=== block 1 ===
File: src/rtl/prep_acc_multi.sv
// Multi-channel block accumulator: channel-tagged samples are summed per channel and dumped every DEPTH samples.
// Optional build macro PREP_ACC_SAT_EN: clamp the block sum at 2^ACC_WIDTH-1 instead of wrapping.
module prep_acc_multi #(
  parameter int WIDTH     = 16,
  parameter int ACC_WIDTH = 24,
  parameter int CHANNELS  = 4,
  parameter int DEPTH     = 16,
  localparam int CW       = (CHANNELS > 1) ? $clog2(CHANNELS) : 1
) (
  input  logic                 CLK,
  input  logic                 RST,
  input  logic                 clr,
  input  logic                 in_valid,
  output logic                 in_ready,
  input  logic [CW-1:0]        in_ch,
  input  logic [WIDTH-1:0]     in_data,
  output logic                 out_valid,
  input  logic                 out_ready,
  output logic [CW-1:0]        out_ch,
  output logic [ACC_WIDTH-1:0] out_data,
  output logic                 out_ovf
);

  localparam int CNTW = (DEPTH > 1) ? $clog2(DEPTH) : 1;
  localparam logic [CNTW-1:0] CNT_LAST = CNTW'(DEPTH - 1);

  logic [ACC_WIDTH-1:0] acc_q [CHANNELS];
  logic [ACC_WIDTH-1:0] acc_d [CHANNELS];
  logic [CNTW-1:0]      cnt_q [CHANNELS];
  logic [CNTW-1:0]      cnt_d [CHANNELS];
  logic [CHANNELS-1:0]  ovf_q, ovf_d;

  logic                 out_valid_q, out_valid_d;
  logic [CW-1:0]        out_ch_q, out_ch_d;
  logic [ACC_WIDTH-1:0] out_data_q, out_data_d;
  logic                 out_ovf_q, out_ovf_d;

  logic                 accept;
  logic                 ch_ok;
  logic [CW-1:0]        sel;
  logic [ACC_WIDTH:0]   sum_ext;
  logic                 carry;
  logic [ACC_WIDTH-1:0] sum;
  logic                 last;

  // Accept only while the output slot is free or draining this cycle; clr stalls the input.
  assign in_ready = !clr && (!out_valid_q || out_ready);
  assign accept   = in_valid && in_ready;
  assign ch_ok    = {1'b0, in_ch} < (CW + 1)'(CHANNELS);
  assign sel      = ch_ok ? in_ch : '0;
  assign sum_ext  = {1'b0, acc_q[sel]} + (ACC_WIDTH + 1)'(in_data);
  assign carry    = sum_ext[ACC_WIDTH];
`ifdef PREP_ACC_SAT_EN
  assign sum      = carry ? '1 : sum_ext[ACC_WIDTH-1:0];
`else
  assign sum      = sum_ext[ACC_WIDTH-1:0];
`endif
  assign last     = (cnt_q[sel] == CNT_LAST);

  always_comb begin
    acc_d       = acc_q;
    cnt_d       = cnt_q;
    ovf_d       = ovf_q;
    out_valid_d = out_valid_q;
    out_ch_d    = out_ch_q;
    out_data_d  = out_data_q;
    out_ovf_d   = out_ovf_q;

    if (out_valid_q && out_ready) begin
      out_valid_d = 1'b0;
    end

    if (clr) begin
      for (int i = 0; i < CHANNELS; i++) begin
        acc_d[i] = '0;
        cnt_d[i] = '0;
      end
      ovf_d = '0;
    end else if (accept && ch_ok) begin
      if (last) begin
        acc_d[sel]  = '0;
        cnt_d[sel]  = '0;
        ovf_d[sel]  = 1'b0;
        out_valid_d = 1'b1;
        out_ch_d    = sel;
        out_data_d  = sum;
        out_ovf_d   = ovf_q[sel] | carry;
      end else begin
        acc_d[sel]  = sum;
        cnt_d[sel]  = cnt_q[sel] + 1'b1;
        ovf_d[sel]  = ovf_q[sel] | carry;
      end
    end
  end

  always_ff @(posedge CLK or posedge RST) begin
    if (RST) begin
      for (int i = 0; i < CHANNELS; i++) begin
        acc_q[i] <= '0;
        cnt_q[i] <= '0;
      end
      ovf_q       <= '0;
      out_valid_q <= 1'b0;
      out_ch_q    <= '0;
      out_data_q  <= '0;
      out_ovf_q   <= 1'b0;
    end else begin
      acc_q       <= acc_d;
      cnt_q       <= cnt_d;
      ovf_q       <= ovf_d;
      out_valid_q <= out_valid_d;
      out_ch_q    <= out_ch_d;
      out_data_q  <= out_data_d;
      out_ovf_q   <= out_ovf_d;
    end
  end

  assign out_valid = out_valid_q;
  assign out_ch    = out_ch_q;
  assign out_data  = out_data_q;
  assign out_ovf   = out_ovf_q;

endmodule

File: config.mk
export PLATFORM = sky130hd
export DESIGN_NAME = prep_acc_multi
export DESIGN_NICKNAME = d
export VERILOG_FILES = /design/src/rtl/prep_acc_multi.sv
export SDC_FILE = /design/constraint.sdc
export NUM_CORES = 1
export LEC_CHECK = 0
export CORE_MARGIN = 8
export CORE_UTILIZATION = 45
export DETAILED_ROUTE_END_ITERATION = 8
export SETUP_SLACK_MARGIN = 0.5
export SLEW_MARGIN = 15
export SYNTH_ARGS = -nofsm -noshare
export SYNTH_HDL_FRONTEND = slang
export SYNTH_SLANG_ARGS = --single-unit
export TNS_END_PERCENT = 30
File: constraint.sdc
create_clock -name CLK -period 5.45 [get_ports CLK]
set_clock_uncertainty 0.2 [all_clocks]
set_input_delay 0.8175 -clock CLK [delete_from_list [all_inputs] [get_ports CLK]]
set_output_delay 0.8175 -clock CLK [all_outputs]
set_load 0.005 [all_outputs]
=== block 2 ===
## src/rtl/fetch_pkg.sv

```systemverilog
// fetch_pkg: shared types and constants for the instruction fetch unit.
package fetch_pkg;

  localparam int INST_W = 32;
  localparam int ADDR_W = 64;
  localparam logic [ADDR_W-1:0] PC_INCR = 64'h4;

  // Fetch control states: FETCH issues requests, FLUSH drains stale responses.
  typedef enum logic [0:0] {
    FETCH = 1'b0,
    FLUSH = 1'b1
  } fetch_state_t;

  // One instruction queue entry: the fetched word and the address it came from.
  typedef struct packed {
    logic [ADDR_W-1:0] pc;
    logic [INST_W-1:0] inst;
  } fetch_entry_t;

  // Instructions are word aligned; the low two bits of any target are ignored.
  function automatic logic [ADDR_W-1:0] align_pc(input logic [ADDR_W-1:0] pc);
    return {pc[ADDR_W-1:2], 2'b00};
  endfunction

endpackage

```

## src/rtl/fetch_if.sv

```systemverilog
// fetch_if: instruction memory request/response bus.
// master = fetch unit side, slave = memory side.
interface fetch_if;

  logic                           ImemReqValid;
  logic [fetch_pkg::ADDR_W-1:0]   ImemReqAddr;
  logic                           ImemReqReady;
  logic                           ImemRspValid;
  logic [fetch_pkg::INST_W-1:0]   ImemRspData;

  modport master (
    output ImemReqValid,
    output ImemReqAddr,
    input  ImemReqReady,
    input  ImemRspValid,
    input  ImemRspData
  );

  modport slave (
    input  ImemReqValid,
    input  ImemReqAddr,
    output ImemReqReady,
    output ImemRspValid,
    output ImemRspData
  );

endinterface

```

## src/rtl/fetch_fifo.sv

```systemverilog
// fetch_fifo: small synchronous FIFO with flush. Push when full and pop when
// empty are ignored so the storage can never overflow or underflow.
module fetch_fifo
  import fetch_pkg::*;
#(
  parameter int  DEPTH = 2,
  parameter type T     = fetch_entry_t
) (
  input  logic                   i_clk,
  input  logic                   i_rst,
  input  logic                   i_flush,
  input  logic                   i_push,
  input  T                       i_data,
  input  logic                   i_pop,
  output T                       o_head,
  output logic [$clog2(DEPTH):0] o_count
);

  localparam int AW = $clog2(DEPTH);
  localparam int CW = AW + 1;
  localparam logic [CW-1:0] DEPTH_C = CW'(DEPTH);

  T              r_mem [DEPTH];
  logic [AW-1:0] r_rd;
  logic [AW-1:0] r_wr;
  logic [CW-1:0] r_cnt;
  logic          w_push;
  logic          w_pop;

  // Qualify push/pop against occupancy and flush.
  always_comb begin
    w_push = i_push && !i_flush && (r_cnt != DEPTH_C);
    w_pop  = i_pop  && !i_flush && (r_cnt != CW'(0));
  end

  // Pointer and occupancy tracking; reset and flush both empty the FIFO.
  always_ff @(posedge i_clk) begin
    if (i_rst || i_flush) begin
      r_rd  <= AW'(0);
      r_wr  <= AW'(0);
      r_cnt <= CW'(0);
    end else begin
      if (w_push) r_wr <= r_wr + AW'(1);
      if (w_pop)  r_rd <= r_rd + AW'(1);
      case ({w_push, w_pop})
        2'b10:   r_cnt <= r_cnt + CW'(1);
        2'b01:   r_cnt <= r_cnt - CW'(1);
        default: r_cnt <= r_cnt;
      endcase
    end
  end

  // Entry storage; contents are only meaningful while counted as occupied.
  always_ff @(posedge i_clk) begin
    if (w_push) r_mem[r_wr] <= i_data;
  end

  assign o_head  = r_mem[r_rd];
  assign o_count = r_cnt;

endmodule

```

## src/rtl/fetch_unit.sv

```systemverilog
// fetch_unit: in-order instruction fetch with credit-limited requests,
// redirect/flush handling and an instruction queue toward decode.
// Optional feature: define FETCH_BYPASS_EN to let a response that finds the
// queue empty reach decode combinationally in the same cycle.
module fetch_unit
  import fetch_pkg::*;
#(
  parameter logic [ADDR_W-1:0] RESET_PC = 64'h0,
  parameter int                DEPTH    = 2
) (
  input  logic              CLK,
  input  logic              Reset,
  input  logic              RedirectValid,
  input  logic [ADDR_W-1:0] RedirectPC,
  fetch_if.master           imem,
  output logic              InstValid,
  output logic [INST_W-1:0] Instruction,
  output logic [ADDR_W-1:0] InstPC,
  input  logic              InstReady
);

  localparam int CW = $clog2(DEPTH) + 1;
  localparam logic [CW:0] DEPTH_L = (CW+1)'(DEPTH);

  fetch_state_t      r_state;
  fetch_state_t      w_next_state;
  logic [ADDR_W-1:0] r_pc;

  logic [CW-1:0]     w_trk_cnt;
  logic [ADDR_W-1:0] w_trk_head;
  logic [CW-1:0]     w_q_cnt;
  fetch_entry_t      w_q_head;
  fetch_entry_t      w_q_in;

  logic [CW:0]       w_inflight;
  logic [CW-1:0]     w_out_next;
  logic              w_req_valid;
  logic              w_req_fire;
  logic              w_rsp_fire;
  logic              w_bypass;
  logic              w_q_push;
  logic              w_q_pop;
  logic              w_q_flush;

  // Credit and handshake qualification shared by the FSM and datapath.
  always_comb begin
    w_inflight  = {1'b0, w_trk_cnt} + {1'b0, w_q_cnt};
    w_req_valid = !Reset && (r_state == FETCH) && (w_inflight < DEPTH_L);
    w_req_fire  = w_req_valid && imem.ImemReqReady;
    w_rsp_fire  = !Reset && imem.ImemRspValid && (w_trk_cnt != CW'(0));
    w_out_next  = w_trk_cnt + CW'(w_req_fire) - CW'(w_rsp_fire);
  end

  // FSM state register.
  always_ff @(posedge CLK) begin
    if (Reset) r_state <= FETCH;
    else       r_state <= w_next_state;
  end

  // FSM next state: a redirect with requests still in flight drains them first.
  always_comb begin
    w_next_state = r_state;
    case (r_state)
      FETCH: begin
        if (RedirectValid) w_next_state = (w_out_next != CW'(0)) ? FLUSH : FETCH;
        else               w_next_state = FETCH;
      end
      FLUSH: begin
        if (w_out_next == CW'(0)) w_next_state = FETCH;
        else                      w_next_state = FLUSH;
      end
      default: w_next_state = FETCH;
    endcase
  end

  // FSM outputs: queue control, bypass select and decode-facing outputs.
  always_comb begin
`ifdef FETCH_BYPASS_EN
    w_bypass = (r_state == FETCH) && (w_q_cnt == CW'(0)) && !RedirectValid && w_rsp_fire;
`else
    w_bypass = 1'b0;
`endif
    w_q_flush = RedirectValid;
    w_q_pop   = InstReady && (w_q_cnt != CW'(0));
    w_q_push  = w_rsp_fire && (r_state == FETCH) && !RedirectValid && !(w_bypass && InstReady);
    w_q_in    = '{pc: w_trk_head, inst: imem.ImemRspData};
    if (w_q_cnt != CW'(0)) begin
      InstValid   = 1'b1;
      Instruction = w_q_head.inst;
      InstPC      = w_q_head.pc;
`ifdef FETCH_BYPASS_EN
    end else if (w_bypass) begin
      InstValid   = 1'b1;
      Instruction = imem.ImemRspData;
      InstPC      = w_trk_head;
`endif
    end else begin
      InstValid   = 1'b0;
      Instruction = 32'h0;
      InstPC      = 64'h0;
    end
  end

  // Fetch PC: redirect wins over the +4 advance of an accepted request.
  always_ff @(posedge CLK) begin
    if (Reset)              r_pc <= RESET_PC;
    else if (RedirectValid) r_pc <= align_pc(RedirectPC);
    else if (w_req_fire)    r_pc <= r_pc + PC_INCR;
    else                    r_pc <= r_pc;
  end

  assign imem.ImemReqValid = w_req_valid;
  assign imem.ImemReqAddr  = r_pc;

  // Addresses of outstanding requests, in issue order; its count is the
  // outstanding total and its head pairs with the next response.
  fetch_fifo #(
    .DEPTH (DEPTH),
    .T     (logic [ADDR_W-1:0])
  ) u_trk (
    .i_clk   (CLK),
    .i_rst   (Reset),
    .i_flush (1'b0),
    .i_push  (w_req_fire),
    .i_data  (r_pc),
    .i_pop   (w_rsp_fire),
    .o_head  (w_trk_head),
    .o_count (w_trk_cnt)
  );

  // Instruction queue toward decode.
  fetch_fifo #(
    .DEPTH (DEPTH),
    .T     (fetch_entry_t)
  ) u_queue (
    .i_clk   (CLK),
    .i_rst   (Reset),
    .i_flush (w_q_flush),
    .i_push  (w_q_push),
    .i_data  (w_q_in),
    .i_pop   (w_q_pop),
    .o_head  (w_q_head),
    .o_count (w_q_cnt)
  );

endmodule

```

## src/flat_wrapper.sv

```systemverilog
// flat-port wrapper written by rule: the top's interface ports become plain ports
module fetch_unit_flat import fetch_pkg::*;
#(
  parameter logic [ADDR_W-1:0] RESET_PC = 64'h0,
  parameter int                DEPTH    = 2
)
  (CLK, Reset, RedirectValid, RedirectPC, InstValid, Instruction, InstPC, InstReady, imem_ImemReqValid, imem_ImemReqAddr, imem_ImemReqReady, imem_ImemRspValid, imem_ImemRspData);
  fetch_if imem_i ();
  input  logic CLK;
  input  logic Reset;
  input  logic RedirectValid;
  input  logic [ADDR_W-1:0] RedirectPC;
  output logic InstValid;
  output logic [INST_W-1:0] Instruction;
  output logic [ADDR_W-1:0] InstPC;
  input  logic InstReady;
  output wire logic [$bits(imem_i.ImemReqValid)-1:0] imem_ImemReqValid;
  output wire logic [$bits(imem_i.ImemReqAddr)-1:0] imem_ImemReqAddr;
  input wire logic [$bits(imem_i.ImemReqReady)-1:0] imem_ImemReqReady;
  input wire logic [$bits(imem_i.ImemRspValid)-1:0] imem_ImemRspValid;
  input wire logic [$bits(imem_i.ImemRspData)-1:0] imem_ImemRspData;
  assign imem_ImemReqValid = imem_i.ImemReqValid;
  assign imem_ImemReqAddr = imem_i.ImemReqAddr;
  assign imem_i.ImemReqReady = imem_ImemReqReady;
  assign imem_i.ImemRspValid = imem_ImemRspValid;
  assign imem_i.ImemRspData = imem_ImemRspData;
  fetch_unit #(.RESET_PC(RESET_PC), .DEPTH(DEPTH)) u_core (.CLK(CLK), .Reset(Reset), .RedirectValid(RedirectValid), .RedirectPC(RedirectPC), .imem(imem_i), .InstValid(InstValid), .Instruction(Instruction), .InstPC(InstPC), .InstReady(InstReady));
endmodule
```

## config.mk

```make
export PLATFORM = sky130hd
export DESIGN_NAME = fetch_unit_flat
export DESIGN_NICKNAME = d
export VERILOG_FILES = /design/src/rtl/fetch_pkg.sv /design/src/rtl/fetch_if.sv /design/src/rtl/fetch_fifo.sv /design/src/rtl/fetch_unit.sv /design/src/flat_wrapper.sv
export SDC_FILE = /design/constraint.sdc
export NUM_CORES = 1
export LEC_CHECK = 0
export CELL_PAD_IN_SITES_DETAIL_PLACEMENT = 1
export CELL_PAD_IN_SITES_GLOBAL_PLACEMENT = 1
export CORE_MARGIN = 10
export CORE_UTILIZATION = 39
export CTS_CLUSTER_SIZE = 12
export DETAILED_ROUTE_END_ITERATION = 10
export MAX_ROUTING_LAYER = met4
export PLACE_DENSITY = 0.85
export SYNTH_ARGS = -nofsm -noshare
export SYNTH_HDL_FRONTEND = slang
export SYNTH_SLANG_ARGS = --single-unit
```

## constraint.sdc

```tcl
create_clock -name CLK -period 6.7 [get_ports CLK]
set_input_delay 1.34 -clock CLK [delete_from_list [all_inputs] [get_ports CLK]]
set_output_delay 1.34 -clock CLK [all_outputs]
set_load 0.03 [all_outputs]
```


==> gallery <==
Clock network drawn from the DEF.
Plate I
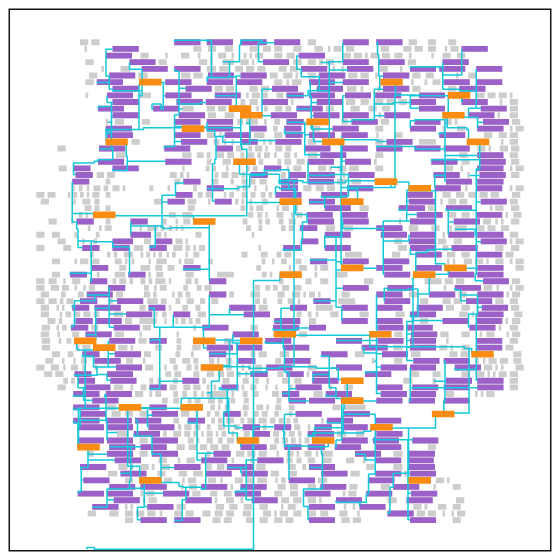
Plate II
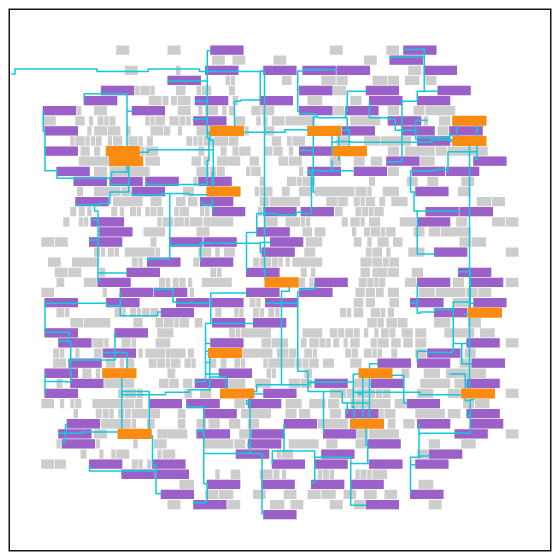
Plate II -> block 1
Plate I -> block 2
- most sequential cells: Plate I

Key to Plate II:
[clock wires] cyan | length: 1960 um
[clock-net drivers] orange | count: 17
[flip-flops] purple | count: 144
routed clock nets	18

block_2/sizing.png
Bar = 50 um.
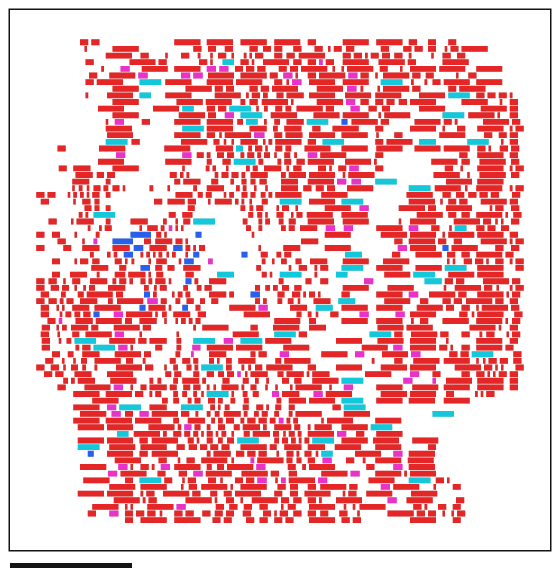
size	colour	cells
x1 and smaller	red	1273
x6 and larger	cyan	58
x2	magenta	78
x3 and x4	blue	19
final worst slack: 2280 ps
Signal buffers: 273
Layout area overhead: 28.5%

==> job_summary.md, block 2 <==
## Synthesis and layout report

| Metric | Value |
|---|---|
| Status | `complete, no violations` |
| Sequential Power | `0.00288 W` |
| Top power group | `sequential cells` |
| Pwr dens | `276 nW/um^2` |
| Sw Share | `23.7%` |
| Dpl cell area | `19000 um^2` |
| Basic Gates by Area | `11.7%` |
| Vias in the first global route | `11300` |
| Seq. cell area | `10800 um^2` |
| Post-route ant nets | `0` |
| Total track usage | `18.9%` |
| Max cap viols | `0` |
| Synth top cells by count | `edfxtp_1 (312), nor2_1 (162), mux2i_1 (95)` |
| Commonest Layout Cell | `edfxtp_1` |
| Final Util | `50.9%` |
-- block 2: registers in the layout, summed over array words and instances, names as in the netlist, named ones only --
name                     count
u_core.imem.ImemReqAddr     62
u_core.u_trk.o_count         2
u_core.u_queue.r_mem       188
u_core.u_queue.r_wr          1
u_core.r_state               1
u_core.u_trk.r_mem         124
u_core.u_queue.o_count       2
u_core.u_trk.r_rd            1
u_core.u_queue.r_rd          1
u_core.u_trk.r_wr            1
-- block 2: critical path: stages (launching register included) --
cell and delay [ps]:
dfxtp_4 910, buf_4 580, mux2i_1 360, nor2_1 70, clkdlybuf4s50_1 620
block_1/sizing.png
Bar = 50 um.
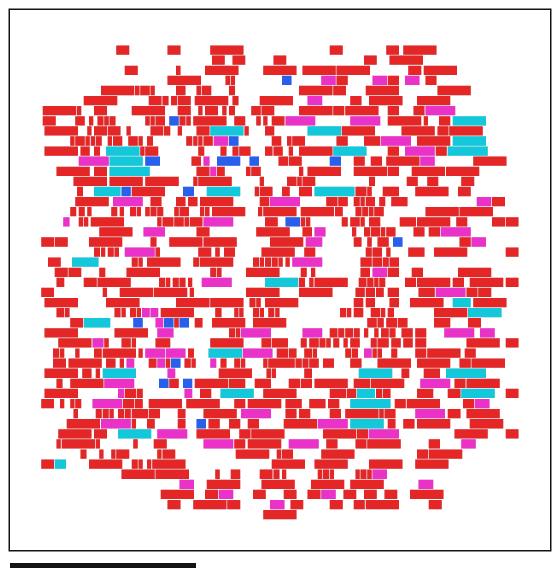
size	colour	cells
x1 and smaller	red	614
x6 and larger	cyan	28
x3 and x4	blue	18
x2	magenta	67
final worst slack: 1200 ps
Signal buffers: 66

==> job_summary.md, block 1 <==
## Synthesis and layout report

| Metric | Value |
|---|---|
| Status | `complete, no violations` |
| Crit. Startpoint | `in_ch[0]` |
| Synth Seq Share | `47.8%` |
| Setup violations, final | `0` |
| Pin count of the biggest net entering global routing | `113` |
| Clock buffer depth | `2` |
| Fmax | `0.235 GHz` |
| Relative slew slack | `23.3%` |
| Global routing's busiest layer | `met2` |
| Clock Latency Late Sink | `430 ps` |
| Placed cell count | `916` |
| Hold_sp | `acc_q[42]` |
| Dpl hpwl | `13100 um` |
| Pwr dens | `299 nW/um^2` |
| Row count | `47` |
| Global-route wire length before repair | `32700 um` |
| Part of the power in registers | `41.6%` |
| R2r setup slk | `2170 ps` |
| Post-route ant nets | `0` |
| CP dominant cell by count | `o21ai_0` |
| Yosys Instances | `675` |
| Top cell type by instance count after synthesis | `dfrtp_1` |
| Antenna Cells | `0` |
| # DRC | `0` |
| DR WL met2 | `9650 um` |
| Synth Warn # | `0` |
| Dpl cell area | `8260 um^2` |
| Reg-to-reg endpoint | `acc_q[43]` |
| Synthesized Nets | `716` |
block 1: per-stage QoR:
stage	worst slack, ps	power, W
global placement	781	0.00140
detailed placement	719	0.00140
global route	845	0.00276
finish	1200	0.00267
CTS	1130	0.00269
floorplan	566	0.00131
block 1: cell type report:
| type | count | share of cell area, % |
|---|---|---|
| Clock buffer | 20 | 5.13 |
| Clock inverter | 11 | 2.09 |
| Inverter | 12 | 0.562 |
| Multi-Input combinational cell | 474 | 41.3 |
| Sequential cell | 144 | 40.5 |
| Tap cell | 220 | 3.09 |
| Timing Repair Buffer | 66 | 7.36 |

=== block 3 ===
block_3/clock_nets.png
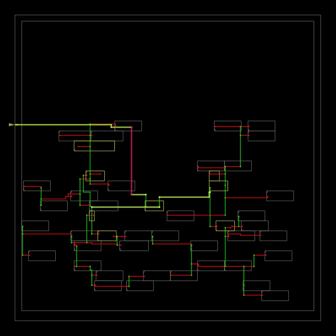

## src/rtl/rcpu_pkg.sv

```systemverilog
// rcpu_pkg: definitions shared by the rcpu memory arbiter and its read-tag pipe.
//   WORD_W     : memory word / address width
//   OWNER_*    : identifies which requester issued a read
//   rd_tag_t   : in-flight read tag {valid, owner}
package rcpu_pkg;

  localparam int WORD_W = 16;

  localparam logic OWNER_CPU = 1'b0;
  localparam logic OWNER_DBG = 1'b1;

  typedef struct packed {
    logic valid;
    logic owner;
  } rd_tag_t;

  localparam rd_tag_t TAG_EMPTY = '{valid: 1'b0, owner: OWNER_CPU};

endpackage

```

## src/rtl/rcpu_rd_tag_pipe.sv

```systemverilog
// rcpu_rd_tag_pipe: STAGES-deep shift register of read tags matching the
// memory read latency. A tag entered with a read command emerges on the cycle
// the memory presents that read's data and is decoded into per-owner strobes.
// Ports:
//   clk, i_rst      : clock, synchronous active-high clear (empties all stages)
//   i_tag_valid     : a read command is issued this cycle
//   i_tag_owner     : owner of that read (OWNER_CPU / OWNER_DBG)
//   o_cpu_rvalid    : CPU read data valid this cycle
//   o_dbg_rvalid    : debug read data valid this cycle
module rcpu_rd_tag_pipe
  import rcpu_pkg::*;
#(
  parameter int STAGES = 1
) (
  input  logic clk,
  input  logic i_rst,
  input  logic i_tag_valid,
  input  logic i_tag_owner,
  output logic o_cpu_rvalid,
  output logic o_dbg_rvalid
);

  rd_tag_t r_tag_p [STAGES];
  rd_tag_t w_tag_out;

  always_ff @(posedge clk) begin
    if (i_rst) begin
      for (int i = 0; i < STAGES; i++) begin
        r_tag_p[i] <= TAG_EMPTY;
      end
    end else begin
      r_tag_p[0] <= '{valid: i_tag_valid, owner: i_tag_owner};
      for (int i = 1; i < STAGES; i++) begin
        r_tag_p[i] <= r_tag_p[i-1];
      end
    end
  end

  // Output stage: tags still sitting in the pipe while reset is high are
  // suppressed so a discarded read never produces a strobe.
  assign w_tag_out    = r_tag_p[STAGES-1];
  assign o_cpu_rvalid = ~i_rst & w_tag_out.valid & (w_tag_out.owner == OWNER_CPU);
  assign o_dbg_rvalid = ~i_rst & w_tag_out.valid & (w_tag_out.owner == OWNER_DBG);

endmodule

```

## src/rtl/rcpu_mem_arbiter.sv

```systemverilog
// rcpu_mem_arbiter: shares a single-port memory between the rcpu core (fixed
// priority) and a debug/loader port. A streak counter forces a debug grant
// after MAX_STREAK consecutive CPU grants taken while debug was waiting. Read
// responses are steered back to the issuing requester via a tag pipeline.
// Ports:
//   clk, reset                         : clock, synchronous active-high reset
//   cpu_req/we/addr/wdata              : CPU command (held until cpu_gnt)
//   cpu_gnt, cpu_stall                 : CPU accepted / CPU waiting
//   cpu_rvalid, cpu_rdata              : CPU read response (rdata holds last value)
//   dbg_req/we/addr/wdata              : debug command (held until dbg_gnt)
//   dbg_gnt                            : debug accepted
//   dbg_rvalid, dbg_rdata              : debug read response (rdata holds last value)
//   mem_en/we/addr/wdata               : memory command, issued in the grant cycle
//   mem_rdata                          : memory data, RD_LATENCY cycles after a read
module rcpu_mem_arbiter
  import rcpu_pkg::*;
#(
  parameter int RD_LATENCY = 1,
  parameter int MAX_STREAK = 4
) (
  input  logic              clk,
  input  logic              reset,
  input  logic              cpu_req,
  input  logic              cpu_we,
  input  logic [WORD_W-1:0] cpu_addr,
  input  logic [WORD_W-1:0] cpu_wdata,
  output logic              cpu_gnt,
  output logic              cpu_stall,
  output logic              cpu_rvalid,
  output logic [WORD_W-1:0] cpu_rdata,
  input  logic              dbg_req,
  input  logic              dbg_we,
  input  logic [WORD_W-1:0] dbg_addr,
  input  logic [WORD_W-1:0] dbg_wdata,
  output logic              dbg_gnt,
  output logic              dbg_rvalid,
  output logic [WORD_W-1:0] dbg_rdata,
  output logic              mem_en,
  output logic              mem_we,
  output logic [WORD_W-1:0] mem_addr,
  output logic [WORD_W-1:0] mem_wdata,
  input  logic [WORD_W-1:0] mem_rdata
);

  localparam logic [3:0] STREAK_MAX = 4'(MAX_STREAK);

  logic [3:0]        r_streak;
  logic [WORD_W-1:0] r_cpu_rdata;
  logic [WORD_W-1:0] r_dbg_rdata;
  logic              w_force_dbg;
  logic              w_cpu_gnt;
  logic              w_dbg_gnt;
  logic              w_rd_issue;
  logic              w_cpu_rvalid;
  logic              w_dbg_rvalid;

  function automatic logic [3:0] streak_sat_inc(input logic [3:0] cur);
    return (cur == STREAK_MAX) ? cur : cur + 4'd1;
  endfunction

  // Grant stage (combinational, same cycle as the request)
  assign w_force_dbg = dbg_req & (r_streak == STREAK_MAX);
  assign w_cpu_gnt   = ~reset & cpu_req & ~w_force_dbg;
  assign w_dbg_gnt   = ~reset & dbg_req & ~w_cpu_gnt;

  assign cpu_gnt   = w_cpu_gnt;
  assign dbg_gnt   = w_dbg_gnt;
  assign cpu_stall = ~reset & cpu_req & ~w_cpu_gnt;

  // Streak only counts CPU wins that actually kept debug waiting.
  always_ff @(posedge clk) begin
    if (reset) begin
      r_streak <= 4'd0;
    end else if (!dbg_req || w_dbg_gnt) begin
      r_streak <= 4'd0;
    end else if (w_cpu_gnt) begin
      r_streak <= streak_sat_inc(r_streak);
    end
  end

  always_comb begin
    mem_en    = 1'b0;
    mem_we    = 1'b0;
    mem_addr  = '0;
    mem_wdata = '0;
    if (w_cpu_gnt) begin
      mem_en    = 1'b1;
      mem_we    = cpu_we;
      mem_addr  = cpu_addr;
      mem_wdata = cpu_wdata;
    end else if (w_dbg_gnt) begin
      mem_en    = 1'b1;
      mem_we    = dbg_we;
      mem_addr  = dbg_addr;
      mem_wdata = dbg_wdata;
    end
  end

  // Read tag stages: one per cycle of memory read latency
  assign w_rd_issue = mem_en & ~mem_we;

  rcpu_rd_tag_pipe #(
    .STAGES (RD_LATENCY)
  ) u_tag_pipe (
    .clk          (clk),
    .i_rst        (reset),
    .i_tag_valid  (w_rd_issue),
    .i_tag_owner  (w_dbg_gnt ? OWNER_DBG : OWNER_CPU),
    .o_cpu_rvalid (w_cpu_rvalid),
    .o_dbg_rvalid (w_dbg_rvalid)
  );

  // Response stage: deliver mem_rdata on the strobe cycle, then hold it.
  always_ff @(posedge clk) begin
    if (reset) begin
      r_cpu_rdata <= '0;
      r_dbg_rdata <= '0;
    end else begin
      if (w_cpu_rvalid) r_cpu_rdata <= mem_rdata;
      if (w_dbg_rvalid) r_dbg_rdata <= mem_rdata;
    end
  end

  assign cpu_rvalid = w_cpu_rvalid;
  assign dbg_rvalid = w_dbg_rvalid;
  assign cpu_rdata  = w_cpu_rvalid ? mem_rdata : r_cpu_rdata;
  assign dbg_rdata  = w_dbg_rvalid ? mem_rdata : r_dbg_rdata;

endmodule
```

## config.mk

```make
export PLATFORM = sky130hd
export DESIGN_NAME = rcpu_mem_arbiter
export DESIGN_NICKNAME = d
export VERILOG_FILES = /design/src/rtl/rcpu_pkg.sv /design/src/rtl/rcpu_rd_tag_pipe.sv /design/src/rtl/rcpu_mem_arbiter.sv
export SDC_FILE = /design/constraint.sdc
export NUM_CORES = 1
export LEC_CHECK = 0
export CORE_MARGIN = 1.5
export CORE_UTILIZATION = 30
export DETAILED_ROUTE_END_ITERATION = 6
export GPL_ROUTABILITY_DRIVEN = 0
export HOLD_SLACK_MARGIN = 0.06
export MAX_ROUTING_LAYER = met4
export PLACE_DENSITY = 0.74
export SYNTH_ARGS = -nofsm -noshare
export SYNTH_HDL_FRONTEND = slang
export SYNTH_SLANG_ARGS = --single-unit
```

## constraint.sdc

```tcl
create_clock -name clk -period 1.7 [get_ports clk]
set_input_delay 0.425 -clock clk [delete_from_list [all_inputs] [get_ports clk]]
set_output_delay 0.425 -clock clk [all_outputs]
set_load 0.01 [all_outputs]
```

=== block 4 ===
===== config.mk =====
export PLATFORM = sky130hd
export DESIGN_NAME = module_key_event
export DESIGN_NICKNAME = d
export VERILOG_FILES = /design/src/rtl/keypad_pkg.sv /design/src/rtl/module_debounce_counter.sv /design/src/rtl/module_key_event.sv
export SDC_FILE = /design/constraint.sdc
export NUM_CORES = 1
export LEC_CHECK = 0
export CAP_MARGIN = 10
export CORE_MARGIN = 2
export CORE_UTILIZATION = 45
export CTS_CLUSTER_DIAMETER = 30
export DETAILED_ROUTE_END_ITERATION = 6
export MAX_ROUTING_LAYER = met4
export PLACE_DENSITY_LB_ADDON = 0.1
export SYNTH_ARGS = -nofsm -noshare
export SYNTH_HDL_FRONTEND = slang
export SYNTH_SLANG_ARGS = --single-unit

===== constraint.sdc =====
create_clock -name clk -period 2.75 [get_ports clk]
set_input_delay 0.55 -clock clk [delete_from_list [all_inputs] [get_ports clk]]
set_output_delay 0.55 -clock clk [all_outputs]
set_load 0.03 [all_outputs]

===== src/rtl/keypad_pkg.sv =====
// Shared keypad types: debounce FSM states, key-code width, operator codes
// and the scanner-to-logical key remap.
package keypad_pkg;

  localparam int unsigned KEY_CODE_W = 4;

  typedef enum logic [1:0] {
    IDLE       = 2'd0,
    DB_PRESS   = 2'd1,
    PRESSED    = 2'd2,
    DB_RELEASE = 2'd3
  } key_state_t;

  localparam logic [KEY_CODE_W-1:0] KEY_OP_A = 4'hA;
  localparam logic [KEY_CODE_W-1:0] KEY_OP_B = 4'hB;
  localparam logic [KEY_CODE_W-1:0] KEY_OP_C = 4'hC;
  localparam logic [KEY_CODE_W-1:0] KEY_OP_D = 4'hD;
  localparam logic [KEY_CODE_W-1:0] KEY_OP_E = 4'hE;
  localparam logic [KEY_CODE_W-1:0] KEY_OP_F = 4'hF;

  // Scanner matrix position to logical digit; operator keys pass through.
  function automatic logic [KEY_CODE_W-1:0] key_map(input logic [KEY_CODE_W-1:0] scan);
    case (scan)
      4'h0:     key_map = 4'h0;
      4'h1:     key_map = 4'h7;
      4'h2:     key_map = 4'h1;
      4'h3:     key_map = 4'h4;
      4'h4:     key_map = 4'h8;
      4'h5:     key_map = 4'h2;
      4'h6:     key_map = 4'h5;
      4'h7:     key_map = 4'h9;
      4'h8:     key_map = 4'h3;
      4'h9:     key_map = 4'h6;
      KEY_OP_A, KEY_OP_B, KEY_OP_C,
      KEY_OP_D, KEY_OP_E, KEY_OP_F: key_map = scan;
      default:  key_map = scan;
    endcase
  endfunction

  function automatic logic key_is_digit(input logic [KEY_CODE_W-1:0] code);
    key_is_digit = (code <= 4'd9);
  endfunction

endpackage


===== src/rtl/module_debounce_counter.sv =====
// Loadable up-counter for the key debouncer; flags the terminal count
// combinationally so the FSM can act on the same edge.
module module_debounce_counter #(
  parameter int unsigned CNT_W    = 19,
  parameter int unsigned TC_VALUE = 269999
) (
  input  logic clk,
  input  logic rst,
  input  logic i_clear,
  input  logic i_inc,
  output logic o_tc_c
);

  logic [CNT_W-1:0] r_count;

  // Saturates rather than wrapping if ever incremented past all-ones.
  always_ff @(posedge clk) begin
    if (rst) begin
      r_count <= '0;
    end else if (i_clear) begin
      r_count <= '0;
    end else if (i_inc && (r_count != {CNT_W{1'b1}})) begin
      r_count <= r_count + CNT_W'(1);
    end
  end

  assign o_tc_c = (r_count == CNT_W'(TC_VALUE));

endmodule


===== src/rtl/module_key_event.sv =====
// Debounces the scanner's level key sample into one registered key event per
// physical press, with the logical (remapped) key code and a held flag.
module module_key_event
  import keypad_pkg::*;
#(
  parameter int unsigned DEBOUNCE_CYCLES = 270000,
  parameter int unsigned CNT_W           = 19
) (
  input  logic                  clk,
  input  logic                  rst,
  input  logic [KEY_CODE_W-1:0] key_sample,
  input  logic                  key_detect,
  output logic [KEY_CODE_W-1:0] key_code,
  output logic                  key_pulse,
  output logic                  key_held,
  output logic                  is_digit
);

  key_state_t            r_state;
  key_state_t            w_state_nxt;
  logic [KEY_CODE_W-1:0] r_candidate;
  logic [KEY_CODE_W-1:0] r_key_code;
  logic                  r_key_pulse;
  logic                  r_key_held;
  logic                  r_is_digit;
  logic                  w_cnt_clr;
  logic                  w_cnt_inc;
  logic                  w_cand_load;
  logic                  w_accept;
  logic                  w_release;
  logic                  w_tc;

  module_debounce_counter #(
    .CNT_W    (CNT_W),
    .TC_VALUE (DEBOUNCE_CYCLES - 1)
  ) u_counter (
    .clk     (clk),
    .rst     (rst),
    .i_clear (w_cnt_clr),
    .i_inc   (w_cnt_inc),
    .o_tc_c  (w_tc)
  );

  always_ff @(posedge clk) begin
    if (rst) begin
      r_state <= IDLE;
    end else begin
      r_state <= w_state_nxt;
    end
  end

  // Counter is cleared on every state change so each phase starts at zero.
  always_comb begin
    w_state_nxt = r_state;
    w_cnt_clr   = 1'b0;
    w_cnt_inc   = 1'b0;
    w_cand_load = 1'b0;
    w_accept    = 1'b0;
    w_release   = 1'b0;
    case (r_state)
      IDLE: begin
        if (key_detect) begin
          w_cand_load = 1'b1;
          w_cnt_clr   = 1'b1;
          w_state_nxt = DB_PRESS;
        end
      end
      DB_PRESS: begin
        if (!key_detect) begin
          w_cnt_clr   = 1'b1;
          w_state_nxt = IDLE;
        end else if (key_sample != r_candidate) begin
          w_cand_load = 1'b1;
          w_cnt_clr   = 1'b1;
        end else if (w_tc) begin
          w_accept    = 1'b1;
          w_cnt_clr   = 1'b1;
          w_state_nxt = PRESSED;
        end else begin
          w_cnt_inc = 1'b1;
        end
      end
      PRESSED: begin
        if (!key_detect) begin
          w_cnt_clr   = 1'b1;
          w_state_nxt = DB_RELEASE;
        end
      end
      DB_RELEASE: begin
        if (key_detect) begin
          w_cnt_clr   = 1'b1;
          w_state_nxt = PRESSED;
        end else if (w_tc) begin
          w_release   = 1'b1;
          w_cnt_clr   = 1'b1;
          w_state_nxt = IDLE;
        end else begin
          w_cnt_inc = 1'b1;
        end
      end
      default: begin
        w_cnt_clr   = 1'b1;
        w_state_nxt = IDLE;
      end
    endcase
  end

  always_ff @(posedge clk) begin
    if (rst) begin
      r_candidate <= '0;
    end else if (w_cand_load) begin
      r_candidate <= key_sample;
    end
  end

  // Pulse lasts exactly the cycle after acceptance; code/digit hold until the next press.
  always_ff @(posedge clk) begin
    if (rst) begin
      r_key_code  <= '0;
      r_key_pulse <= 1'b0;
      r_key_held  <= 1'b0;
      r_is_digit  <= 1'b0;
    end else begin
      r_key_pulse <= w_accept;
      if (w_accept) begin
        r_key_code <= key_map(r_candidate);
        r_is_digit <= key_is_digit(key_map(r_candidate));
        r_key_held <= 1'b1;
      end else if (w_release) begin
        r_key_held <= 1'b0;
      end
    end
  end

  assign key_code  = r_key_code;
  assign key_pulse = r_key_pulse;
  assign key_held  = r_key_held;
  assign is_digit  = r_is_digit;

endmodule

=== block 5 ===
[config.mk]
export PLATFORM = sky130hd
export DESIGN_NAME = result_display_driver
export DESIGN_NICKNAME = d
export VERILOG_FILES = /design/src/rtl/result_display_driver.sv
export SDC_FILE = /design/constraint.sdc
export NUM_CORES = 1
export LEC_CHECK = 0
export ABC_AREA = 0
export ABC_CLOCK_PERIOD_IN_PS = 4100
export CORE_MARGIN = 5
export CORE_UTILIZATION = 35
export CTS_BUF_LIST = sky130_fd_sc_hd__clkbuf_8
export DETAILED_ROUTE_END_ITERATION = 7
export SLEW_MARGIN = 20
export SYNTH_ARGS = -nofsm -noshare
export SYNTH_HDL_FRONTEND = slang
export SYNTH_SLANG_ARGS = --single-unit
[constraint.sdc]
create_clock -name clk -period 4.1 [get_ports clk]
set_clock_uncertainty 0.05 [all_clocks]
set_input_delay 1.23 -clock clk [delete_from_list [all_inputs] [get_ports clk]]
set_output_delay 1.23 -clock clk [all_outputs]
set_load 0.1 [all_outputs]
[src/rtl/result_display_driver.sv]
// Signed result -> BCD (sequential double-dabble) -> 4-digit multiplexed seven-segment driver.
// Optional build macro LEADING_ZERO_BLANK_EN blanks leading zeros and floats the minus sign.
module result_display_driver #(
  parameter int unsigned WIDTH        = 16,
  parameter int unsigned REFRESH_BITS = 2
) (
  input  logic             clk,
  input  logic             rst,
  input  logic [WIDTH-1:0] result,
  input  logic             result_valid,
  input  logic             div_err,
  output logic             busy,
  output logic             done,
  output logic             err,
  output logic [7:0]       finalToDisplay,
  output logic [3:0]       enable
);

  localparam int unsigned CntW = $clog2(WIDTH + 1);
  localparam logic [7:0] SegMinus = 8'hBF;
  localparam logic [7:0] SegE     = 8'h86;
  localparam logic [7:0] SegR     = 8'hAF;
  localparam logic [7:0] SegBlank = 8'hFF;

  typedef enum logic [1:0] {StIdle, StLoad, StShift, StCommit} state_e;

  state_e                  state_q, state_d;
  logic [WIDTH-1:0]        res_q, res_d;
  logic                    derr_q, derr_d;
  logic [WIDTH-1:0]        sh_q, sh_d;
  logic [19:0]             bcd_q, bcd_d;
  logic [CntW-1:0]         cnt_q, cnt_d;
  logic                    neg_q, neg_d;
  logic                    perr_q, perr_d;
  logic [15:0]             disp_q, disp_d;
  logic                    dneg_q, dneg_d;
  logic                    err_q, err_d;
  logic                    busy_q, busy_d;
  logic                    done_q, done_d;
  logic [REFRESH_BITS-1:0] presc_q, presc_d;
  logic [1:0]              idx_q, idx_d;
  logic [3:0]              en_q, en_d;
  logic [7:0]              seg_q, seg_d;

  logic [WIDTH:0]          res_ext, mag_w;
  logic                    too_big;
  logic [19:0]             bcd_adj;
  logic [3:0][7:0]         codes;

  function automatic logic [7:0] seg7(input logic [3:0] d);
    case (d)
      4'd0:    seg7 = 8'hC0;
      4'd1:    seg7 = 8'hF9;
      4'd2:    seg7 = 8'hA4;
      4'd3:    seg7 = 8'hB0;
      4'd4:    seg7 = 8'h99;
      4'd5:    seg7 = 8'h92;
      4'd6:    seg7 = 8'h82;
      4'd7:    seg7 = 8'hF8;
      4'd8:    seg7 = 8'h80;
      4'd9:    seg7 = 8'h90;
      default: seg7 = SegBlank;
    endcase
  endfunction

  // Per-digit segment codes from the committed display registers.
`ifdef LEADING_ZERO_BLANK_EN
  logic [1:0] msd;
  always_comb begin
    codes = {4{SegBlank}};
    msd   = 2'd0;
    for (int i = 1; i < 4; i++) begin
      if (disp_q[4*i+:4] != 4'd0) msd = 2'(i);
    end
    for (int i = 0; i < 4; i++) begin
      codes[i] = (2'(i) > msd) ? SegBlank : seg7(disp_q[4*i+:4]);
    end
    if (dneg_q && msd != 2'd3) codes[msd + 2'd1] = SegMinus;
    if (err_q) codes = {SegE, SegR, SegR, SegBlank};
  end
`else
  always_comb begin
    codes = {4{SegBlank}};
    for (int i = 0; i < 4; i++) begin
      codes[i] = seg7(disp_q[4*i+:4]);
    end
    if (dneg_q) codes[3] = SegMinus;
    if (err_q) codes = {SegE, SegR, SegR, SegBlank};
  end
`endif

  always_comb begin
    state_d = state_q;
    res_d   = res_q;
    derr_d  = derr_q;
    sh_d    = sh_q;
    bcd_d   = bcd_q;
    cnt_d   = cnt_q;
    neg_d   = neg_q;
    perr_d  = perr_q;
    disp_d  = disp_q;
    dneg_d  = dneg_q;
    err_d   = err_q;
    busy_d  = busy_q;
    done_d  = 1'b0;

    // WIDTH+1 bits so the most negative input has a representable magnitude.
    res_ext = {res_q[WIDTH-1], res_q};
    mag_w   = res_ext[WIDTH] ? (~res_ext + 1'b1) : res_ext;
    too_big = res_ext[WIDTH] ? (32'(mag_w) > 32'd999) : (32'(mag_w) > 32'd9999);

    bcd_adj = bcd_q;
    for (int i = 0; i < 5; i++) begin
      bcd_adj[4*i+:4] = (bcd_q[4*i+:4] >= 4'd5) ? bcd_q[4*i+:4] + 4'd3 : bcd_q[4*i+:4];
    end

    case (state_q)
      StLoad: begin
        neg_d = res_q[WIDTH-1];
        if (derr_q || too_big) begin
          perr_d  = 1'b1;
          state_d = StCommit;
        end else begin
          perr_d  = 1'b0;
          bcd_d   = '0;
          sh_d    = mag_w[WIDTH-1:0];
          cnt_d   = CntW'(WIDTH);
          state_d = StShift;
        end
      end
      StShift: begin
        bcd_d = {bcd_adj[18:0], sh_q[WIDTH-1]};
        sh_d  = {sh_q[WIDTH-2:0], 1'b0};
        cnt_d = cnt_q - 1'b1;
        if (cnt_q == CntW'(1)) state_d = StCommit;
      end
      StCommit: begin
        disp_d  = bcd_q[15:0];
        dneg_d  = neg_q;
        err_d   = perr_q;
        done_d  = 1'b1;
        busy_d  = 1'b0;
        state_d = StIdle;
      end
      default: ;
    endcase

    // A new result always wins, even over an in-flight conversion; a commit still completes.
    if (result_valid) begin
      res_d   = result;
      derr_d  = div_err;
      busy_d  = 1'b1;
      state_d = StLoad;
    end

    presc_d = presc_q + 1'b1;
    idx_d   = (presc_q == '1) ? idx_q + 2'd1 : idx_q;
    en_d    = ~(4'b0001 << idx_d);
    seg_d   = codes[idx_d];
  end

  always_ff @(posedge clk or negedge rst) begin
    if (!rst) begin
      state_q <= StIdle;
      res_q   <= '0;
      derr_q  <= 1'b0;
      sh_q    <= '0;
      bcd_q   <= '0;
      cnt_q   <= '0;
      neg_q   <= 1'b0;
      perr_q  <= 1'b0;
      disp_q  <= '0;
      dneg_q  <= 1'b0;
      err_q   <= 1'b0;
      busy_q  <= 1'b0;
      done_q  <= 1'b0;
      presc_q <= '0;
      idx_q   <= 2'd0;
      en_q    <= 4'b1110;
      seg_q   <= 8'hC0;
    end else begin
      state_q <= state_d;
      res_q   <= res_d;
      derr_q  <= derr_d;
      sh_q    <= sh_d;
      bcd_q   <= bcd_d;
      cnt_q   <= cnt_d;
      neg_q   <= neg_d;
      perr_q  <= perr_d;
      disp_q  <= disp_d;
      dneg_q  <= dneg_d;
      err_q   <= err_d;
      busy_q  <= busy_d;
      done_q  <= done_d;
      presc_q <= presc_d;
      idx_q   <= idx_d;
      en_q    <= en_d;
      seg_q   <= seg_d;
    end
  end

  assign busy           = busy_q;
  assign done           = done_q;
  assign err            = err_q;
  assign finalToDisplay = seg_q;
  assign enable         = en_q;

endmodule

=== block 6 ===
## config.mk

```make
export PLATFORM = sky130hd
export DESIGN_NAME = computation_mc_flat
export DESIGN_NICKNAME = d
export VERILOG_FILES = /design/src/rtl/computation_mc_if.sv /design/src/rtl/computation_mc.sv /design/src/flat_wrapper.sv
export SDC_FILE = /design/constraint.sdc
export NUM_CORES = 1
export LEC_CHECK = 0
export CORE_ASPECT_RATIO = 0.7
export CORE_MARGIN = 4
export CORE_UTILIZATION = 35
export CTS_CLUSTER_SIZE = 12
export DETAILED_ROUTE_END_ITERATION = 7
export PLACE_DENSITY = 0.51
export SLEW_MARGIN = 20
export SYNTH_ARGS = -nofsm -noshare
export SYNTH_HDL_FRONTEND = slang
export SYNTH_SLANG_ARGS = --single-unit
```

## constraint.sdc

```tcl
create_clock -name clk -period 7.22 [get_ports clk]
set_clock_uncertainty 0.15 [all_clocks]
set_input_delay 0.722 -clock clk [delete_from_list [all_inputs] [get_ports clk]]
set_output_delay 0.722 -clock clk [all_outputs]
set_load 0.02 [all_outputs]
```

## src/rtl/computation_mc_if.sv

```systemverilog
// Bus bundle for computation_mc: operation request, operands and registered results.
// The master side issues requests and the slave side (the datapath) computes them.
interface computation_mc_if #(
  parameter int WIDTH = 16
);
  // Handshake: a request is taken on any rising edge where start=1, busy=0 and
  // reset=0. All other request fields are sampled on that same edge. done=1
  // for exactly one cycle after the edge that writes the result. A new request
  // may already be presented in the done cycle.
  logic             start;
  logic             asel;
  logic             bsel;
  logic             loadc;
  logic             loads;
  logic [1:0]       shift;
  logic [2:0]       ALUop;
  logic [WIDTH-1:0] A;
  logic [WIDTH-1:0] B;
  logic [WIDTH-1:0] sximm;
  logic [WIDTH-1:0] C;
  logic [2:0]       status;
  logic             busy;
  logic             done;
  logic             dbg_state;

  modport master (
    output start, asel, bsel, loadc, loads, shift, ALUop, A, B, sximm,
    input  C, status, busy, done, dbg_state
  );

  modport slave (
    input  start, asel, bsel, loadc, loads, shift, ALUop, A, B, sximm,
    output C, status, busy, done, dbg_state
  );
endinterface

```

## src/rtl/computation_mc.sv

```systemverilog
// Shifter + ALU with registered result/flags; MUL runs as a WIDTH-step
// shift-add sequence, every other operation completes on the accepting edge.
module computation_mc #(
  parameter int WIDTH = 16
) (
  input  logic            clk,
  input  logic            reset,
  computation_mc_if.slave bus
);

  localparam int CW = (WIDTH > 1) ? $clog2(WIDTH) : 1;
  localparam logic [CW-1:0] LAST_STEP = CW'(WIDTH - 1);

  localparam logic [2:0] OP_ADD = 3'b000;
  localparam logic [2:0] OP_SUB = 3'b001;
  localparam logic [2:0] OP_AND = 3'b010;
  localparam logic [2:0] OP_MVN = 3'b011;
  localparam logic [2:0] OP_MUL = 3'b100;

  typedef enum logic {
    ST_IDLE = 1'b0,
    ST_MUL  = 1'b1
  } state_t;

  state_t state, state_nxt;

  logic [WIDTH-1:0] b_shift;
  logic [WIDTH-1:0] ain;
  logic [WIDTH-1:0] bin;
  logic [WIDTH-1:0] alu_res;
  logic             alu_v;

  logic [WIDTH-1:0] mul_a;
  logic [WIDTH-1:0] mul_b;
  logic [WIDTH-1:0] acc;
  logic [WIDTH-1:0] step_sum;
  logic [CW-1:0]    cnt;
  logic             mul_loadc;
  logic             mul_loads;

  logic             accept;
  logic             accept_mul;
  logic             mul_last;

  logic             wr_en;
  logic             wr_c;
  logic             wr_s;
  logic [WIDTH-1:0] wr_res;
  logic             wr_v;

  logic [WIDTH-1:0] c_q;
  logic [2:0]       status_q;
  logic             done_q;

  // B shifter
  always_comb begin
    b_shift = bus.B;
    unique case (bus.shift)
      2'b00: b_shift = bus.B;
      2'b01: b_shift = {bus.B[WIDTH-2:0], 1'b0};
      2'b10: b_shift = {1'b0, bus.B[WIDTH-1:1]};
      2'b11: b_shift = {bus.B[WIDTH-1], bus.B[WIDTH-1:1]};
    endcase
  end

  assign ain = bus.asel ? '0 : bus.A;
  assign bin = bus.bsel ? bus.sximm : b_shift;

  // Single-cycle ALU; MUL and reserved codes produce 0 here (MUL result comes from acc)
  always_comb begin
    alu_res = '0;
    alu_v   = 1'b0;
    case (bus.ALUop)
      OP_ADD: begin
        alu_res = ain + bin;
        alu_v   = (ain[WIDTH-1] == bin[WIDTH-1]) && (alu_res[WIDTH-1] != ain[WIDTH-1]);
      end
      OP_SUB: begin
        alu_res = ain - bin;
        alu_v   = (ain[WIDTH-1] != bin[WIDTH-1]) && (alu_res[WIDTH-1] != ain[WIDTH-1]);
      end
      OP_AND:  alu_res = ain & bin;
      OP_MVN:  alu_res = ~bin;
      default: alu_res = '0;
    endcase
  end

  always_comb begin
    state_nxt  = state;
    accept     = 1'b0;
    accept_mul = 1'b0;
    mul_last   = 1'b0;
    case (state)
      ST_IDLE: begin
        if (bus.start) begin
          accept = 1'b1;
          if (bus.ALUop == OP_MUL) begin
            accept_mul = 1'b1;
            state_nxt  = ST_MUL;
          end
        end
      end
      ST_MUL: begin
        if (cnt == LAST_STEP) begin
          mul_last  = 1'b1;
          state_nxt = ST_IDLE;
        end
      end
      default: state_nxt = ST_IDLE;
    endcase
  end

  always_ff @(posedge clk) begin
    if (reset) state <= ST_IDLE;
    else       state <= state_nxt;
  end

  // One shift-add step: add the partial product selected by the current multiplier bit
  assign step_sum = acc + (mul_b[0] ? mul_a : '0);

  always_comb begin
    wr_en  = (accept && !accept_mul) || mul_last;
    wr_c   = (accept && !accept_mul && bus.loadc) || (mul_last && mul_loadc);
    wr_s   = (accept && !accept_mul && bus.loads) || (mul_last && mul_loads);
    wr_res = mul_last ? step_sum : alu_res;
    wr_v   = mul_last ? 1'b0 : alu_v;
  end

  always_ff @(posedge clk) begin
    if (reset) begin
      c_q       <= '0;
      status_q  <= 3'b000;
      done_q    <= 1'b0;
      cnt       <= '0;
      acc       <= '0;
      mul_a     <= '0;
      mul_b     <= '0;
      mul_loadc <= 1'b0;
      mul_loads <= 1'b0;
    end else begin
      done_q <= wr_en;
      if (wr_c) c_q <= wr_res;
      if (wr_s) status_q <= {wr_res[WIDTH-1], wr_v, (wr_res == '0)};

      if (accept_mul) begin
        mul_a     <= ain;
        mul_b     <= bin;
        acc       <= '0;
        cnt       <= '0;
        mul_loadc <= bus.loadc;
        mul_loads <= bus.loads;
      end else if (state == ST_MUL) begin
        acc   <= step_sum;
        mul_a <= mul_a << 1;
        mul_b <= mul_b >> 1;
        cnt   <= mul_last ? '0 : cnt + 1'b1;
      end
    end
  end

  assign bus.C         = c_q;
  assign bus.status    = status_q;
  assign bus.done      = done_q;
  assign bus.busy      = (state == ST_MUL);
  assign bus.dbg_state = (state == ST_MUL);

endmodule

```

## src/flat_wrapper.sv

```systemverilog
// flat-port wrapper written by rule: the top's interface ports become plain ports
module computation_mc_flat 
#(
  parameter int WIDTH = 16
)
  (clk, reset, bus_start, bus_asel, bus_bsel, bus_loadc, bus_loads, bus_shift, bus_ALUop, bus_A, bus_B, bus_sximm, bus_C, bus_status, bus_busy, bus_done, bus_dbg_state);
  computation_mc_if #(.WIDTH(WIDTH)) bus_i ();
  input  logic clk;
  input  logic reset;
  input wire logic [$bits(bus_i.start)-1:0] bus_start;
  input wire logic [$bits(bus_i.asel)-1:0] bus_asel;
  input wire logic [$bits(bus_i.bsel)-1:0] bus_bsel;
  input wire logic [$bits(bus_i.loadc)-1:0] bus_loadc;
  input wire logic [$bits(bus_i.loads)-1:0] bus_loads;
  input wire logic [$bits(bus_i.shift)-1:0] bus_shift;
  input wire logic [$bits(bus_i.ALUop)-1:0] bus_ALUop;
  input wire logic [$bits(bus_i.A)-1:0] bus_A;
  input wire logic [$bits(bus_i.B)-1:0] bus_B;
  input wire logic [$bits(bus_i.sximm)-1:0] bus_sximm;
  output wire logic [$bits(bus_i.C)-1:0] bus_C;
  output wire logic [$bits(bus_i.status)-1:0] bus_status;
  output wire logic [$bits(bus_i.busy)-1:0] bus_busy;
  output wire logic [$bits(bus_i.done)-1:0] bus_done;
  output wire logic [$bits(bus_i.dbg_state)-1:0] bus_dbg_state;
  assign bus_i.start = bus_start;
  assign bus_i.asel = bus_asel;
  assign bus_i.bsel = bus_bsel;
  assign bus_i.loadc = bus_loadc;
  assign bus_i.loads = bus_loads;
  assign bus_i.shift = bus_shift;
  assign bus_i.ALUop = bus_ALUop;
  assign bus_i.A = bus_A;
  assign bus_i.B = bus_B;
  assign bus_i.sximm = bus_sximm;
  assign bus_C = bus_i.C;
  assign bus_status = bus_i.status;
  assign bus_busy = bus_i.busy;
  assign bus_done = bus_i.done;
  assign bus_dbg_state = bus_i.dbg_state;
  computation_mc #(.WIDTH(WIDTH)) u_core (.clk(clk), .reset(reset), .bus(bus_i));
endmodule
```

block_4/clock_wires.png
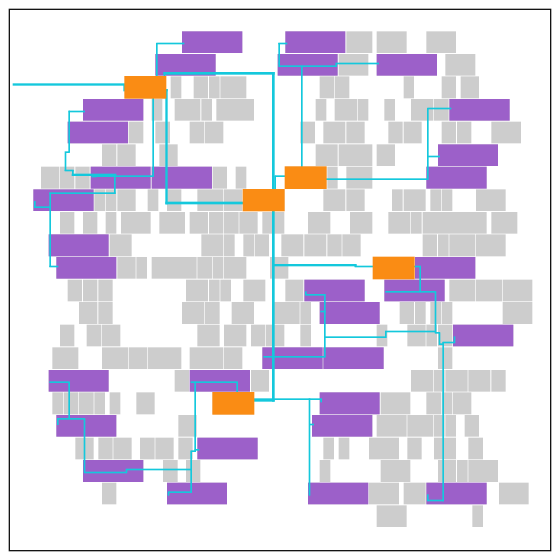
[clock wires] cyan | length: 397 um
[flip-flops] purple | count: 32
[clock-net drivers] orange | count: 5
flops lie	all over the die
Clock Power: 0.000331 W
Clock Latency Late Sink: 280 ps
skew final: 4.57 ps
Clk network pwr share: 38.1%

==> job_summary.md, block 4 <==
## Synthesis and layout report

| Metric | Value |
|---|---|
| Buf/Inv on CP | `1` |
| GPL Wtd Cong | `0.873` |
| R2r setup slk | `480 ps` |
| DRT Pass-1 Iters | `7` |
| Comb power frac | `6.7%` |
| Top power group | `sequential cells` |
| Post-CTS sizing | `0` |
| Cell leakage power | `0.638 nW` |
| Post-route ant nets | `0` |
| GRT overflow | `0` |
| Int Power | `0.000666 W` |
| Fraction of area in registers | `32.7%` |
| Synthesized Nets | `215` |
| Synth Warn # | `0` |
| Fin Setup TNS | `0 ps` |
| Status | `complete, no violations` |
| Hold Buf Count CTS | `0` |
| Top area contributor share | `38.2%` |
| CP peak stage delay | `510 ps` |
| Post-route cell area | `1960 um^2` |
| Multi-input combinational cell count | `162` |
==> block 4: worst min path at each step <==
stage	from	end	slack, ps
after floorplan	u_counter.r_count[18]	u_counter.r_count[18]	440
after global placement	key_code[1]	key_code[1]	460
after detailed placement	key_code[1]	key_code[1]	470
after CTS	key_code[1]	key_code[1]	470
after global routing	key_code[1]	key_code[1]	500
final	key_code[1]	key_code[1]	470
==> block 4: cell families after synthesis <==
| logic type | count (synthesis) |
|---|---|
| compound gates | 48 |
| xor+xnor | 9 |
| fa+ha+maj | 1 |
| buf+inv | 13 |
| flops | 32 |
| mux | 5 |
| simple gates | 99 |
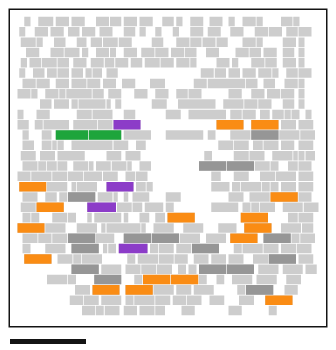
block_3/ff_map.png
Bar = 20 um. Other sequential cells in the stronger grey, the rest of the logic in the fainter grey.
signal	colour	placed flops
`r_streak`	purple	4
`r_cpu_rdata`	orange	16
`u_tag_pipe.r_tag_p`	green	2
not coloured	16
Sequential Power: 0.000920 W
fraction of area in registers: 17.5%

block_3/class_map.png
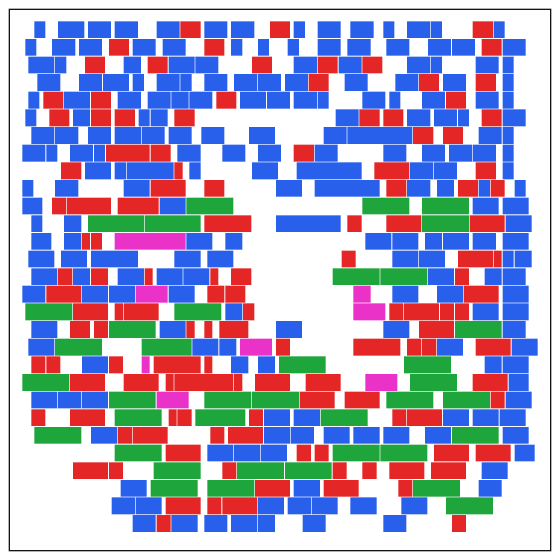
class	colour	cells	share of their area
sequential cells	green	38	18%
remaining buffers and delay cells	blue	220	50%
remaining logic cells	red	127	29%
clock drivers and dummy loads	magenta	8	2.6%

About block_3/clock_nets.png:
Clock Latency Late Sink: 280 ps
Clock Power: 0.000753 W
layout clock buffer count: 6

==> job_summary.md, block 3 <==
## Synthesis and layout report

| Metric | Value |
|---|---|
| Final Util | `70.0%` |
| PortBufs | `156` |
| Layout cells sized above 1 | `48.9%` |
| Sw Share | `24.1%` |
| Setup violations, final | `70` |
| Antenna Cells | `0` |
| Max cap viols | `0` |
| Cell leakage power | `2.13 nW` |
| Final worst slack | `-566 ps` |
| Violated checks | `negative setup slack` |
| Xor/xnor share | `0.906%` |
| Top flop regs | `r_cpu_rdata: 16 flops, r_dbg_rdata: 16 flops, r_streak: 4 flops` |
| Status | `finished with violations` |
| Endpoints failing hold | `0` |
| Part of the power in registers | `37.9%` |
==> block 3: cells in the mapped netlist, types with 2 or more instances <==
library cell	count
dfxtp_1	38
a22o_1	33
and2_1	32
mux2_2	22
mux2_4	9
inv_1	7
nor2_1	5
buf_2	4
buf_6	3
clkbuf_1	3
ha_1	2
nand3_1	2
==> block 3: routing by layer <==
layer  wire length (um)  global-route usage, %  up-vias
met4                 53                   3.79        0
met2               3970                   35.8       64
li1                   -                      -     1064
met5                  0                      -        -
met1               3480                   28.4     1048
met3                314                   3.58        6
block_6/clock_nets.png
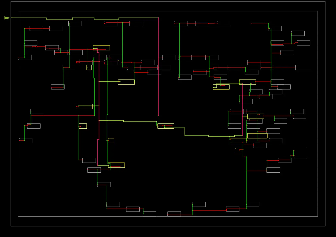
flip-flops: 75
layout clock buffer count: 9

block_6/ff_map.png
Bar = 50 um. Other sequential cells in the stronger grey, the rest of the logic in the fainter grey.
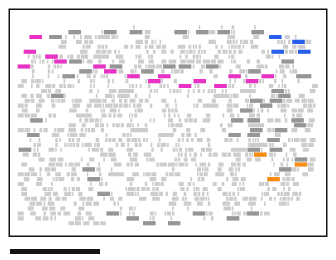
signal	colour	placed flops
`u_core.mul_a`	magenta	16
`u_core.bus.status`	orange	3
`u_core.cnt`	blue	4
Sequential Power: 0.000433 W
fraction of area in registers: 18.4%
Final Util: 42.8%
Seq. cell area: 1510 um^2

==> job_summary.md, block 6 <==
## Synthesis and layout report

| Metric | Value |
|---|---|
| Status | `complete, no violations` |
| Dpl cell area | `7850 um^2` |
| Relative slew slack | `28.0%` |
| Detailed Route Iter0 Violations | `540` |
| RSZ-0062 raised after global routing | `no` |
| Number of enable flip-flop cells | `0` |
| Yosys aoi share | `27.3%` |
| Top area contributor share | `21.9%` |
| PortBufs | `81` |
| Placed cell count | `1234` |
| Mux cell area share after synthesis | `7.04%` |
| Row count | `42` |
| Hold Crit Depth | `2` |
| Post-route ant nets | `0` |
| Top power group | `clock` |
| Yosys Instances | `938` |
| Crit path cell chain | `clkdlybuf4s50_1 > mux2_2 > mux2i_1 > nor2_1 > a21oi_1 > inv_1 > ha_1 > inv_2 > a2111oi_4 > a211oi_2 > o41a_1 > a2111oi_2 > o22a_1 > o21ai_2 > nor4_2 > a32o_1` |
| Pre-Place Util | `36.0%` |
| Pin count of the biggest net entering global routing | `82` |
| Pwr dens | `163 nW/um^2` |
| Die W | `175 um` |
| Max Used Layer | `met4` |
| Initial antenna violation count | `1` |
| Vias in the first global route | `6316` |
| Crit path required time | `7370 ps` |
| Sw Share | `35.2%` |
## block 6: per-layer routing
metal | up-vias | GRT usage [%]
met4 | 0 | 4.71
met2 | 230 | 27.6
li1 | 3470 | -
met3 | 18 | 5.58
met5 | - | 0
met1 | 3171 | 35.8
## block 6: area by class of cell
type / count / area share (%)
Multi-Input combinational cell: 763 / 61.1
Sequential cell: 75 / 18.4
Timing Repair Buffer: 89 / 10.6
Tap cell: 264 / 4.05
Clock buffer: 9 / 2.76
Inverter: 43 / 1.98
Clock inverter: 7 / 1.01
block_5/clock_wires.png
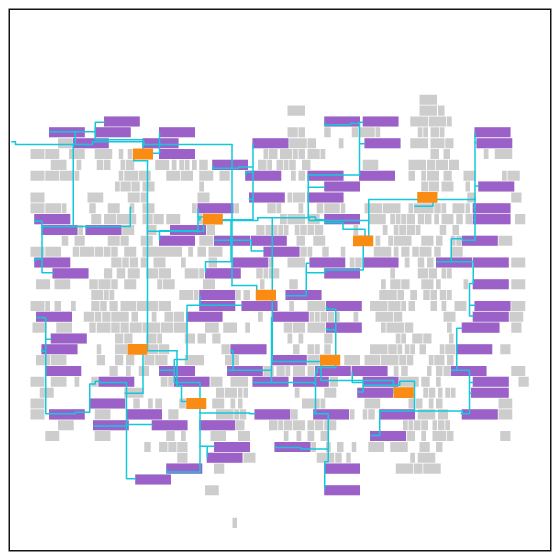
[clock-net drivers] orange | count: 9
[clock wires] cyan | length: 1190 um
[flip-flops] purple | count: 93
routed clock nets	10
Clock Power: 0.000582 W
Clock Latency Late Sink: 370 ps
Clk network pwr share: 21.2%

==> job_summary.md, block 5 <==
## Synthesis and layout report

| Metric | Value |
|---|---|
| Sw Share | `38.2%` |
| Max VDD drop | `0.209 mV` |
| Row count | `45` |
| Worst r2r src | `res_q[0]` |
| # DRC | `0` |
| Die ar. | `18300 um^2` |
| Final nets | `656` |
| Hold Buf Count CTS | `0` |
| Delay-heaviest family, CP | `simple AND/OR/NAND/NOR gates` |
| RSZ-0062 raised after global routing | `no` |
| Crit path required time | `4290 ps` |
| IO Count | `35` |
| Layout cells sized above 1 | `10.2%` |
| Top power group | `sequential cells` |
| Clock sinks | `93` |
| YS chip area | `5500 um^2` |
| Final worst slack | `703 ps` |
| CTS tree | `built` |
| Synth async-reset ratio | `100%` |
| Cell leakage power | `2.58 nW` |
| Comb power frac | `33.7%` |
| Crit path cell chain | `inv_1 > ha_1 > or4b_4 > or3_1 > mux2_2 > a211oi_2 > nor3b_2 > or2_1 > buf_4 > o22ai_1` |
| Synth top cells by count | `dfrtp_1 (89), nand2_1 (63), o21ai_0 (42)` |
| Basic Gates by Area | `16.5%` |
| Worst slew pin tran | `982 ps` |
| Die W | `135 um` |
| Crit Path Max Fanout | `22` |
| PortBufs | `33` |
| Layout area overhead | `11.8%` |
| Crit. Startpoint | `res_q[0]` |
| Worst setup EP type | `register` |
| Fin Setup TNS | `0 ps` |
| Clock transition at path regs | `80 ps` |
| Adders+Majority by Area | `7.73%` |
| Int Power | `0.00170 W` |
| R2r setup slk | `700 ps` |
| Yosys aoi share | `18.2%` |
| Crit Path Class | `register to register` |
| Status | `complete, no violations` |
block 5: area by class of cell:
cell class | instances | area, um^2 | area share (%)
sequential | 93 | 2330 | 37.9
clock buffer | 13 | 179 | 2.91
tap | 211 | 264 | 4.29
multi-input combinational | 419 | 2850 | 46.3
timing repair buffer | 41 | 375 | 6.10
clock inverter | 3 | 11.3 | 0.183
inverter | 38 | 143 | 2.32
block 5: metal layers:
layer / GRT usage (%) / wire (um)
met5: 0 / 0
met4: 4.14 / 204
met3: 3.16 / 434
met2: 20.8 / 5260
met1: 16.4 / 5150


==> screenshots <==
Clock nets.
image #1
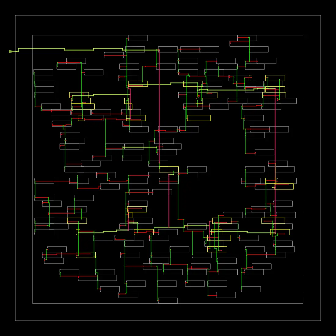
image #2
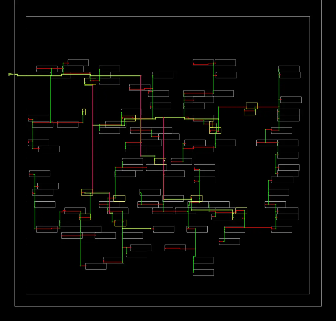
image #3
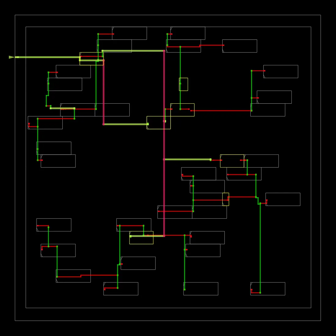
image #4
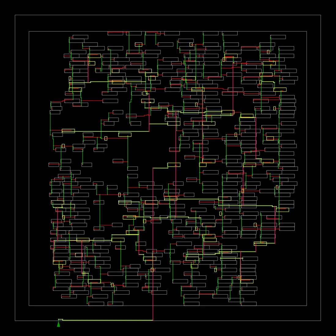
- image #4 = block 2
- image #3 = block 4
- image #2 = block 5
- image #1 = block 1
- most clock buffers: image #4
- fewest clock buffers: image #3


==> notes/layouts.md <==
Pictures saved along the way, in no particular order.

Sequential cells coloured by netlist name.
shot_01.png
Bar = 50 um. Other sequential cells in the stronger grey, the rest of the logic in the fainter grey.
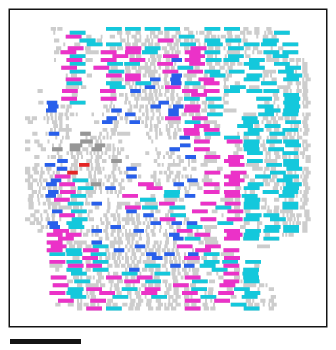
shot_02.png
Bar = 20 um. Other sequential cells in the stronger grey, the rest of the logic in the fainter grey.
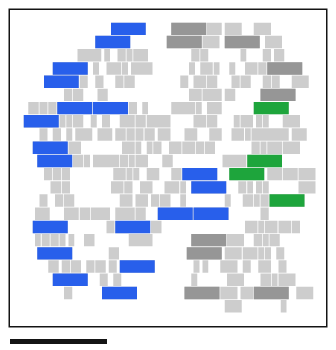
shot_03.png
Bar = 50 um. Other sequential cells in the stronger grey, the rest of the logic in the fainter grey.
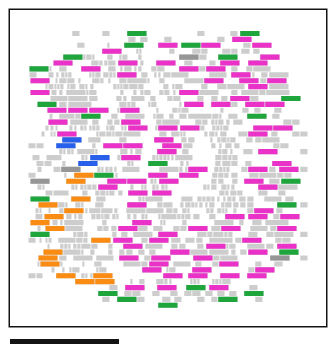
shot_04.png
Bar = 50 um. Other sequential cells in the stronger grey, the rest of the logic in the fainter grey.
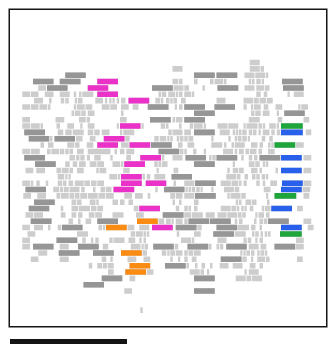
The one with the fewest cells is shot_02.png.
shot_03.png comes from block 1.
shot_04.png comes from block 5.
shot_02.png comes from block 4.
shot_01.png comes from block 2.

Key to shot_02.png:
signal	colour	placed flops
`r_candidate`	green	4
`u_counter.r_count`	blue	19
not coloured	9

Power and IR drop assume default switching activity.
